######## led_pattern_gen ########
Fig. 1: led_pattern_gen, congestion heat map
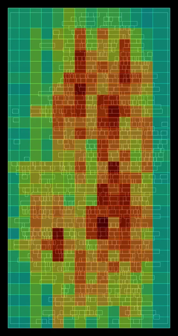

--- src/rtl/led_pattern_gen.sv ---
`default_nettype none
// +--------------------------------------------------------------------------+
// | Module      : led_pattern_gen                                            |
// | Description : Multi-channel LED pattern generator. A prescaler divides   |
// |               clk down to a TICK_HZ strobe. Each channel is set to off, |
// |               on, blink (runtime half-period in ticks) or PWM breathe.  |
// | Ports       : clk         - board clock, rising edge                     |
// |               rst         - asynchronous, active-high reset              |
// |               mode        - per-channel mode, ch i at [2i+1:2i]          |
// |                             00 off, 01 on, 10 blink, 11 breathe         |
// |               half_period - blink half-period in ticks (0 acts as 1)    |
// |               led         - registered LED drive, 1 = lit                |
// |               tick        - one-cycle strobe at TICK_HZ                  |
// | Options     : LED_BREATHE_EN - when defined, mode 11 is PWM breathe.    |
// |               When undefined, mode 11 is blink with inverted phase and  |
// |               no PWM logic is built.                                     |
// | Revision    : 1.0 - initial release                                      |
// +--------------------------------------------------------------------------+
module led_pattern_gen #(
    parameter int CLK_HZ   = 50_000_000,
    parameter int TICK_HZ  = 1000,
    parameter int CHANNELS = 4,
    parameter int PWM_BITS = 8
) (
    input  logic                  clk,
    input  logic                  rst,
    input  logic [2*CHANNELS-1:0] mode,
    input  logic [15:0]           half_period,
    output logic [CHANNELS-1:0]   led,
    output logic                  tick
);

    localparam int              c_div      = CLK_HZ / TICK_HZ;
    localparam int              c_pre_w    = (c_div > 1) ? $clog2(c_div) : 1;
    localparam logic [c_pre_w-1:0] c_pre_last = c_pre_w'(c_div - 1);

    localparam logic [1:0] c_mode_off   = 2'b00;
    localparam logic [1:0] c_mode_on    = 2'b01;
    localparam logic [1:0] c_mode_blink = 2'b10;

    if (CHANNELS < 1 || CHANNELS > 16 || PWM_BITS < 1 || CLK_HZ < 2 * TICK_HZ) begin : g_param_err
        $error("led_pattern_gen: parameter out of range");
    end

    // ------------------------------------------------------------------
    // Prescaler. tick is registered from the next prescaler value so that
    // it is high exactly while the prescaler holds DIV-1.
    // ------------------------------------------------------------------
    logic [c_pre_w-1:0] r_pre;
    logic [c_pre_w-1:0] w_pre_next;
    logic               r_tick;

    assign w_pre_next = (r_pre == c_pre_last) ? '0 : r_pre + 1'b1;

    always_ff @(posedge clk or posedge rst) begin
        if (rst) begin
            r_pre  <= '0;
            r_tick <= 1'b0;
        end else begin
            r_pre  <= w_pre_next;
            r_tick <= (w_pre_next == c_pre_last);
        end
    end

    assign tick = r_tick;

    // Terminal count for the blink counter; a half-period of 0 behaves as 1.
    logic [15:0] w_hp_last;
    assign w_hp_last = (half_period == 16'd0) ? 16'd0 : half_period - 16'd1;

`ifdef LED_BREATHE_EN
    localparam logic [PWM_BITS-1:0] c_duty_max = '1;
    localparam logic [1:0]          c_mode_breathe = 2'b11;

    // Shared free-running PWM ramp; only reset clears it.
    logic [PWM_BITS-1:0] r_pwm;

    always_ff @(posedge clk or posedge rst) begin
        if (rst) begin
            r_pwm <= '0;
        end else begin
            r_pwm <= r_pwm + 1'b1;
        end
    end
`endif

    // ------------------------------------------------------------------
    // Per-channel pattern state
    // ------------------------------------------------------------------
    for (genvar i = 0; i < CHANNELS; i++) begin : g_ch
        logic [1:0]  w_mode;
        logic        w_chg;
        logic        w_blink;
        logic        w_ph_eff;
        logic        w_led_next;
        logic [1:0]  r_mode_q;
        logic [15:0] r_cnt;
        logic        r_ph;
        logic        r_led;

        assign w_mode = mode[2*i +: 2];
        assign w_chg  = (w_mode != r_mode_q);

`ifdef LED_BREATHE_EN
        assign w_blink = (w_mode == c_mode_blink);
`else
        // Mode 11 shares the blink counter and only inverts the output.
        assign w_blink = w_mode[1];
`endif

        // On a mode change the LED follows the freshly cleared state, so a
        // stale phase from the previous mode never leaks out for a cycle.
        assign w_ph_eff = w_chg ? 1'b0 : r_ph;

        always_ff @(posedge clk or posedge rst) begin
            if (rst) begin
                r_mode_q <= c_mode_off;
                r_cnt    <= '0;
                r_ph     <= 1'b0;
            end else begin
                r_mode_q <= w_mode;
                if (w_chg) begin
                    r_cnt <= '0;
                    r_ph  <= 1'b0;
                end else if (r_tick && w_blink) begin
                    // >= rather than == so a lowered half_period toggles on
                    // the next tick instead of wrapping through 65535.
                    if (r_cnt >= w_hp_last) begin
                        r_cnt <= '0;
                        r_ph  <= ~r_ph;
                    end else begin
                        r_cnt <= r_cnt + 16'd1;
                    end
                end
            end
        end

`ifdef LED_BREATHE_EN
        logic [PWM_BITS-1:0] r_duty;
        logic                r_up;
        logic [PWM_BITS-1:0] w_duty_eff;

        // Triangle duty: the step at an extreme reverses direction and moves
        // away immediately, so neither end is held for two ticks.
        always_ff @(posedge clk or posedge rst) begin
            if (rst) begin
                r_duty <= '0;
                r_up   <= 1'b1;
            end else if (w_chg) begin
                r_duty <= '0;
                r_up   <= 1'b1;
            end else if (r_tick && (w_mode == c_mode_breathe)) begin
                if (r_up) begin
                    if (r_duty == c_duty_max) begin
                        r_up   <= 1'b0;
                        r_duty <= r_duty - 1'b1;
                    end else begin
                        r_duty <= r_duty + 1'b1;
                    end
                end else begin
                    if (r_duty == '0) begin
                        r_up   <= 1'b1;
                        r_duty <= r_duty + 1'b1;
                    end else begin
                        r_duty <= r_duty - 1'b1;
                    end
                end
            end
        end

        assign w_duty_eff = w_chg ? '0 : r_duty;
`endif

        always_comb begin
            w_led_next = 1'b0;
            case (w_mode)
                c_mode_off:   w_led_next = 1'b0;
                c_mode_on:    w_led_next = 1'b1;
                c_mode_blink: w_led_next = w_ph_eff;
`ifdef LED_BREATHE_EN
                default:      w_led_next = (r_pwm < w_duty_eff);
`else
                default:      w_led_next = ~w_ph_eff;
`endif
            endcase
        end

        always_ff @(posedge clk or posedge rst) begin
            if (rst) begin
                r_led <= 1'b0;
            end else begin
                r_led <= w_led_next;
            end
        end

        assign led[i] = r_led;
    end

endmodule
`default_nettype wire

--- config.mk ---
export PLATFORM = sky130hd
export DESIGN_NAME = led_pattern_gen
export DESIGN_NICKNAME = d
export VERILOG_FILES = /design/src/rtl/led_pattern_gen.sv
export SDC_FILE = /design/constraint.sdc
export NUM_CORES = 1
export LEC_CHECK = 0
export CAP_MARGIN = 20
export CORE_ASPECT_RATIO = 2
export CORE_UTILIZATION = 34
export DETAILED_ROUTE_END_ITERATION = 6
export PLACE_DENSITY = 0.57
export SETUP_SLACK_MARGIN = 0.05
export SLEW_MARGIN = 20
export SYNTH_ARGS = -nofsm -noshare
export SYNTH_HDL_FRONTEND = slang
export SYNTH_SLANG_ARGS = --single-unit
--- constraint.sdc ---
create_clock -name clk -period 2.7 [get_ports clk]
set_input_delay 0.405 -clock clk [delete_from_list [all_inputs] [get_ports clk]]
set_output_delay 0.405 -clock clk [all_outputs]
set_load 0.05 [all_outputs]
######## ex_stage ########
`src/rtl/ex_stage_pkg.sv`:
```
// Shared constants and types for the execute stage: ALU/shift/forward/branch
// encodings, the JALR opcode, and the iterative shifter's state type.
package ex_stage_pkg;

  // Width codes: datapath width W = 1 << (XLEN + 4)
  localparam int XLEN_32B = 1;
  localparam int XLEN_64B = 2;

  // ALU control codes
  localparam logic [2:0] ALU_ADD  = 3'b000;
  localparam logic [2:0] ALU_SUB  = 3'b001;
  localparam logic [2:0] ALU_AND  = 3'b010;
  localparam logic [2:0] ALU_OR   = 3'b011;
  localparam logic [2:0] ALU_XOR  = 3'b100;
  localparam logic [2:0] ALU_SLT  = 3'b101;
  localparam logic [2:0] ALU_SLTU = 3'b110;
  localparam logic [2:0] ALU_PASS = 3'b111;

  // Shift kinds
  typedef enum logic [1:0] {
    SHIFT_NONE = 2'b00,
    SHIFT_SLL  = 2'b01,
    SHIFT_SRL  = 2'b10,
    SHIFT_SRA  = 2'b11
  } shift_e;

  // Forward select codes (11 behaves as FWD_REG)
  localparam logic [1:0] FWD_REG = 2'b00;
  localparam logic [1:0] FWD_WB  = 2'b01;
  localparam logic [1:0] FWD_MEM = 2'b10;

  // opA source codes (11 behaves as zero)
  localparam logic [1:0] OPA_RS1  = 2'b00;
  localparam logic [1:0] OPA_PC   = 2'b01;
  localparam logic [1:0] OPA_ZERO = 2'b10;

  // Branch conditions carried in funct3
  localparam logic [2:0] BR_EQ  = 3'b000;
  localparam logic [2:0] BR_NE  = 3'b001;
  localparam logic [2:0] BR_LT  = 3'b100;
  localparam logic [2:0] BR_GE  = 3'b101;
  localparam logic [2:0] BR_LTU = 3'b110;
  localparam logic [2:0] BR_GEU = 3'b111;

  localparam logic [6:0] OPCODE_JALR = 7'b1100111;

  // Iterative shifter states
  typedef enum logic [1:0] {
    ST_IDLE  = 2'b00,
    ST_SHIFT = 2'b01,
    ST_DONE  = 2'b10
  } shift_state_e;

endpackage

```
`src/rtl/ex_stage_iter_shifter.sv`:
```
// Iterative 1-bit-per-cycle shifter used by the execute stage.
//
// Handshake: start is level-sensitive and means "a shift op sits in EX this
// cycle". In IDLE a start with amt==0 is answered combinationally (result =
// opa, busy low). A start with amt!=0 is captured at the clock edge and busy
// stays high from that cycle through the last SHIFT cycle; done is high for
// exactly one cycle (DONE) with result = shifted value, and the producer must
// replace the op on the edge that ends DONE. flush returns to IDLE at the next
// edge and drops any partial result.
module iter_shifter
  import ex_stage_pkg::*;
#(
  parameter  int XLEN = XLEN_64B,
  localparam int W    = 1 << (XLEN + 4),
  localparam int S    = XLEN + 4
) (
  input  logic         i_clk,
  input  logic         i_rst,
  input  logic         start,
  input  shift_e       kind,
  input  logic [W-1:0] opa,
  input  logic [S-1:0] amt,
  input  logic         flush,
  output logic         busy,
  output logic         done,
  output logic [W-1:0] result,
  output shift_state_e state_dbg
);

  shift_state_e state_q, state_d;
  logic [W-1:0] acc_q;
  logic [S-1:0] cnt_q;
  shift_e       kind_q;
  logic         launch;

  assign launch    = start && (amt != '0);
  assign state_dbg = state_q;

  // State register
  always_ff @(posedge i_clk) begin
    if (i_rst) state_q <= ST_IDLE;
    else       state_q <= state_d;
  end

  // Next-state logic; flush overrides every transition
  always_comb begin
    state_d = state_q;
    case (state_q)
      ST_IDLE:  if (launch) state_d = ST_SHIFT;
      ST_SHIFT: if (cnt_q == S'(1)) state_d = ST_DONE;
      ST_DONE:  state_d = ST_IDLE;
      default:  state_d = ST_IDLE;
    endcase
    if (flush) state_d = ST_IDLE;
  end

  // Operand capture in IDLE, one-bit shift and countdown in SHIFT
  always_ff @(posedge i_clk) begin
    if (i_rst) begin
      acc_q  <= '0;
      cnt_q  <= '0;
      kind_q <= SHIFT_NONE;
    end else if (flush) begin
      cnt_q <= '0;
    end else begin
      case (state_q)
        ST_IDLE: begin
          if (launch) begin
            acc_q  <= opa;
            cnt_q  <= amt;
            kind_q <= kind;
          end
        end
        ST_SHIFT: begin
          case (kind_q)
            SHIFT_SLL: acc_q <= {acc_q[W-2:0], 1'b0};
            SHIFT_SRL: acc_q <= {1'b0, acc_q[W-1:1]};
            SHIFT_SRA: acc_q <= {acc_q[W-1], acc_q[W-1:1]};
            default:   acc_q <= acc_q;
          endcase
          cnt_q <= cnt_q - S'(1);
        end
        default: ;
      endcase
    end
  end

  // Outputs: busy from current state (plus the launch cycle), result in DONE
  // or as a zero-amount bypass
  always_comb begin
    busy   = (state_q == ST_SHIFT) || ((state_q == ST_IDLE) && launch);
    done   = (state_q == ST_DONE);
    result = done ? acc_q : opa;
  end

endmodule

```
`src/rtl/ex_stage.sv`:
```
// Execute stage: operand forwarding, ALU, branch/jump resolution, redirect
// target, and the iterative shifter whose busy flag stalls IF/ID/ID-EX.
module ex_stage
  import ex_stage_pkg::*;
#(
  parameter  int XLEN = XLEN_64B,
  localparam int W    = 1 << (XLEN + 4),
  localparam int S    = XLEN + 4
) (
  input  logic         i_clk,
  input  logic         i_rst,
  input  logic         i_flush_ex,
  input  logic [W-1:0] i_regs_do1_e,
  input  logic [W-1:0] i_regs_do2_e,
  input  logic [W-1:0] i_pc_e,
  input  logic [W-1:0] i_imm32_e,
  input  logic [2:0]   i_alu_ctl_e,
  input  logic [1:0]   i_alu_src_opa_e,
  input  logic         i_alu_src_opb_e,
  input  logic [1:0]   i_alu_shift_e,
  input  logic         i_jmp_e,
  input  logic         i_branch_e,
  input  logic [2:0]   i_f3_e,
  input  logic [6:0]   i_opcode_e,
  input  logic [1:0]   i_fwd_a_e,
  input  logic [1:0]   i_fwd_b_e,
  input  logic [W-1:0] i_result_w,
  input  logic [W-1:0] i_alu_result_m,
  output logic [W-1:0] o_alu_result_e,
  output logic [W-1:0] o_wr_data_e,
  output logic         o_pc_src_e,
  output logic [W-1:0] o_pc_target_e,
  output logic         o_stall_ex
);

  logic [W-1:0] fa, fb, op_a, op_b, alu_res, sh_res, jalr_sum;
  logic         cond, is_shift, sh_busy, sh_done;
  shift_state_e sh_state;

  // Forwarding muxes for rs1/rs2
  always_comb begin
    case (i_fwd_a_e)
      FWD_WB:  fa = i_result_w;
      FWD_MEM: fa = i_alu_result_m;
      default: fa = i_regs_do1_e;
    endcase
    case (i_fwd_b_e)
      FWD_WB:  fb = i_result_w;
      FWD_MEM: fb = i_alu_result_m;
      default: fb = i_regs_do2_e;
    endcase
  end

  // ALU operand selection
  always_comb begin
    case (i_alu_src_opa_e)
      OPA_RS1: op_a = fa;
      OPA_PC:  op_a = i_pc_e;
      default: op_a = '0;
    endcase
    op_b = i_alu_src_opb_e ? i_imm32_e : fb;
  end

  // Combinational ALU
  always_comb begin
    case (i_alu_ctl_e)
      ALU_ADD:  alu_res = op_a + op_b;
      ALU_SUB:  alu_res = op_a - op_b;
      ALU_AND:  alu_res = op_a & op_b;
      ALU_OR:   alu_res = op_a | op_b;
      ALU_XOR:  alu_res = op_a ^ op_b;
      ALU_SLT:  alu_res = {{(W-1){1'b0}}, ($signed(op_a) < $signed(op_b))};
      ALU_SLTU: alu_res = {{(W-1){1'b0}}, (op_a < op_b)};
      default:  alu_res = op_b;
    endcase
  end

  // Branch condition on the forwarded register operands
  always_comb begin
    case (i_f3_e)
      BR_EQ:   cond = (fa == fb);
      BR_NE:   cond = (fa != fb);
      BR_LT:   cond = ($signed(fa) < $signed(fb));
      BR_GE:   cond = ($signed(fa) >= $signed(fb));
      BR_LTU:  cond = (fa < fb);
      BR_GEU:  cond = (fa >= fb);
      default: cond = 1'b0;
    endcase
  end

  assign is_shift = (i_alu_shift_e != 2'b00);

  iter_shifter #(.XLEN(XLEN)) u_shifter (
    .i_clk     (i_clk),
    .i_rst     (i_rst),
    .start     (is_shift),
    .kind      (shift_e'(i_alu_shift_e)),
    .opa       (op_a),
    .amt       (op_b[S-1:0]),
    .flush     (i_flush_ex),
    .busy      (sh_busy),
    .done      (sh_done),
    .result    (sh_res),
    .state_dbg (sh_state)
  );

  // Result select, redirect resolution and store data
  always_comb begin
    jalr_sum      = fa + i_imm32_e;
    o_stall_ex    = sh_busy;
    o_wr_data_e   = fb;
    o_pc_target_e = (i_opcode_e == OPCODE_JALR) ? (jalr_sum & {{(W-1){1'b1}}, 1'b0})
                                                : (i_pc_e + i_imm32_e);
    o_pc_src_e    = !sh_busy && (i_jmp_e || (i_branch_e && cond));
    if (sh_done || (is_shift && (sh_state == ST_IDLE) && (op_b[S-1:0] == '0)))
      o_alu_result_e = sh_res;
    else
      o_alu_result_e = alu_res;
  end

  // The shifter never reports busy while presenting its result
  assert property (@(posedge i_clk) disable iff (i_rst) (sh_state == ST_DONE) |-> !o_stall_ex);

endmodule
```
`config.mk`:
```
export PLATFORM = sky130hd
export DESIGN_NAME = ex_stage
export DESIGN_NICKNAME = d
export VERILOG_FILES = /design/src/rtl/ex_stage_pkg.sv /design/src/rtl/ex_stage_iter_shifter.sv /design/src/rtl/ex_stage.sv
export SDC_FILE = /design/constraint.sdc
export NUM_CORES = 2
export LEC_CHECK = 0
export CAP_MARGIN = 40
export CORE_MARGIN = 2
export CORE_UTILIZATION = 40
export CTS_CLUSTER_SIZE = 40
export DETAILED_ROUTE_END_ITERATION = 12
export HOLD_SLACK_MARGIN = 0.08
export PLACE_DENSITY_LB_ADDON = 0.08
export SLEW_MARGIN = 20
export SYNTH_ARGS = -nofsm -noshare
export SYNTH_HDL_FRONTEND = slang
export SYNTH_SLANG_ARGS = --single-unit
```
`constraint.sdc`:
```
create_clock -name i_clk -period 7.65 [get_ports i_clk]
set_input_delay 0.765 -clock i_clk [delete_from_list [all_inputs] [get_ports i_clk]]
set_output_delay 0.765 -clock i_clk [all_outputs]
set_load 0.05 [all_outputs]
```
######## truth_table_probe ########
$ cat config.mk
export PLATFORM = sky130hd
export DESIGN_NAME = truth_table_probe
export DESIGN_NICKNAME = d
export VERILOG_FILES = /design/src/rtl/truth_table_probe.sv
export SDC_FILE = /design/constraint.sdc
export NUM_CORES = 1
export LEC_CHECK = 0
export CAP_MARGIN = 25
export CORE_AREA = 2 2 55 70
export DETAILED_ROUTE_END_ITERATION = 10
export DIE_AREA = 0 0 57 72
export MAX_ROUTING_LAYER = met4
export PLACE_DENSITY = 0.76
export SLEW_MARGIN = 20
export SYNTH_ARGS = -nofsm -noshare
export SYNTH_HDL_FRONTEND = slang
export SYNTH_SLANG_ARGS = --single-unit
$ cat constraint.sdc
create_clock -name clk -period 6 [get_ports clk]
set_input_delay 1.5 -clock clk [delete_from_list [all_inputs] [get_ports clk]]
set_output_delay 1.5 -clock clk [all_outputs]
set_load 0.005 [all_outputs]
$ cat src/rtl/truth_table_probe.sv
// Truth-table probe: walks a 3-input function through all 8 rows, settles,
// samples its response 3x per row and reports majority code plus an error mask.
//   clk, rst_n         : clock, async active-low reset
//   start, abort       : run request / cancel
//   probe_in1..3       : row drive to the function (probe_in1 = MSB)
//   probe_out          : function response
//   busy, done         : run in progress / one-cycle completion pulse
//   code, code_valid   : captured truth table (row 0 -> MSB) and its valid flag
//   err_mask           : rows whose three samples disagreed
module truth_table_probe #(
  parameter int SETTLE_CYCLES = 4,
  parameter int SAMPLES       = 3
) (
  input  logic       clk,
  input  logic       rst_n,
  input  logic       start,
  input  logic       abort,
  output logic       probe_in1,
  output logic       probe_in2,
  output logic       probe_in3,
  input  logic       probe_out,
  output logic       busy,
  output logic       done,
  output logic [7:0] code,
  output logic       code_valid,
  output logic [7:0] err_mask
);

  typedef enum logic [1:0] {
    IDLE,
    SETTLE,
    SAMPLE,
    DONE
  } state_e;

  localparam logic [7:0] SETTLE_LAST = 8'(SETTLE_CYCLES - 1);
  localparam logic [7:0] SAMPLE_LAST = 8'(SAMPLES - 1);

  state_e     state_q, state_d;
  logic [2:0] row_q, row_d;
  logic [7:0] cnt_q, cnt_d;
  logic [1:0] smp_q, smp_d;
  logic [7:0] code_q, code_d;
  logic [7:0] err_q, err_d;
  logic       valid_q, valid_d;

  logic [2:0] bit_idx;
  logic       maj;
  logic       agree;

  // Row 0 lands in the MSB, so the bit index is 7-row (= ~row on 3 bits).
  assign bit_idx = ~row_q;

  // Third sample is the live input; the first two were stored.
  assign maj = (smp_q[0] & smp_q[1]) |
               (smp_q[0] & probe_out) |
               (smp_q[1] & probe_out);
  assign agree = (smp_q[0] == smp_q[1]) &&
                 (smp_q[1] == probe_out);

  always_comb begin
    state_d = state_q;
    row_d   = row_q;
    cnt_d   = cnt_q;
    smp_d   = smp_q;
    code_d  = code_q;
    err_d   = err_q;
    valid_d = valid_q;
    unique case (state_q)
      IDLE: begin
        if (start) begin
          state_d = SETTLE;
          row_d   = 3'd0;
          cnt_d   = 8'd0;
          code_d  = 8'h00;
          err_d   = 8'h00;
          valid_d = 1'b0;
        end
      end
      SETTLE, SAMPLE: begin
        if (abort) begin
          state_d = IDLE;
          row_d   = 3'd0;
          cnt_d   = 8'd0;
          code_d  = 8'h00;
          err_d   = 8'h00;
          valid_d = 1'b0;
        end else if (state_q == SETTLE) begin
          if (cnt_q == SETTLE_LAST) begin
            state_d = SAMPLE;
            cnt_d   = 8'd0;
          end else begin
            cnt_d = cnt_q + 8'd1;
          end
        end else if (cnt_q != SAMPLE_LAST) begin
          smp_d[cnt_q[0]] = probe_out;
          cnt_d           = cnt_q + 8'd1;
        end else begin
          code_d[bit_idx] = maj;
          err_d[bit_idx]  = ~agree;
          cnt_d           = 8'd0;
          if (row_q == 3'd7) begin
            state_d = DONE;
            valid_d = 1'b1;
          end else begin
            state_d = SETTLE;
            row_d   = row_q + 3'd1;
          end
        end
      end
      DONE: begin
        state_d = IDLE;
        row_d   = 3'd0;
      end
      default: state_d = IDLE;
    endcase
  end

  always_ff @(posedge clk or negedge rst_n) begin
    if (!rst_n) begin
      state_q <= IDLE;
      row_q   <= 3'd0;
      cnt_q   <= 8'd0;
      smp_q   <= 2'b00;
      code_q  <= 8'h00;
      err_q   <= 8'h00;
      valid_q <= 1'b0;
    end else begin
      state_q <= state_d;
      row_q   <= row_d;
      cnt_q   <= cnt_d;
      smp_q   <= smp_d;
      code_q  <= code_d;
      err_q   <= err_d;
      valid_q <= valid_d;
    end
  end

  assign busy = (state_q == SETTLE) || (state_q == SAMPLE);
  assign done = (state_q == DONE);

  assign {probe_in1, probe_in2, probe_in3} = busy ? row_q : 3'b000;

  assign code       = code_q;
  assign err_mask   = err_q;
  assign code_valid = valid_q;

endmodule
Fig. 2: ex_stage, congestion heat map
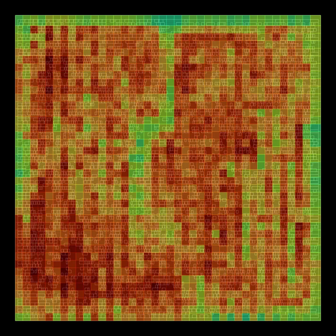
met2 Track Usage GR: 0.657
drt wl/cell: 29.2 microns
final core occ: 0.540

==> impl_metrics.yaml, ex_stage <==
# flow metrics
synth:
  avgSynthCellArea_sq_um: 6.30
  yosys_warnings: 0
  fp_nets: 5623
  ff_type: "dfxtp_1"
  numSynthFlops: 74
  yosys_area_sq_um: 30100
setup_path:
  endpoint: "o_alu_result_e[61]"
  cp-start-kind: "input port"
  cp.depth: 22
  max_stage_delay_ns: 0.58
  crit_slowest_cell: "clkdlybuf4s50_1"
pwr:
  p_sw_frac: 0.574
  clkPwrFrac: 0.073
  p_seq_mw: 0.438
  internal_power_mw: 2.60
  p_total_mw: 6.10
  p_comb_mw: 5.22
  pg_clk_mw: 0.448
route:
  num_vias: 42058
  wl_met1_mm: 74.9
  dr.pass1.iters: 9
  drt-total-wl_mm: 188
global_route:
  overflow: 0
  antenna_found_initial: 25
  busiest_layer: "met2"
  grt_max_degree: 87
job:
  drv_cap: 0
final_timing:
  setup_slack_ns: 0.0917
  rsz0062_at_grt: "true"
  hold_violations: 0
  period_needed_ns: 7.56
clocking:
  htree_levels: 3
  cts_sinks: 74
  cts_tree: "done"
cells_and_area:
  fillers: 7521
  biggestCellCategory: "logic gates"
outcome:
  outcome: "finished clean"
die:
  die_w_microns: 279
## ex_stage: what timing repair did
item,in CTS,in global routing
resized,0,60
endpoints found under the setup margin,0,34
setup buffers,0,3
## ex_stage: registers in the layout, summed over array words and instances (netlist names)
name                 count
u_shifter.state_dbg      2
u_shifter.cnt_q          6
u_shifter.acc_q         64
u_shifter.kind_q         2
## ex_stage: cells by family after synthesis
logic type | synth area share
multiplexers | 0.0279
flip-flops | 0.0491
AND-OR/OR-AND | 0.397
XOR/XNOR | 0.0479
buffers and inverters | 0.0810
AND/OR/NAND/NOR | 0.219
adder cells (fa/ha/maj) | 0.177
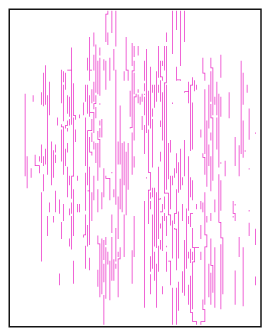
Fig. 3. Metal 2 (truth_table_probe).
nets with wire on the layer: 187
longest straight run: 30.6 microns
main direction: vertical
via count: 1458
met2 Track Usage GR: 0.352
Routed WL: 3.64 mm

==> impl_metrics.yaml, truth_table_probe <==
# flow metrics
outcome:
  outcome: "finished clean"
clocking:
  htree_levels: 2
  cts_tree: "done"
  clockBufferDepth: 2
  cts_root_buffer: "clkbuf_8"
hold_path:
  whs_path_depth: 2
synth:
  yosys_warnings: 0
  ys_cells: 175
pwr:
  maxPowerGroup: "combinational logic"
  p_comb_mw: 0.273
  p_leak_nw: 0.869
  power_frac_comb: 0.374
final_timing:
  setup_viol: 0
  period_used_share: 0.578
  tns_ns: 0
  hold_violations: 0
route:
  drt-vias-per-instance: 6.10
  wl_met1_mm: 1.49
  antenna_left: 0
cells_and_area:
  comb_share: 0.413
  fillers: 306
  multiInputGateArea_sq_um: 878
  nNonClkBuffers: 27
  diodes: 0
global_route:
  grt_pass1_wl_mm: 6.10
  overflow: 0
  first_global_vias: 1339
die:
  die-area_sq_um: 4100
setup_path:
  endpoint_kind: "flip-flop"
truth_table_probe: critical path, cell delays in order:
cell             delay [ns]
clkdlybuf4s50_1        0.49
mux2i_2                0.21
nand4b_1               0.72
or3_1                  0.58
o21ai_0                0.16
truth_table_probe: registers in the layout, indices dropped and copies added (netlist names):
| register | count |
|---|---|
| code | 8 |
| cnt_q | 8 |
| err_mask | 8 |
| state_q | 2 |
| row_q | 3 |
| code_valid | 1 |
| smp_q | 2 |
truth_table_probe: metrics by stage:
step	area, sq um	instances
after floorplan	1740	175
after global placement	2010	231
after detailed placement	2010	231
after CTS	2120	239
after global routing	2130	239
final	2130	239
Fig. 4: led_pattern_gen, the metal 4 layer
Scale bar: 20 microns. Cells faint in the background.
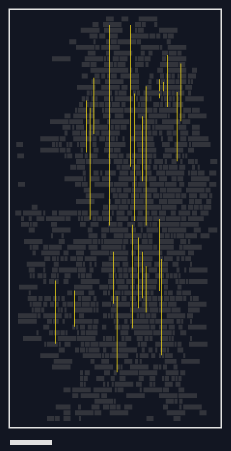
nets with wire on the layer: 22
longest straight run: 95.2 microns
share of all routed wire: 4.4%
main direction: vertical
Routed WL: 18.8 mm
via count: 5797

Notes on Fig. 1 above:
GR peak layer: met2
total track usage: 0.194
M1 GR Usage: 0.207

==> impl_metrics.yaml, led_pattern_gen <==
# flow metrics
outcome:
  outcome: "finished with violations"
  violations: "negative setup slack"
final_timing:
  hold_violations: 0
  setup_viol: 68
  setup_slack_ns: -0.690
pwr:
  seq_power_share: 0.438
  p_leak_nw: 4.03
  maxPowerGroup: "sequential cells"
  clkPwrFrac: 0.387
setup_path:
  path_cells: "clkdlybuf4s50_1, nor2_2, nand3b_1, buf_6, buf_12, nor3_4, xor2_2, nand2_8, ha_4, nand4_1, a211oi_2, a32oi_4, buf_6, nand3_4, buf_6, nor3_2, a211o_1"
  critical_path.startpoint: "half_period[6]"
  max_stage_delay_ns: 0.52
cells_and_area:
  stdcell_count: 1115
  flops: 97
  regMostFlops: "g_ch.r_cnt"
die:
  fp_util: 0.349
  die_w_microns: 100
synth:
  synth_cells: 707
  ys_sh_mux: 0.00304
  topCellsByArea: "dfrtp_1 (37%), ha_1 (14%), xor2_1 (5.6%)"
clocking:
  htree_levels: 3
  cts_root_buffer: "clkbuf_16"
route:
  wl_met3_microns: 505
job:
  drv_cap: 0
## led_pattern_gen: timing repair
item	in CTS	in global routing
gates resized	165	96
buffers inserted	24	18
endpoints found under the hold margin	0	0
pin swaps	84	74
endpoints found under the setup margin	68	68
gates cloned	4	1
## led_pattern_gen: critical path, delay by kind of cell
family,cells,cell delay (ns)
adder cells (fa/ha/maj),1,0.28
AND-OR/OR-AND,3,0.76
buffers and inverters,5,1.05
XOR/XNOR,1,0.26
AND/OR/NAND/NOR,7,0.85

## Gallery

M1 wires.
Cells faint in the background.
(a)
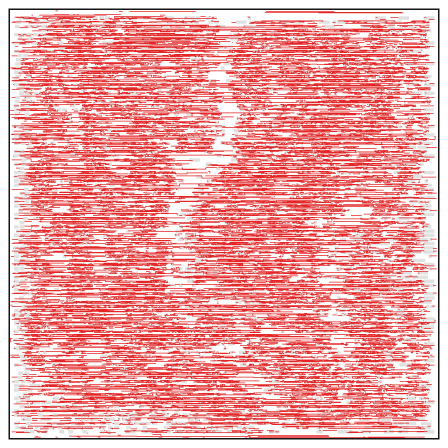
(b)
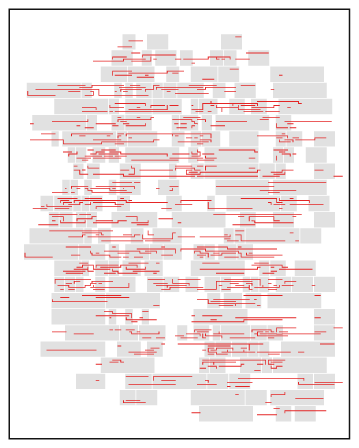
(c)
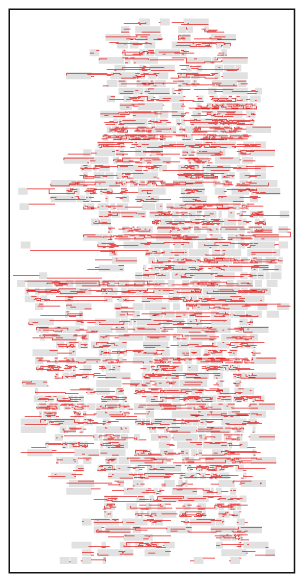
- (b) = truth_table_probe
- (a) = ex_stage
- (c) = led_pattern_gen


######## mem_bus_initiator ########
Fig. 5: mem_bus_initiator, metal 3
Cells faint in the background.
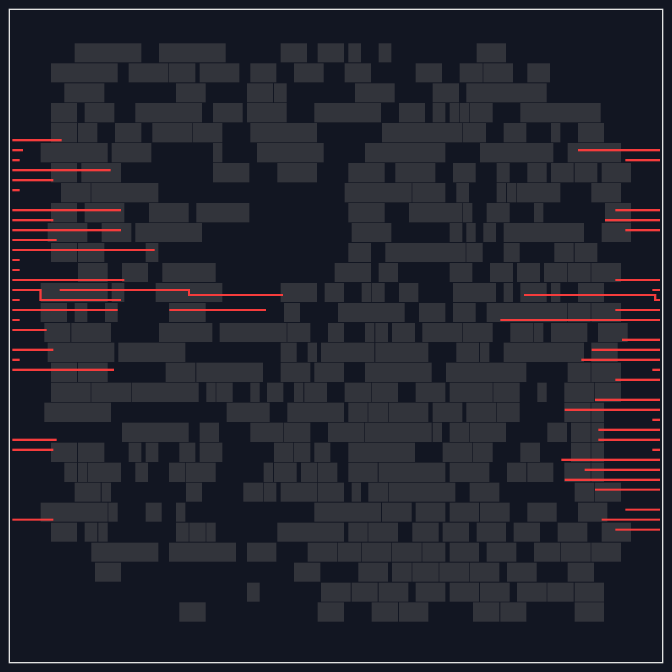

$ cat config.mk
export PLATFORM = sky130hd
export DESIGN_NAME = mem_bus_initiator
export DESIGN_NICKNAME = d
export VERILOG_FILES = /design/src/rtl/mem_bus_initiator.sv
export SDC_FILE = /design/constraint.sdc
export NUM_CORES = 1
export LEC_CHECK = 0
export CORE_MARGIN = 4
export CORE_UTILIZATION = 30
export CTS_CLUSTER_DIAMETER = 100
export CTS_CLUSTER_SIZE = 28
export DETAILED_ROUTE_END_ITERATION = 8
export PLACE_DENSITY_LB_ADDON = 0.2
export SETUP_SLACK_MARGIN = 0.4
export SLEW_MARGIN = 20
export SYNTH_ARGS = -nofsm -noshare
export SYNTH_HDL_FRONTEND = slang
export SYNTH_SLANG_ARGS = --single-unit
$ cat constraint.sdc
create_clock -name clk -period 2 [get_ports clk]
set_clock_uncertainty 0.05 [all_clocks]
set_input_delay 0.6 -clock clk [delete_from_list [all_inputs] [get_ports clk]]
set_output_delay 0.6 -clock clk [all_outputs]
set_load 0.02 [all_outputs]
$ cat src/rtl/mem_bus_initiator.sv
// mem_bus_initiator
//   Bus master for the memory / memory-mapped IO bus. A client posts single
//   or burst read/write requests over a valid/ready handshake. The initiator
//   walks the burst one beat at a time. Each read command is held on the bus
//   for READ_LAT+1 cycles before read_data is captured, and read data goes
//   back to the client on a back-pressured response channel.
//
// Ports
//   clk, reset_n         rising-edge clock, asynchronous active-low reset
//   req_valid/req_ready  request handshake (accepted only while idle)
//   req_write            1 = write burst, 0 = read burst
//   req_addr, req_len    first beat address, beats minus one
//   wr_valid/wr_ready    write beat handshake, wr_data passed straight to bus
//   rsp_valid/rsp_ready  read beat handshake; rsp_data, rsp_last held while stalled
//   busy                 a burst is in progress
//   mem_cmd              2'b10 MREAD, 2'b01 MWRITE, 2'b00 none
//   mem_addr, write_data bus address and write data (zero when no command)
//   read_data            bus read data returned by the slaves

module mem_bus_initiator #(
  parameter int ADDR_W   = 9,
  parameter int DATA_W   = 16,
  parameter int LEN_W    = 4,
  parameter int READ_LAT = 1
) (
  input  logic              clk,
  input  logic              reset_n,
  input  logic              req_valid,
  output logic              req_ready,
  input  logic              req_write,
  input  logic [ADDR_W-1:0] req_addr,
  input  logic [LEN_W-1:0]  req_len,
  input  logic              wr_valid,
  output logic              wr_ready,
  input  logic [DATA_W-1:0] wr_data,
  output logic              rsp_valid,
  input  logic              rsp_ready,
  output logic [DATA_W-1:0] rsp_data,
  output logic              rsp_last,
  output logic              busy,
  output logic [1:0]        mem_cmd,
  output logic [ADDR_W-1:0] mem_addr,
  output logic [DATA_W-1:0] write_data,
  input  logic [DATA_W-1:0] read_data
);

  localparam logic [1:0] CMD_NONE  = 2'b00;
  localparam logic [1:0] CMD_WRITE = 2'b01;
  localparam logic [1:0] CMD_READ  = 2'b10;
  // Value of the wait counter on the last cycle of a read command.
  localparam logic [1:0] LAT_LAST  = 2'(READ_LAT);

  typedef enum logic [1:0] {
    IDLE     = 2'd0,
    WRITE    = 2'd1,
    RD_ISSUE = 2'd2,
    RD_RSP   = 2'd3
  } state_t;

  state_t            state;
  logic [ADDR_W-1:0] cur_addr;
  logic [LEN_W-1:0]  beat_cnt;
  logic [1:0]        wait_cnt;
  logic              accept_req;
  logic              write_beat;
  logic              rsp_next;

  // Addresses wrap modulo 2^ADDR_W; any carry out is discarded.
  function automatic logic [ADDR_W-1:0] addr_inc(input logic [ADDR_W-1:0] a);
    return a + ADDR_W'(1);
  endfunction

  assign accept_req = (state == IDLE) && req_valid;
  assign write_beat = (state == WRITE) && wr_valid;
  // A non-final read beat is accepted, so the next beat begins.
  assign rsp_next   = (state == RD_RSP) && rsp_ready && !rsp_last;

  assign req_ready = (state == IDLE);
  assign wr_ready  = (state == WRITE);
  assign busy      = (state != IDLE);

  // Bus drive: write beats pass wr_data straight through in the cycle the
  // client presents it; the bus is quiet in IDLE and while a response waits.
  always_comb begin
    mem_cmd    = CMD_NONE;
    mem_addr   = '0;
    write_data = '0;
    case (state)
      WRITE: begin
        if (wr_valid) begin
          mem_cmd    = CMD_WRITE;
          mem_addr   = cur_addr;
          write_data = wr_data;
        end
      end
      RD_ISSUE: begin
        mem_cmd  = CMD_READ;
        mem_addr = cur_addr;
      end
      default: ;
    endcase
  end

  // Beat address; only meaningful while busy, so it carries no reset.
  always_ff @(posedge clk) begin
    if (accept_req) begin
      cur_addr <= req_addr;
    end else if ((write_beat && (beat_cnt != '0)) || rsp_next) begin
      cur_addr <= addr_inc(cur_addr);
    end
  end

  always_ff @(posedge clk or negedge reset_n) begin
    if (!reset_n) begin
      state     <= IDLE;
      beat_cnt  <= '0;
      wait_cnt  <= '0;
      rsp_valid <= 1'b0;
      rsp_last  <= 1'b0;
      rsp_data  <= '0;
    end else begin
      case (state)
        IDLE: begin
          if (req_valid) begin
            beat_cnt <= req_len;
            wait_cnt <= '0;
            state    <= req_write ? WRITE : RD_ISSUE;
          end
        end
        WRITE: begin
          if (wr_valid) begin
            if (beat_cnt == '0) begin
              state <= IDLE;
            end else begin
              beat_cnt <= beat_cnt - LEN_W'(1);
            end
          end
        end
        RD_ISSUE: begin
          // Hold the read command READ_LAT+1 cycles, capture on the last edge.
          if (wait_cnt == LAT_LAST) begin
            wait_cnt  <= '0;
            rsp_data  <= read_data;
            rsp_valid <= 1'b1;
            rsp_last  <= (beat_cnt == '0);
            state     <= RD_RSP;
          end else begin
            wait_cnt <= wait_cnt + 2'd1;
          end
        end
        RD_RSP: begin
          if (rsp_ready) begin
            rsp_valid <= 1'b0;
            if (rsp_last) begin
              rsp_last <= 1'b0;
              state    <= IDLE;
            end else begin
              beat_cnt <= beat_cnt - LEN_W'(1);
              state    <= RD_ISSUE;
            end
          end
        end
        default: state <= IDLE;
      endcase
    end
  end

endmodule
######## regfile_write_arbiter_flat ########
<file path="src/rtl/regfile_write_arbiter_if.sv">
// Write-back bus between the ALU/MDU result sources and the register file write arbiter.
// The sources hold the master side; the arbiter sits on the slave side.
interface regfile_write_arbiter_if #(
  parameter int DEPTH  = 4,
  parameter int DATA_W = 32,
  parameter int REG_AW = 5
);
  localparam int CNT_W = $clog2(DEPTH) + 1;

  logic                 alu_valid;
  logic [REG_AW-1:0]    alu_reg;
  logic [DATA_W-1:0]    alu_data;
  logic                 mdu_valid;
  logic                 mdu_ready;
  logic [REG_AW-1:0]    mdu_reg;
  logic [DATA_W-1:0]    mdu_data;
  logic [REG_AW-1:0]    write_reg;
  logic [DATA_W-1:0]    write_data;
  logic                 regWrite;
  logic [2**REG_AW-1:0] pending_mask;
  logic [CNT_W-1:0]     fifo_count;

  modport master (
    output alu_valid, alu_reg, alu_data, mdu_valid, mdu_reg, mdu_data,
    input  mdu_ready, write_reg, write_data, regWrite, pending_mask, fifo_count
  );

  modport slave (
    input  alu_valid, alu_reg, alu_data, mdu_valid, mdu_reg, mdu_data,
    output mdu_ready, write_reg, write_data, regWrite, pending_mask, fifo_count
  );
endinterface

</file>
<file path="src/rtl/regfile_write_arbiter.sv">
// Merges ALU and queued MDU results into one register file write per cycle.
// ALU writes win outright and kill older queued MDU results to the same register.
module regfile_write_arbiter #(
  parameter int DEPTH  = 4,
  parameter int DATA_W = 32,
  parameter int REG_AW = 5
) (
  input logic                   clk,
  input logic                   reset,
  regfile_write_arbiter_if.slave bus
);
  localparam int PTR_W = $clog2(DEPTH);
  localparam int CNT_W = PTR_W + 1;
  localparam int NREG  = 2**REG_AW;
  localparam logic [CNT_W-1:0] FULL = CNT_W'(DEPTH);

  logic [REG_AW-1:0] fifo_reg  [DEPTH];
  logic [DATA_W-1:0] fifo_data [DEPTH];
  logic [DEPTH-1:0]  live;
  logic [DEPTH-1:0]  live_next;
  logic [DEPTH-1:0]  kill;
  logic [PTR_W-1:0]  rd_ptr;
  logic [PTR_W-1:0]  wr_ptr;
  logic [CNT_W-1:0]  count;
  logic [NREG-1:0]   mask;

  logic alu_write;
  logic push;
  logic pop;
  logic push_live;
  logic head_writes;

  // A dropped r0 ALU result still occupies the port and blocks the pop.
  assign alu_write   = bus.alu_valid && (bus.alu_reg != '0);
  assign push        = bus.mdu_valid && (count < FULL);
  assign pop         = !bus.alu_valid && (count != '0);
  assign push_live   = !(alu_write && (bus.mdu_reg == bus.alu_reg));
  assign head_writes = live[rd_ptr] && (fifo_reg[rd_ptr] != '0);

  always_comb begin
    kill = '0;
    for (int i = 0; i < DEPTH; i++) begin
      kill[i] = alu_write && (fifo_reg[i] == bus.alu_reg);
    end
  end

  // Pop and push never share a slot: popping needs count>0, pushing needs count<DEPTH.
  always_comb begin
    live_next = live & ~kill;
    if (pop) begin
      live_next[rd_ptr] = 1'b0;
    end
    if (push) begin
      live_next[wr_ptr] = push_live;
    end
  end

  always_ff @(posedge clk) begin
    if (push) begin
      fifo_reg[wr_ptr]  <= bus.mdu_reg;
      fifo_data[wr_ptr] <= bus.mdu_data;
    end
  end

  always_ff @(posedge clk or posedge reset) begin
    if (reset) begin
      live   <= '0;
      rd_ptr <= '0;
      wr_ptr <= '0;
      count  <= '0;
    end else begin
      live <= live_next;
      if (pop) begin
        rd_ptr <= rd_ptr + PTR_W'(1);
      end
      if (push) begin
        wr_ptr <= wr_ptr + PTR_W'(1);
      end
      case ({push, pop})
        2'b10:   count <= count + CNT_W'(1);
        2'b01:   count <= count - CNT_W'(1);
        default: count <= count;
      endcase
    end
  end

  // Killed or r0 heads are popped silently; address and data keep their last values.
  always_ff @(posedge clk or posedge reset) begin
    if (reset) begin
      bus.regWrite   <= 1'b0;
      bus.write_reg  <= '0;
      bus.write_data <= '0;
    end else if (alu_write) begin
      bus.regWrite   <= 1'b1;
      bus.write_reg  <= bus.alu_reg;
      bus.write_data <= bus.alu_data;
    end else if (pop && head_writes) begin
      bus.regWrite   <= 1'b1;
      bus.write_reg  <= fifo_reg[rd_ptr];
      bus.write_data <= fifo_data[rd_ptr];
    end else begin
      bus.regWrite   <= 1'b0;
    end
  end

  always_comb begin
    mask = '0;
    for (int i = 0; i < DEPTH; i++) begin
      if (live[i]) begin
        mask[fifo_reg[i]] = 1'b1;
      end
    end
    mask[0] = 1'b0;
  end

  assign bus.pending_mask = mask;
  assign bus.fifo_count   = count;
  assign bus.mdu_ready    = (count < FULL);
endmodule
</file>
<file path="src/flat_wrapper.sv">
// flat-port wrapper written by rule: the top's interface ports become plain ports
module regfile_write_arbiter_flat 
#(
  parameter int DEPTH  = 4,
  parameter int DATA_W = 32,
  parameter int REG_AW = 5
)
  (clk, reset, bus_alu_valid, bus_alu_reg, bus_alu_data, bus_mdu_valid, bus_mdu_reg, bus_mdu_data, bus_mdu_ready, bus_write_reg, bus_write_data, bus_regWrite, bus_pending_mask, bus_fifo_count);
  regfile_write_arbiter_if #(.DEPTH(DEPTH), .DATA_W(DATA_W), .REG_AW(REG_AW)) bus_i ();
  input logic clk;
  input logic reset;
  input wire logic [$bits(bus_i.alu_valid)-1:0] bus_alu_valid;
  input wire logic [$bits(bus_i.alu_reg)-1:0] bus_alu_reg;
  input wire logic [$bits(bus_i.alu_data)-1:0] bus_alu_data;
  input wire logic [$bits(bus_i.mdu_valid)-1:0] bus_mdu_valid;
  input wire logic [$bits(bus_i.mdu_reg)-1:0] bus_mdu_reg;
  input wire logic [$bits(bus_i.mdu_data)-1:0] bus_mdu_data;
  output wire logic [$bits(bus_i.mdu_ready)-1:0] bus_mdu_ready;
  output wire logic [$bits(bus_i.write_reg)-1:0] bus_write_reg;
  output wire logic [$bits(bus_i.write_data)-1:0] bus_write_data;
  output wire logic [$bits(bus_i.regWrite)-1:0] bus_regWrite;
  output wire logic [$bits(bus_i.pending_mask)-1:0] bus_pending_mask;
  output wire logic [$bits(bus_i.fifo_count)-1:0] bus_fifo_count;
  assign bus_i.alu_valid = bus_alu_valid;
  assign bus_i.alu_reg = bus_alu_reg;
  assign bus_i.alu_data = bus_alu_data;
  assign bus_i.mdu_valid = bus_mdu_valid;
  assign bus_i.mdu_reg = bus_mdu_reg;
  assign bus_i.mdu_data = bus_mdu_data;
  assign bus_mdu_ready = bus_i.mdu_ready;
  assign bus_write_reg = bus_i.write_reg;
  assign bus_write_data = bus_i.write_data;
  assign bus_regWrite = bus_i.regWrite;
  assign bus_pending_mask = bus_i.pending_mask;
  assign bus_fifo_count = bus_i.fifo_count;
  regfile_write_arbiter #(.DEPTH(DEPTH), .DATA_W(DATA_W), .REG_AW(REG_AW)) u_core (.clk(clk), .reset(reset), .bus(bus_i));
endmodule
</file>
<file path="config.mk">
export PLATFORM = sky130hd
export DESIGN_NAME = regfile_write_arbiter_flat
export DESIGN_NICKNAME = d
export VERILOG_FILES = /design/src/rtl/regfile_write_arbiter_if.sv /design/src/rtl/regfile_write_arbiter.sv /design/src/flat_wrapper.sv
export SDC_FILE = /design/constraint.sdc
export NUM_CORES = 1
export LEC_CHECK = 0
export CORE_MARGIN = 4
export CORE_UTILIZATION = 50
export CTS_CLUSTER_DIAMETER = 100
export DETAILED_ROUTE_END_ITERATION = 10
export PLACE_DENSITY = 0.75
export SKIP_CTS_REPAIR_TIMING = 1
export SLEW_MARGIN = 20
export SYNTH_ARGS = -nofsm -noshare
export SYNTH_HDL_FRONTEND = slang
export SYNTH_SLANG_ARGS = --single-unit
</file>
<file path="constraint.sdc">
create_clock -name clk -period 2.6 [get_ports clk]
set_input_delay 0.52 -clock clk [delete_from_list [all_inputs] [get_ports clk]]
set_output_delay 0.52 -clock clk [all_outputs]
set_load 0.05 [all_outputs]
</file>
Fig. 6: regfile_write_arbiter_flat, congestion heat map
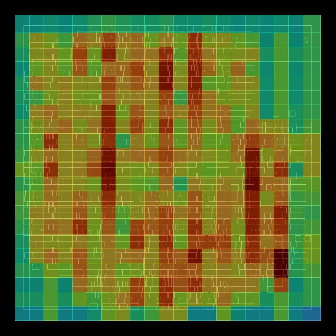
final core occ: 0.654
GR peak layer: met2
total track usage: 0.236
met2 Track Usage GR: 0.412
M1 GR Usage: 0.301

==> impl_metrics.yaml, regfile_write_arbiter_flat <==
# flow metrics
outcome:
  outcome: "finished clean"
route:
  wire_per_inst_microns: 23.6
  dr.pass1.iters: 7
synth:
  ys_async_sr_fraction: 0.249
  simple_gate_area_frac: 0.0886
  top_area_frac: 0.463
  ys_top_logic_family: "AND-OR/OR-AND gates"
  avgSynthCellArea_sq_um: 14.5
  ys_seq_share: 0.591
  ys_sh_xor: 0.0274
final_timing:
  setup_viol: 0
clocking:
  cts_sinks: 197
  clockBufferDepth: 2
  clkSlewWorstSetupHoldPaths_ns: 0.07
cells_and_area:
  buffer_area_frac: 0.174
  final-clk-cell-share: 0.0486
  drive_gt1_frac: 0.243
  fillers: 1341
  stdcell_count: 1069
  mostFrequentLayoutCell: "edfxtp_1"
  diodes: 0
setup_path:
  worstPathRequired_ns: 2.08
  endpoint: "bus_pending_mask[7]"
  max_stage_delay_ns: 0.61
  cp_num_buf_inv: 1
die:
  fp_util: 0.511
  die-area_sq_um: 21500
pwr:
  p_comb_mw: 5.58
  maxPowerGroup: "combinational logic"
  vdd_drop_max_uv: 804
placed_design:
  place_congestion: 0.936
[regfile_write_arbiter_flat: metrics by stage]
stage	worst slack [ns]	cell area, sq um	total power [mW]	util
after floorplan	0.131	9590	8.35	-
after global placement	0.255	11500	9.97	0.612
after detailed placement	0.174	11500	10.1	0.612
after CTS	-0.0162	12100	12.7	0.644
after global routing	-0.00963	12300	13.2	0.654
final	0.00114	12300	12.7	0.654
[regfile_write_arbiter_flat: per-layer routing]
metal	wire length (microns)	part of all wire
met4	552	0.022
met3	1440	0.057
met5	13	0.00052
met1	10100	0.40
met2	13100	0.52
Fig. 7: mem_bus_initiator, register map, names as in the netlist
Scale bar: 20 microns.
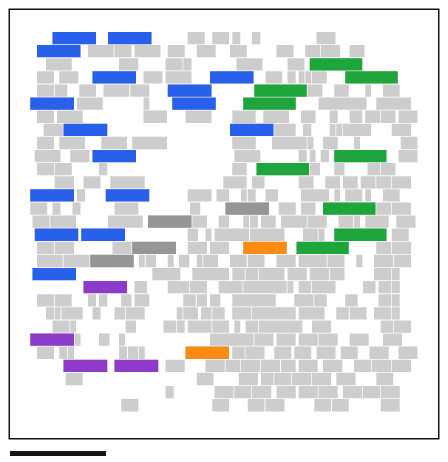
| name in the netlist | colour | sequential cells |
|---|---|---|
| state | orange | 2 |
| beat_cnt | purple | 4 |
| cur_addr | green | 9 |
| rsp_data | blue | 16 |
not coloured: 4
Flop+latch power: 1.44 mW
flop share of the area: 0.238
final core occ: 0.609
register area: 921 sq um

Fig. 8: mem_bus_initiator, M1 wires
Cells faint in the background.
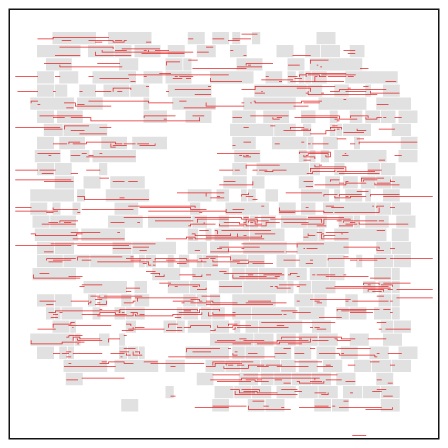
nets with wire on the layer: 321
longest straight run: 22.5 microns
wire length on this layer: 2550 microns
Routed WL: 5.96 mm
M1 GR Usage: 0.193
via count: 1863

Notes on Fig. 5 above:
share of all routed wire: 7.3%
main direction: horizontal
nets with wire on the layer: 54
met3 usage: 0.0410

==> impl_metrics.yaml, mem_bus_initiator <==
# flow metrics
die:
  rows: 29
  fp_util: 0.308
  die-area_sq_um: 7880
  ios: 99
synth:
  numSynthFlops: 35
  yosys_warnings: 0
  avgSynthCellArea_sq_um: 10.4
  ys_async_sr_fraction: 0.743
  topCellsByArea: "dfrtp_1 (33%), edfxtp_1 (14%), mux2_2 (9.8%)"
  synth-edff-count: 9
  ys_types: 35
placed_design:
  portBuffers: 98
  dp_hpwl_mm: 3.79
  placed_area_sq_um: 3240
global_route:
  antenna_found_initial: 0
  overflow: 0
  grt_pass1_wl_mm: 9.27
  grt_usage: 0.151
  busiest_layer: "met2"
  grt_util_met2: 0.258
  first_global_vias: 1893
final_timing:
  rsz0062_at_grt: "true"
  hold_slack_ns: 0.459
  setup_viol: 27
  hold_violations: 0
  setup_slack_ns: -0.238
cells_and_area:
  comb_share: 0.357
  stdcell_count: 401
  regMostFlops: "rsp_data"
  biggestCellCategory: "logic gates"
  largest_register_ffs: 16
  buffer_area_frac: 0.347
  nNetsFinal: 381
route:
  antenna_left: 0
  drt_iter0_markers: 34
pwr:
  internal_power_mw: 3.82
  p_per_area_nw_per_um2: 1610
  p_leak_nw: 1.76
  pg_clk_mw: 0.563
  clkPwrFrac: 0.090
setup_path:
  crit_top_cell: "buf_6"
  path_delay_family: "flip-flops"
  cp_num_buf_inv: 3
  endpoint_kind: "output pin"
clocking:
  cts_sinks: 35
  clockBufferDepth: 2
  htree_levels: 2
  cts_setup_buffers: 13
job:
  tool_warnings: 33
outcome:
  violations: "negative setup slack"
  outcome: "finished with violations"
hold_path:
  hold_end: "rsp_data[15]$_DFFE_PN0P_"
==> mem_bus_initiator: placed cells by master, fill, tap and decap left out, drive strengths merged, types with 9 or more instances in the layout <==
cell type and instances:
buf 72, clkdlybuf4s50 49, dfrtp 26, nand2 18
mux2 17, and3 17, and2 12, o21ai 11
clkdlybuf4s15 10, edfxtp 9
==> mem_bus_initiator: layer usage <==
layer  vias to the layer above  routed length, microns
met3                         2                     435
met2                        55                    2950
met5                         -                       0
li1                        932                       -
met4                         0                      20
met1                       874                    2550

######## next_pc_unit ########
### src/rtl/next_pc_unit.sv
// Next-PC selection for the fetch stage: BOOT -> RUN -> HALTED FSM with stall, jump and branch redirects.
// Optional return-address capture is compiled in when NEXT_PC_LINK_EN is defined.
module next_pc_unit #(
    parameter logic [31:0] RESET_PC = 32'h0000_0000,
    parameter int unsigned PC_STEP  = 4
) (
    input  logic        clk,
    input  logic        rst,
    input  logic        stall,
    input  logic        halt,
    input  logic        jump_en,
    input  logic [31:0] jump_target,
    input  logic        branch_en,
    input  logic [31:0] branch_off,
    input  logic        link_en,
    output logic [31:0] pc,
    output logic        pc_valid,
    output logic        halted,
    output logic        misaligned,
    output logic [31:0] link_addr
);

    typedef enum logic [1:0] {
        BOOT   = 2'd0,
        RUN    = 2'd1,
        HALTED = 2'd2
    } state_t;

    localparam logic [31:0] STEP = 32'(PC_STEP);

    state_t      state;
    state_t      state_nxt;
    logic [31:0] pc_q;
    logic [31:0] pc_nxt;
    logic        mis_q;
    logic        mis_nxt;
    logic [31:0] redir_raw;
    logic [31:0] seq_pc;

    // Jump wins over branch; additions wrap modulo 2^32.
    assign redir_raw = jump_en ? jump_target : (pc_q + branch_off);
    assign seq_pc    = pc_q + STEP;

    always_ff @(posedge clk or posedge rst) begin
        if (rst) begin
            state <= BOOT;
            pc_q  <= RESET_PC;
            mis_q <= 1'b0;
        end else begin
            state <= state_nxt;
            pc_q  <= pc_nxt;
            mis_q <= mis_nxt;
        end
    end

    always_comb begin
        state_nxt = state;
        pc_nxt    = pc_q;
        mis_nxt   = mis_q;
        case (state)
            BOOT: state_nxt = RUN;
            RUN: begin
                if (halt) begin
                    state_nxt = HALTED;
                end else if (stall) begin
                    pc_nxt = pc_q;
                end else if (jump_en || branch_en) begin
                    // Misaligned targets are forced to a word boundary and flagged.
                    pc_nxt = {redir_raw[31:2], 2'b00};
                    if (redir_raw[1:0] != 2'b00) begin
                        mis_nxt = 1'b1;
                    end
                end else begin
                    pc_nxt = seq_pc;
                end
            end
            HALTED: state_nxt = HALTED;
            default: state_nxt = BOOT;
        endcase
    end

    assign pc         = pc_q;
    assign pc_valid   = (state == RUN);
    assign halted     = (state == HALTED);
    assign misaligned = mis_q;

`ifdef NEXT_PC_LINK_EN
    logic [31:0] link_q;

    always_ff @(posedge clk or posedge rst) begin
        if (rst) begin
            link_q <= 32'h0;
        end else if (state == RUN && !halt && !stall && jump_en && link_en) begin
            link_q <= seq_pc;
        end
    end

    assign link_addr = link_q;
`else
    logic unused_link;

    assign unused_link = &{1'b0, link_en};
    assign link_addr   = 32'h0;
`endif

endmodule

### config.mk
export PLATFORM = sky130hd
export DESIGN_NAME = next_pc_unit
export DESIGN_NICKNAME = d
export VERILOG_FILES = /design/src/rtl/next_pc_unit.sv
export SDC_FILE = /design/constraint.sdc
export NUM_CORES = 1
export LEC_CHECK = 0
export ABC_AREA = 1
export CAP_MARGIN = 30
export CORE_MARGIN = 3
export CORE_UTILIZATION = 45
export DETAILED_ROUTE_END_ITERATION = 8
export PLACE_DENSITY = 0.72
export SYNTH_ARGS = -nofsm -noshare
export SYNTH_HDL_FRONTEND = slang
export SYNTH_SLANG_ARGS = --single-unit
### constraint.sdc
create_clock -name clk -period 3.76 [get_ports clk]
set_input_delay 0.564 -clock clk [delete_from_list [all_inputs] [get_ports clk]]
set_output_delay 0.564 -clock clk [all_outputs]
set_load 0.03 [all_outputs]
######## phys_reg_free_list ########
[src/rtl/phys_reg_free_list_pkg.sv]
`default_nettype none
// +--------------------------------------------------------------------------+
// | phys_reg_free_list_pkg : shared types and sizing for the free list        |
// | Revision 1.0                                                              |
// +--------------------------------------------------------------------------+
package phys_reg_free_list_pkg;

  localparam int NUM_PHYS_REGS_DEFAULT = 64;
  localparam int NUM_ARCH_REGS_DEFAULT = 32;
  localparam int FREE_LIST_DEPTH       = NUM_PHYS_REGS_DEFAULT - NUM_ARCH_REGS_DEFAULT;

  typedef enum logic [0:0] {
    INIT  = 1'b0,
    READY = 1'b1
  } free_list_state_t;

  // Pointer width that stays legal for a single-entry list.
  function automatic int clog2_min1(input int n);
    return (n <= 1) ? 1 : $clog2(n);
  endfunction

endpackage
`default_nettype wire

[src/rtl/phys_reg_free_list_lutram.sv]
`default_nettype none
// +--------------------------------------------------------------------------+
// | phys_reg_free_list_lutram : 1 write / N async read storage, not reset     |
// | Revision 1.0                                                              |
// +--------------------------------------------------------------------------+
module phys_reg_free_list_lutram #(
  parameter int DATA_WIDTH     = 6,
  parameter int DEPTH          = 32,
  parameter int NUM_READ_PORTS = 1,
  parameter int ADDR_W         = 5
) (
  input  logic                                      clk,
  input  logic                                      we_i,
  input  logic [ADDR_W-1:0]                         waddr_i,
  input  logic [DATA_WIDTH-1:0]                     wdata_i,
  input  logic [NUM_READ_PORTS-1:0][ADDR_W-1:0]     raddr_i,
  output logic [NUM_READ_PORTS-1:0][DATA_WIDTH-1:0] rdata_o
);

  logic [DATA_WIDTH-1:0] mem_q [DEPTH];

  always_ff @(posedge clk) begin
    if (we_i) begin
      mem_q[waddr_i] <= wdata_i;
    end
  end

  generate
    for (genvar g = 0; g < NUM_READ_PORTS; g++) begin : g_read
      assign rdata_o[g] = mem_q[raddr_i[g]];
    end
  endgenerate

endmodule
`default_nettype wire

[src/rtl/phys_reg_free_list.sv]
`default_nettype none
// +--------------------------------------------------------------------------+
// | phys_reg_free_list : FIFO of free physical registers with init sequencer |
// | Revision 1.0                                                              |
// +--------------------------------------------------------------------------+
module phys_reg_free_list
  import phys_reg_free_list_pkg::*;
#(
  parameter int NUM_PHYS_REGS = NUM_PHYS_REGS_DEFAULT,
  parameter int NUM_ARCH_REGS = NUM_ARCH_REGS_DEFAULT,
  parameter int USE_ZERO      = 0
) (
  input  logic                                                clk,
  input  logic                                                rst,
  input  logic                                                init_start_i,
  output logic                                                ready_o,
  output logic                                                alloc_valid_o,
  output logic [$clog2(NUM_PHYS_REGS)-1:0]                    alloc_phys_addr_o,
  input  logic                                                alloc_pop_i,
  input  logic                                                release_valid_i,
  input  logic [$clog2(NUM_PHYS_REGS)-1:0]                    release_phys_addr_i,
  output logic [$clog2(NUM_PHYS_REGS-NUM_ARCH_REGS+1)-1:0]    free_count_o,
  output logic                                                overflow_error_o
);

  localparam int DEPTH  = NUM_PHYS_REGS - NUM_ARCH_REGS;
  localparam int ADDR_W = $clog2(NUM_PHYS_REGS);
  localparam int PTR_W  = clog2_min1(DEPTH);
  localparam int CNT_W  = $clog2(DEPTH + 1);

  localparam logic [PTR_W-1:0]  C_PTR_LAST   = PTR_W'(DEPTH - 1);
  localparam logic [CNT_W-1:0]  C_CNT_FULL   = CNT_W'(DEPTH);
  localparam logic [ADDR_W-1:0] C_FIRST_FREE = ADDR_W'(NUM_ARCH_REGS);
  localparam logic [ADDR_W-1:0] C_LAST_FREE  = ADDR_W'(NUM_PHYS_REGS - 1);

  free_list_state_t  state_q, state_d;
  logic [PTR_W-1:0]  head_q, head_d;
  logic [PTR_W-1:0]  tail_q, tail_d;
  logic [CNT_W-1:0]  count_q, count_d;
  logic [ADDR_W-1:0] init_cnt_q, init_cnt_d;
  logic              ready_q, ready_d;
  logic              ovf_q, ovf_d;

  logic              in_ready;
  logic              not_empty;
  logic              is_full;
  logic              rel_ok;
  logic              pop_acc;
  logic              rel_acc;
  logic              rel_drop;
  logic              mem_we;
  logic [ADDR_W-1:0] mem_wdata;
  logic [0:0][PTR_W-1:0]  mem_raddr;
  logic [0:0][ADDR_W-1:0] mem_rdata;

  function automatic logic [PTR_W-1:0] ptr_inc(input logic [PTR_W-1:0] p);
    return (p == C_PTR_LAST) ? '0 : p + 1'b1;
  endfunction

  assign in_ready  = (state_q == READY);
  assign not_empty = (count_q != '0);
  assign is_full   = (count_q == C_CNT_FULL);
  assign rel_ok    = release_valid_i && ((USE_ZERO != 0) || (release_phys_addr_i != '0));

  assign pop_acc  = in_ready && !init_start_i && alloc_pop_i && not_empty;
  // A full list can still take a release when a pop frees the head slot this cycle.
  assign rel_acc  = in_ready && !init_start_i && rel_ok && (!is_full || pop_acc);
  assign rel_drop = in_ready && !init_start_i && rel_ok && is_full && !pop_acc;

  always_comb begin
    state_d    = state_q;
    head_d     = head_q;
    tail_d     = tail_q;
    count_d    = count_q;
    init_cnt_d = init_cnt_q;
    ready_d    = ready_q;
    ovf_d      = ovf_q;
    if (init_start_i) begin
      state_d    = INIT;
      head_d     = '0;
      tail_d     = '0;
      count_d    = '0;
      init_cnt_d = C_FIRST_FREE;
      ready_d    = 1'b0;
      ovf_d      = 1'b0;
    end else begin
      case (state_q)
        INIT: begin
          tail_d     = ptr_inc(tail_q);
          count_d    = count_q + 1'b1;
          init_cnt_d = init_cnt_q + 1'b1;
          if (init_cnt_q == C_LAST_FREE) begin
            state_d = READY;
            ready_d = 1'b1;
          end
        end
        READY: begin
          if (pop_acc) head_d = ptr_inc(head_q);
          if (rel_acc) tail_d = ptr_inc(tail_q);
          if (pop_acc && !rel_acc) begin
            count_d = count_q - 1'b1;
          end else if (rel_acc && !pop_acc) begin
            count_d = count_q + 1'b1;
          end
          if (rel_drop) ovf_d = 1'b1;
        end
        default: state_d = INIT;
      endcase
    end
  end

  always_ff @(posedge clk or posedge rst) begin
    if (rst) begin
      state_q    <= INIT;
      head_q     <= '0;
      tail_q     <= '0;
      count_q    <= '0;
      init_cnt_q <= C_FIRST_FREE;
      ready_q    <= 1'b0;
      ovf_q      <= 1'b0;
    end else begin
      state_q    <= state_d;
      head_q     <= head_d;
      tail_q     <= tail_d;
      count_q    <= count_d;
      init_cnt_q <= init_cnt_d;
      ready_q    <= ready_d;
      ovf_q      <= ovf_d;
    end
  end

  assign mem_we       = (!in_ready && !init_start_i) || rel_acc;
  assign mem_wdata    = in_ready ? release_phys_addr_i : init_cnt_q;
  assign mem_raddr[0] = head_q;

  phys_reg_free_list_lutram #(
    .DATA_WIDTH     (ADDR_W),
    .DEPTH          (DEPTH),
    .NUM_READ_PORTS (1),
    .ADDR_W         (PTR_W)
  ) u_storage (
    .clk     (clk),
    .we_i    (mem_we),
    .waddr_i (tail_q),
    .wdata_i (mem_wdata),
    .raddr_i (mem_raddr),
    .rdata_o (mem_rdata)
  );

  assign ready_o           = ready_q;
  assign alloc_valid_o     = ready_q && not_empty;
  assign alloc_phys_addr_o = mem_rdata[0];
  assign free_count_o      = count_q;
  assign overflow_error_o  = ovf_q;

endmodule
`default_nettype wire

[config.mk]
export PLATFORM = sky130hd
export DESIGN_NAME = phys_reg_free_list
export DESIGN_NICKNAME = d
export VERILOG_FILES = /design/src/rtl/phys_reg_free_list_pkg.sv /design/src/rtl/phys_reg_free_list_lutram.sv /design/src/rtl/phys_reg_free_list.sv
export SDC_FILE = /design/constraint.sdc
export NUM_CORES = 1
export LEC_CHECK = 0
export CORE_MARGIN = 2
export CORE_UTILIZATION = 40
export CTS_CLUSTER_SIZE = 24
export DETAILED_ROUTE_END_ITERATION = 7
export PLACE_DENSITY = 0.61
export SLEW_MARGIN = 10
export SYNTH_ARGS = -nofsm -noshare
export SYNTH_HDL_FRONTEND = slang
export SYNTH_SLANG_ARGS = --single-unit
[constraint.sdc]
create_clock -name clk -period 3.25 [get_ports clk]
set_input_delay 0.8125 -clock clk [delete_from_list [all_inputs] [get_ports clk]]
set_output_delay 0.8125 -clock clk [all_outputs]
set_load 0.03 [all_outputs]
######## mapper_framer ########
`config.mk`:
```
export PLATFORM = sky130hd
export DESIGN_NAME = mapper_framer
export DESIGN_NICKNAME = d
export VERILOG_FILES = /design/src/rtl/mapper_framer.sv
export SDC_FILE = /design/constraint.sdc
export NUM_CORES = 1
export LEC_CHECK = 0
export ABC_CLOCK_PERIOD_IN_PS = 2100
export CAP_MARGIN = 20
export CELL_PAD_IN_SITES_DETAIL_PLACEMENT = 1
export CELL_PAD_IN_SITES_GLOBAL_PLACEMENT = 1
export CORE_MARGIN = 2
export CORE_UTILIZATION = 36
export DETAILED_ROUTE_END_ITERATION = 8
export PLACE_DENSITY_LB_ADDON = 0.1
export SETUP_SLACK_MARGIN = 0.3
export SLEW_MARGIN = 40
export SYNTH_ARGS = -nofsm -noshare
export SYNTH_HDL_FRONTEND = slang
export SYNTH_SLANG_ARGS = --single-unit
```
`constraint.sdc`:
```
create_clock -name i_clk -period 2.1 [get_ports i_clk]
set_input_delay 0.21 -clock i_clk [delete_from_list [all_inputs] [get_ports i_clk]]
set_output_delay 0.21 -clock i_clk [all_outputs]
set_load 0.02 [all_outputs]
```
`src/rtl/mapper_framer.sv`:
```
// Frame mapper: walks a ROWS x COLS byte grid, inserting FAS bytes, client payload
// or idle fill, and an optional trailing CRC-8 slot; one frame byte per enabled cycle.
module mapper_framer #(
  parameter int                     ROWS        = 4,
  parameter int                     COLS        = 16,
  parameter int                     FAS_BYTES   = 2,
  parameter logic [8*FAS_BYTES-1:0] FAS_PATTERN = 16'hF628,
  parameter int                     CRC_EN      = 1,
  parameter logic [7:0]             IDLE_BYTE   = 8'h00
) (
  input  logic        i_clk,
  input  logic        i_rst,
  input  logic        i_en,
  input  logic [7:0]  i_pyld_data,
  input  logic        i_pyld_data_valid,
  output logic        o_pyld_data_req,
  input  logic        i_fifo_empty,
  output logic [7:0]  o_frame_data,
  output logic        o_frame_data_valid,
  output logic        o_frame_data_fas,
  output logic        o_frame_sof,
  output logic [7:0]  o_crc_val,
  output logic [15:0] o_idle_cnt
);
  localparam int RW = (ROWS > 1) ? $clog2(ROWS) : 1;
  localparam int CW = (COLS > 1) ? $clog2(COLS) : 1;
  localparam logic [RW-1:0] ROW_LAST = RW'(ROWS - 1);
  localparam logic [CW-1:0] COL_LAST = CW'(COLS - 1);

  generate
    if (FAS_BYTES < 1 || FAS_BYTES >= COLS || ROWS < 1) begin : g_bad_cfg
      $error("mapper_framer: illegal ROWS/COLS/FAS_BYTES combination");
    end
  endgenerate

  function automatic logic [7:0] f_crc8(input logic [7:0] c, input logic [7:0] d);
    logic [7:0] x;
    x = c ^ d;
    for (int i = 0; i < 8; i++) x = x[7] ? ((x << 1) ^ 8'h07) : (x << 1);
    return x;
  endfunction

  logic [RW-1:0] r_row;
  logic [CW-1:0] r_col;
  logic [7:0]    r_crc;
  logic [7:0]    r_data;
  logic          r_valid;
  logic          r_fas;
  logic          r_sof;
  logic [7:0]    r_crc_val;
  logic [15:0]   r_idle;

  logic       w_last;
  logic       w_fas;
  logic       w_crc_slot;
  logic       w_pyld;
  logic       w_take;
  logic [7:0] w_pyld_byte;
  logic [7:0] w_crc_next;
  logic [7:0] w_fas_byte;
  logic [7:0] w_slot_byte;

  assign w_last      = (r_row == ROW_LAST) && (r_col == COL_LAST);
  assign w_fas       = (r_row == '0) && (int'(r_col) < FAS_BYTES);
  assign w_crc_slot  = (CRC_EN != 0) && w_last;
  assign w_pyld      = !w_fas && !w_crc_slot;
  assign w_take      = i_en & w_pyld & i_pyld_data_valid & ~i_fifo_empty;
  assign w_pyld_byte = w_take ? i_pyld_data : IDLE_BYTE;
  assign w_crc_next  = f_crc8(r_crc, w_pyld_byte);

  // FAS byte k is taken MSB byte first from the pattern
  always_comb begin
    w_fas_byte = 8'h00;
    for (int k = 0; k < FAS_BYTES; k++) begin
      if (r_col == CW'(k)) w_fas_byte = FAS_PATTERN[8*(FAS_BYTES-1-k) +: 8];
    end
  end

  assign w_slot_byte     = w_fas ? w_fas_byte : (w_crc_slot ? r_crc : w_pyld_byte);
  assign o_pyld_data_req = w_take & ~i_rst;

  always_ff @(posedge i_clk or posedge i_rst) begin
    if (i_rst) begin
      r_row     <= '0;
      r_col     <= '0;
      r_crc     <= 8'h00;
      r_data    <= 8'h00;
      r_valid   <= 1'b0;
      r_fas     <= 1'b0;
      r_sof     <= 1'b0;
      r_crc_val <= 8'h00;
      r_idle    <= 16'h0000;
    end else begin
      r_valid <= i_en;
      r_fas   <= i_en & w_fas;
      r_sof   <= i_en & w_fas & (r_col == '0);
      if (i_en) begin
        r_data <= w_slot_byte;
        if (r_col == COL_LAST) begin
          r_col <= '0;
          r_row <= (r_row == ROW_LAST) ? '0 : r_row + RW'(1);
        end else begin
          r_col <= r_col + CW'(1);
        end
        // FAS only occupies the head of row 0, so clearing there restarts the frame CRC
        if (w_fas)       r_crc <= 8'h00;
        else if (w_pyld) r_crc <= w_crc_next;
        if (w_last)      r_crc_val <= w_crc_slot ? r_crc : w_crc_next;
        if (w_pyld && !w_take && r_idle != 16'hFFFF) r_idle <= r_idle + 16'd1;
      end
    end
  end

  assign o_frame_data       = r_data;
  assign o_frame_data_valid = r_valid;
  assign o_frame_data_fas   = r_fas;
  assign o_frame_sof        = r_sof;
  assign o_crc_val          = r_crc_val;
  assign o_idle_cnt         = r_idle;
endmodule

```
Fig. 9: mapper_framer, congestion heat map
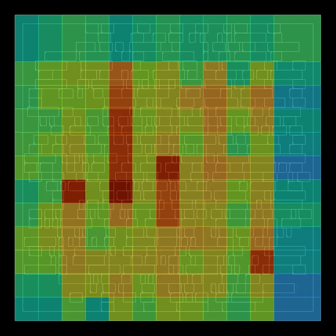
M1 GR Usage: 0.256
met2 Track Usage GR: 0.332

==> impl_metrics.yaml, mapper_framer <==
# flow metrics
final_timing:
  slew_violations: 0
  tns_ns: 0
  rsz0062_at_grt: "true"
  setup_viol: 0
setup_path:
  r2r-end: "o_idle_cnt[6]$_DFFE_PP0P_"
  worstPathArrival_ns: 1.87
  endpoint: "o_pyld_data_req"
  path_cells: "inv_2, ha_4, or4b_4, nand4_1, buf_4, nor2_2, buf_6"
clocking:
  clockBufferDepth: 2
  cts_setup_buffers: 8
  numCtsBuffers: 5
  cts_tree: "done"
route:
  antenna_left: 0
  drc: 0
  wire_per_inst_microns: 16.2
  wl_met3_microns: 183
pwr:
  p_per_area_nw_per_um2: 1150
placed_design:
  portBuffers: 48
  place_congestion: 0.751
synth:
  synth-edff-count: 0
  yosysTopAreaCell: "dfrtp_1"
  ys_top_logic_family: "simple AND/OR/NAND/NOR gates"
die:
  core_area_sq_um: 7180
  fp_util: 0.368
  die-height_microns: 89.6
  tapCellCount: 99
cells_and_area:
  flop_area_sq_um: 1230
  flops: 49
  buffer_area_frac: 0.220
  inverters: 10
  nNetsFinal: 373
  final-clk-cell-share: 0.0281
  diodes: 0
  mostFrequentLayoutCell: "clkdlybuf4s50_1"
  mostFrequentLayoutCells: "clkdlybuf4s50_1 (47), dfrtp_1 (44), nand2_1 (35)"
outcome:
  outcome: "finished clean"
hold_path:
  hold_class: "in -> async"
## mapper_framer: stage by stage
stage	hold slack, ns	setup WS (ns)	area, sq um	utilization
after floorplan	0.241	0.0972	2730	-
after global placement	0.478	-0.150	3530	0.491
after detailed placement	0.476	-0.162	3530	0.491
after CTS	0.278	0.00845	3820	0.532
after global routing	0.333	-0.0720	3960	0.552
final	0.296	0.0190	3960	0.552
## mapper_framer: where the power goes
| part | internal (mW) | switching, mW | leakage [nW] |
|---|---|---|---|
| registers | 1.22 | 0.361 | 0.618 |
| logic | 1.19 | 1.11 | 1.04 |
| clock network | 0.358 | 0.325 | 0.0554 |
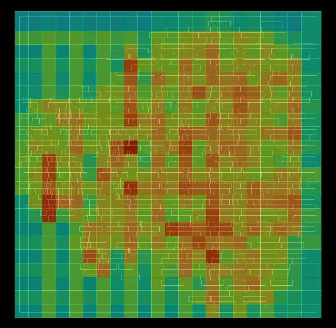
Fig. 10. Congestion heat map (phys_reg_free_list).
total track usage: 0.167
met3 usage: 0.0242

==> impl_metrics.yaml, phys_reg_free_list <==
# flow metrics
final_timing:
  rsz0062_at_grt: "true"
  setup_viol: 6
  setup_slack_ns: -0.263
  hold_slack_ns: 0.526
cells_and_area:
  final-clk-cell-share: 0.0673
  comb_share: 0.233
  fillers: 1822
  inverters: 9
  stdcell_count: 896
  area_growth_pct: 22.3
die:
  die-area_sq_um: 24000
  ios: 26
  die_w_microns: 155
  core_area_sq_um: 22500
synth:
  ff_type: "edfxtp_1"
  simple_gate_area_frac: 0.0603
  fa_ha_area_frac: 0.0151
setup_path:
  crit_type: "reg -> out"
  r2r-end: "free_count_o[5]$_DFFE_PP0P_"
  max_stage_delay_ns: 0.51
  crit_top_cell: "mux4_2"
route:
  wl_met3_mm: 1.08
  drt_iter0_markers: 450
  top_layer_used: "met4"
  antenna_left: 0
clocking:
  clk-insertion-delay-late_ns: 0.50
  htree_levels: 1
global_route:
  busiest_layer: "met2"
  met1_usage: 0.237
  grt_pass1_wl_mm: 30.4
placed_design:
  dp_hpwl_mm: 12.7
outcome:
  outcome: "finished with violations"
  violations: "negative setup slack"
pwr:
  maxPowerGroup: "sequential cells"
phys_reg_free_list: stage by stage:
step           utilization  TNS [ns]  power, mW  area [sq um]
6_report             0.495     -1.46       5.89         11100
5_1_grt              0.495     -1.83       6.07         11100
4_1_cts              0.495     -1.63       5.95         11100
3_5_place_dp         0.453     -2.71       3.38         10200
3_3_place_gp         0.453     -1.66       3.37         10200
2_1_floorplan            -         0       3.26          9110
phys_reg_free_list: timing repair:
item / in CTS / in global routing
gates cloned: 4 / 0
setup buffers: 4 / 0
resized: 60 / 2
endpoints found under the setup margin: 6 / 7
Fig. 11: next_pc_unit, the metal 4 layer
Scale bar: 20 microns. Cells faint in the background.
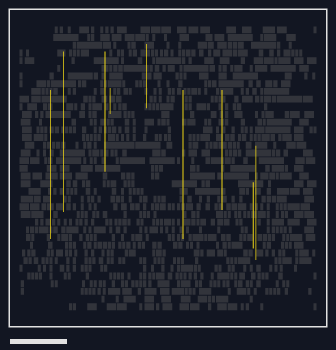
share of all routed wire: 2.1%
nets with wire on the layer: 9
Routed WL: 16.0 mm
via count: 5651

==> impl_metrics.yaml, next_pc_unit <==
# flow metrics
hold_path:
  hold_class: "reg -> reg"
final_timing:
  hold_violations: 0
  rsz0062_at_grt: "false"
  max_freq_mhz: 427
  setup_slack_ns: 1.42
  clock_skew_ns: 0.00671
cells_and_area:
  fillers: 1121
  post-route-util: 0.584
  nNonClkBuffers: 108
  drive_gt1_frac: 0.0459
  area_growth_pct: 23.1
die:
  core_area_sq_um: 10600
  rows: 37
  fp_util: 0.475
synth:
  yosys.area_share.aoi: 0.125
  numSynthFlops: 33
  ff_type: "dfrtp_1"
  ys_types: 34
  ys_cells: 902
  topCellsByArea: "nand2_1 (24%), dfrtp_1 (16%), inv_1 (10%)"
job:
  tool_warnings: 29
setup_path:
  endpoint_kind: "flip-flop"
  worstPathRequired_ns: 3.98
pwr:
  maxPowerGroup: "combinational logic"
  vdd_drop_max_uv: 480
  p_leak_nw: 3.23
route:
  wl_met1_mm: 7.36
  antenna_left: 0
clocking:
  clk-insertion-delay-late_ns: 0.29
  cts_tree: "done"
  htree_levels: 2
outcome:
  outcome: "finished clean"
placed_design:
  place_inst: 1131
-- next_pc_unit: state kept, by name, summed over array words and instances (netlist names) --
signal      count
misaligned      1
pc             30
state           2
-- next_pc_unit: worst max-delay path, cell delays in order --
cell             delay (ns)
clkdlybuf4s50_1        0.40
ha_1                   0.37
nand2_1                0.17
inv_1                  0.05
nand2_1                0.06
nand2_1                0.07
nand3b_1               0.30
nand2_1                0.15
nand2_1                0.06
nand2_1                0.07
nand3_1                0.13
a21oi_1                0.15


==> screenshots <==
Metal 3.
Cells faint in the background.
panel A
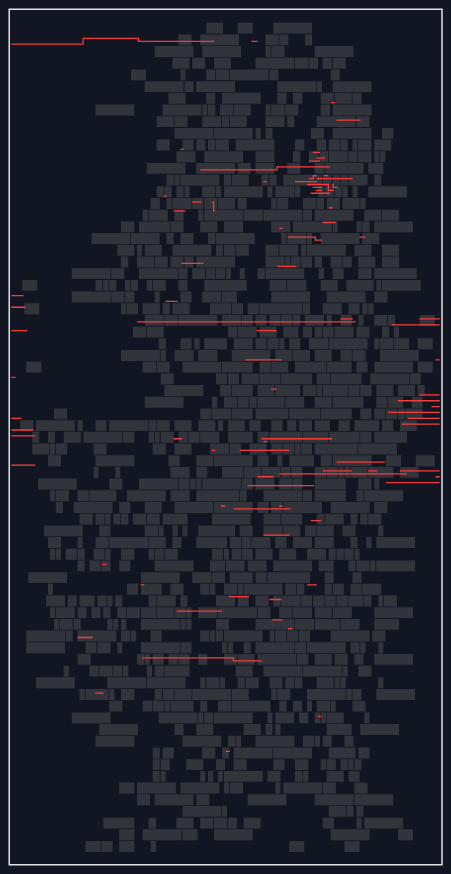
panel B
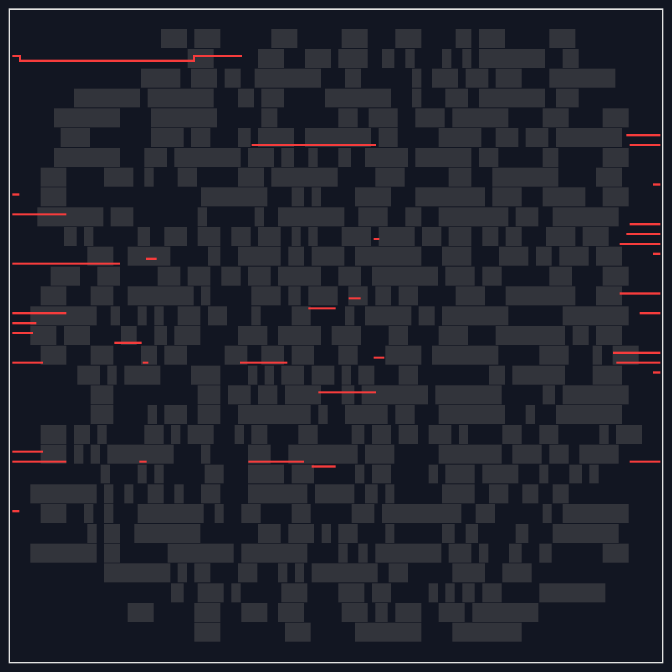
panel C
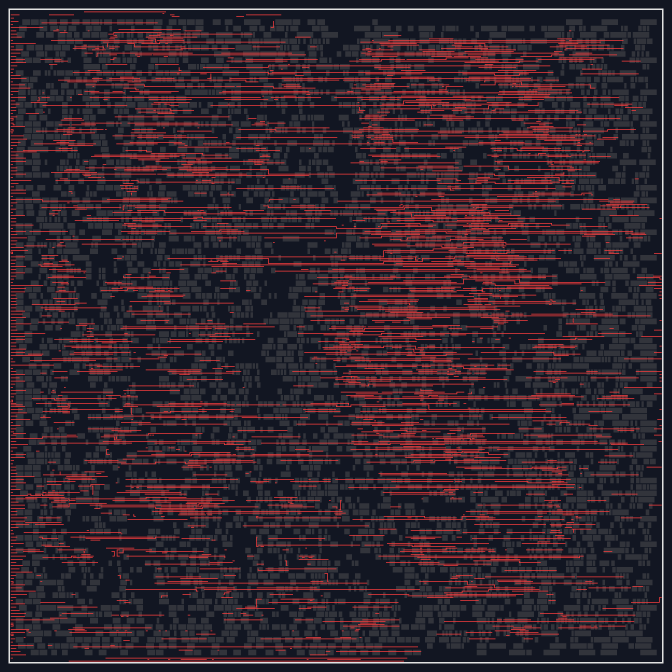
panel D
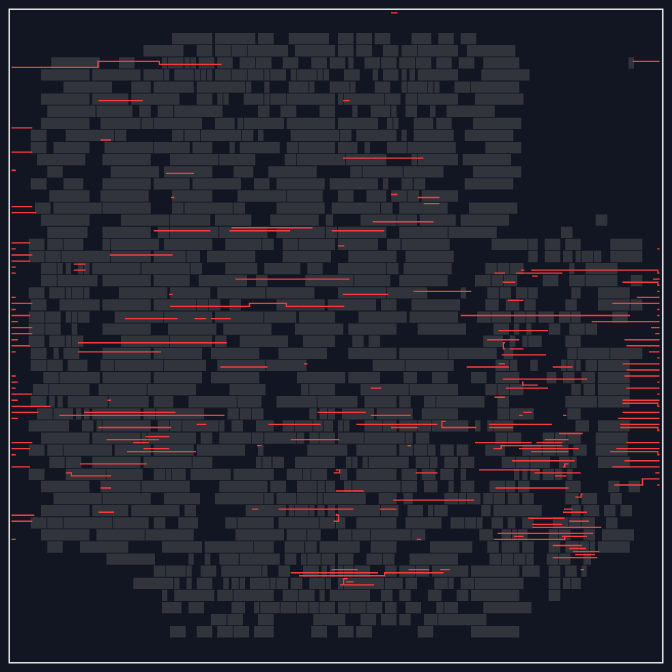
panel E
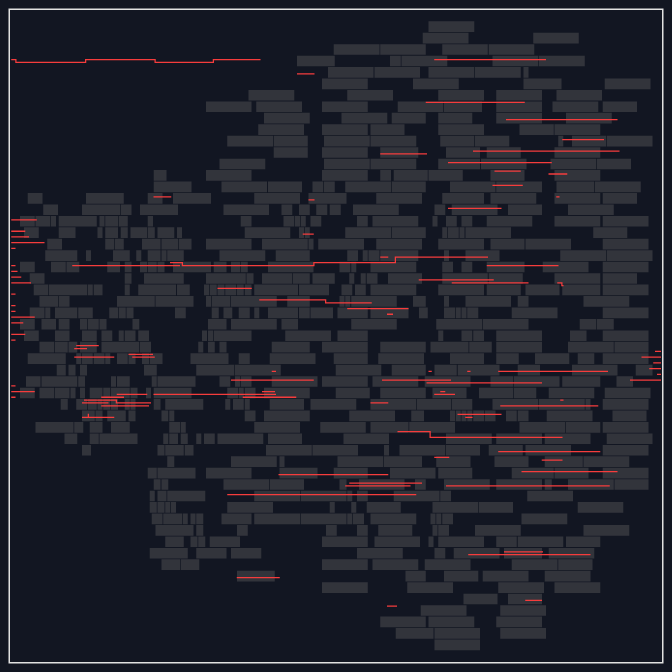
panel F
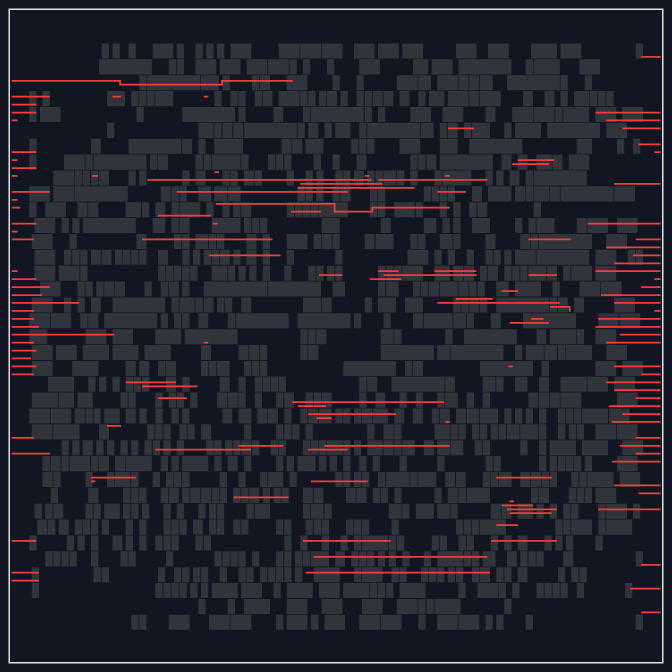
panel A -> led_pattern_gen
panel E -> phys_reg_free_list
panel C -> ex_stage
panel B -> mapper_framer
panel D -> regfile_write_arbiter_flat
panel F -> next_pc_unit


==> layout pictures side by side <==
M1 wires.
Cells faint in the background.
picture 1
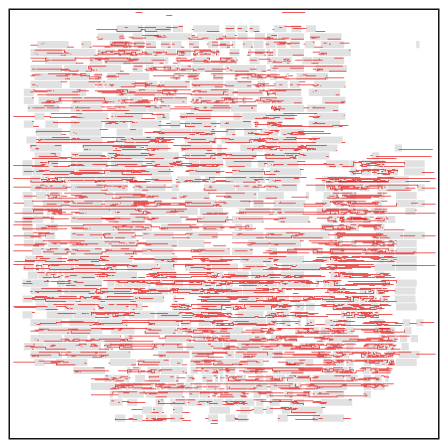
picture 2
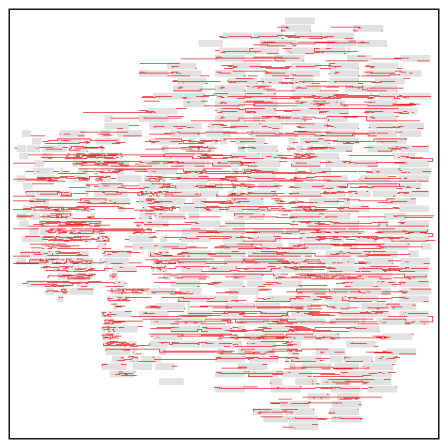
picture 3
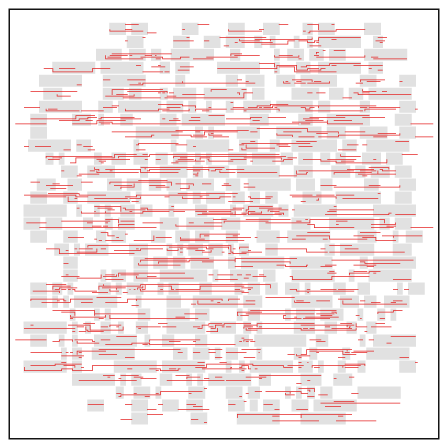
picture 4
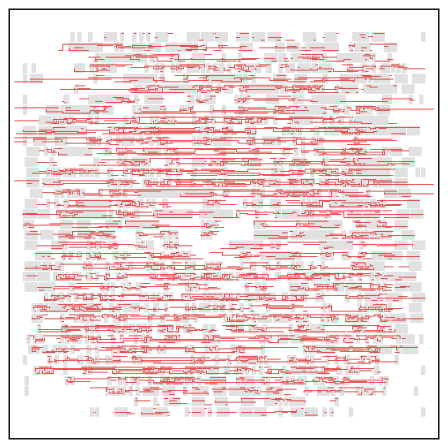
picture 2 -> phys_reg_free_list
picture 1 -> regfile_write_arbiter_flat
picture 4 -> next_pc_unit
picture 3 -> mapper_framer

Key to picture 3:
nets with wire on the layer: 327
main direction: horizontal
wire length on this layer: 3350 microns
longest straight run: 39.1 microns

Power figures rest on the tool's default switching activity, not on a simulated workload.
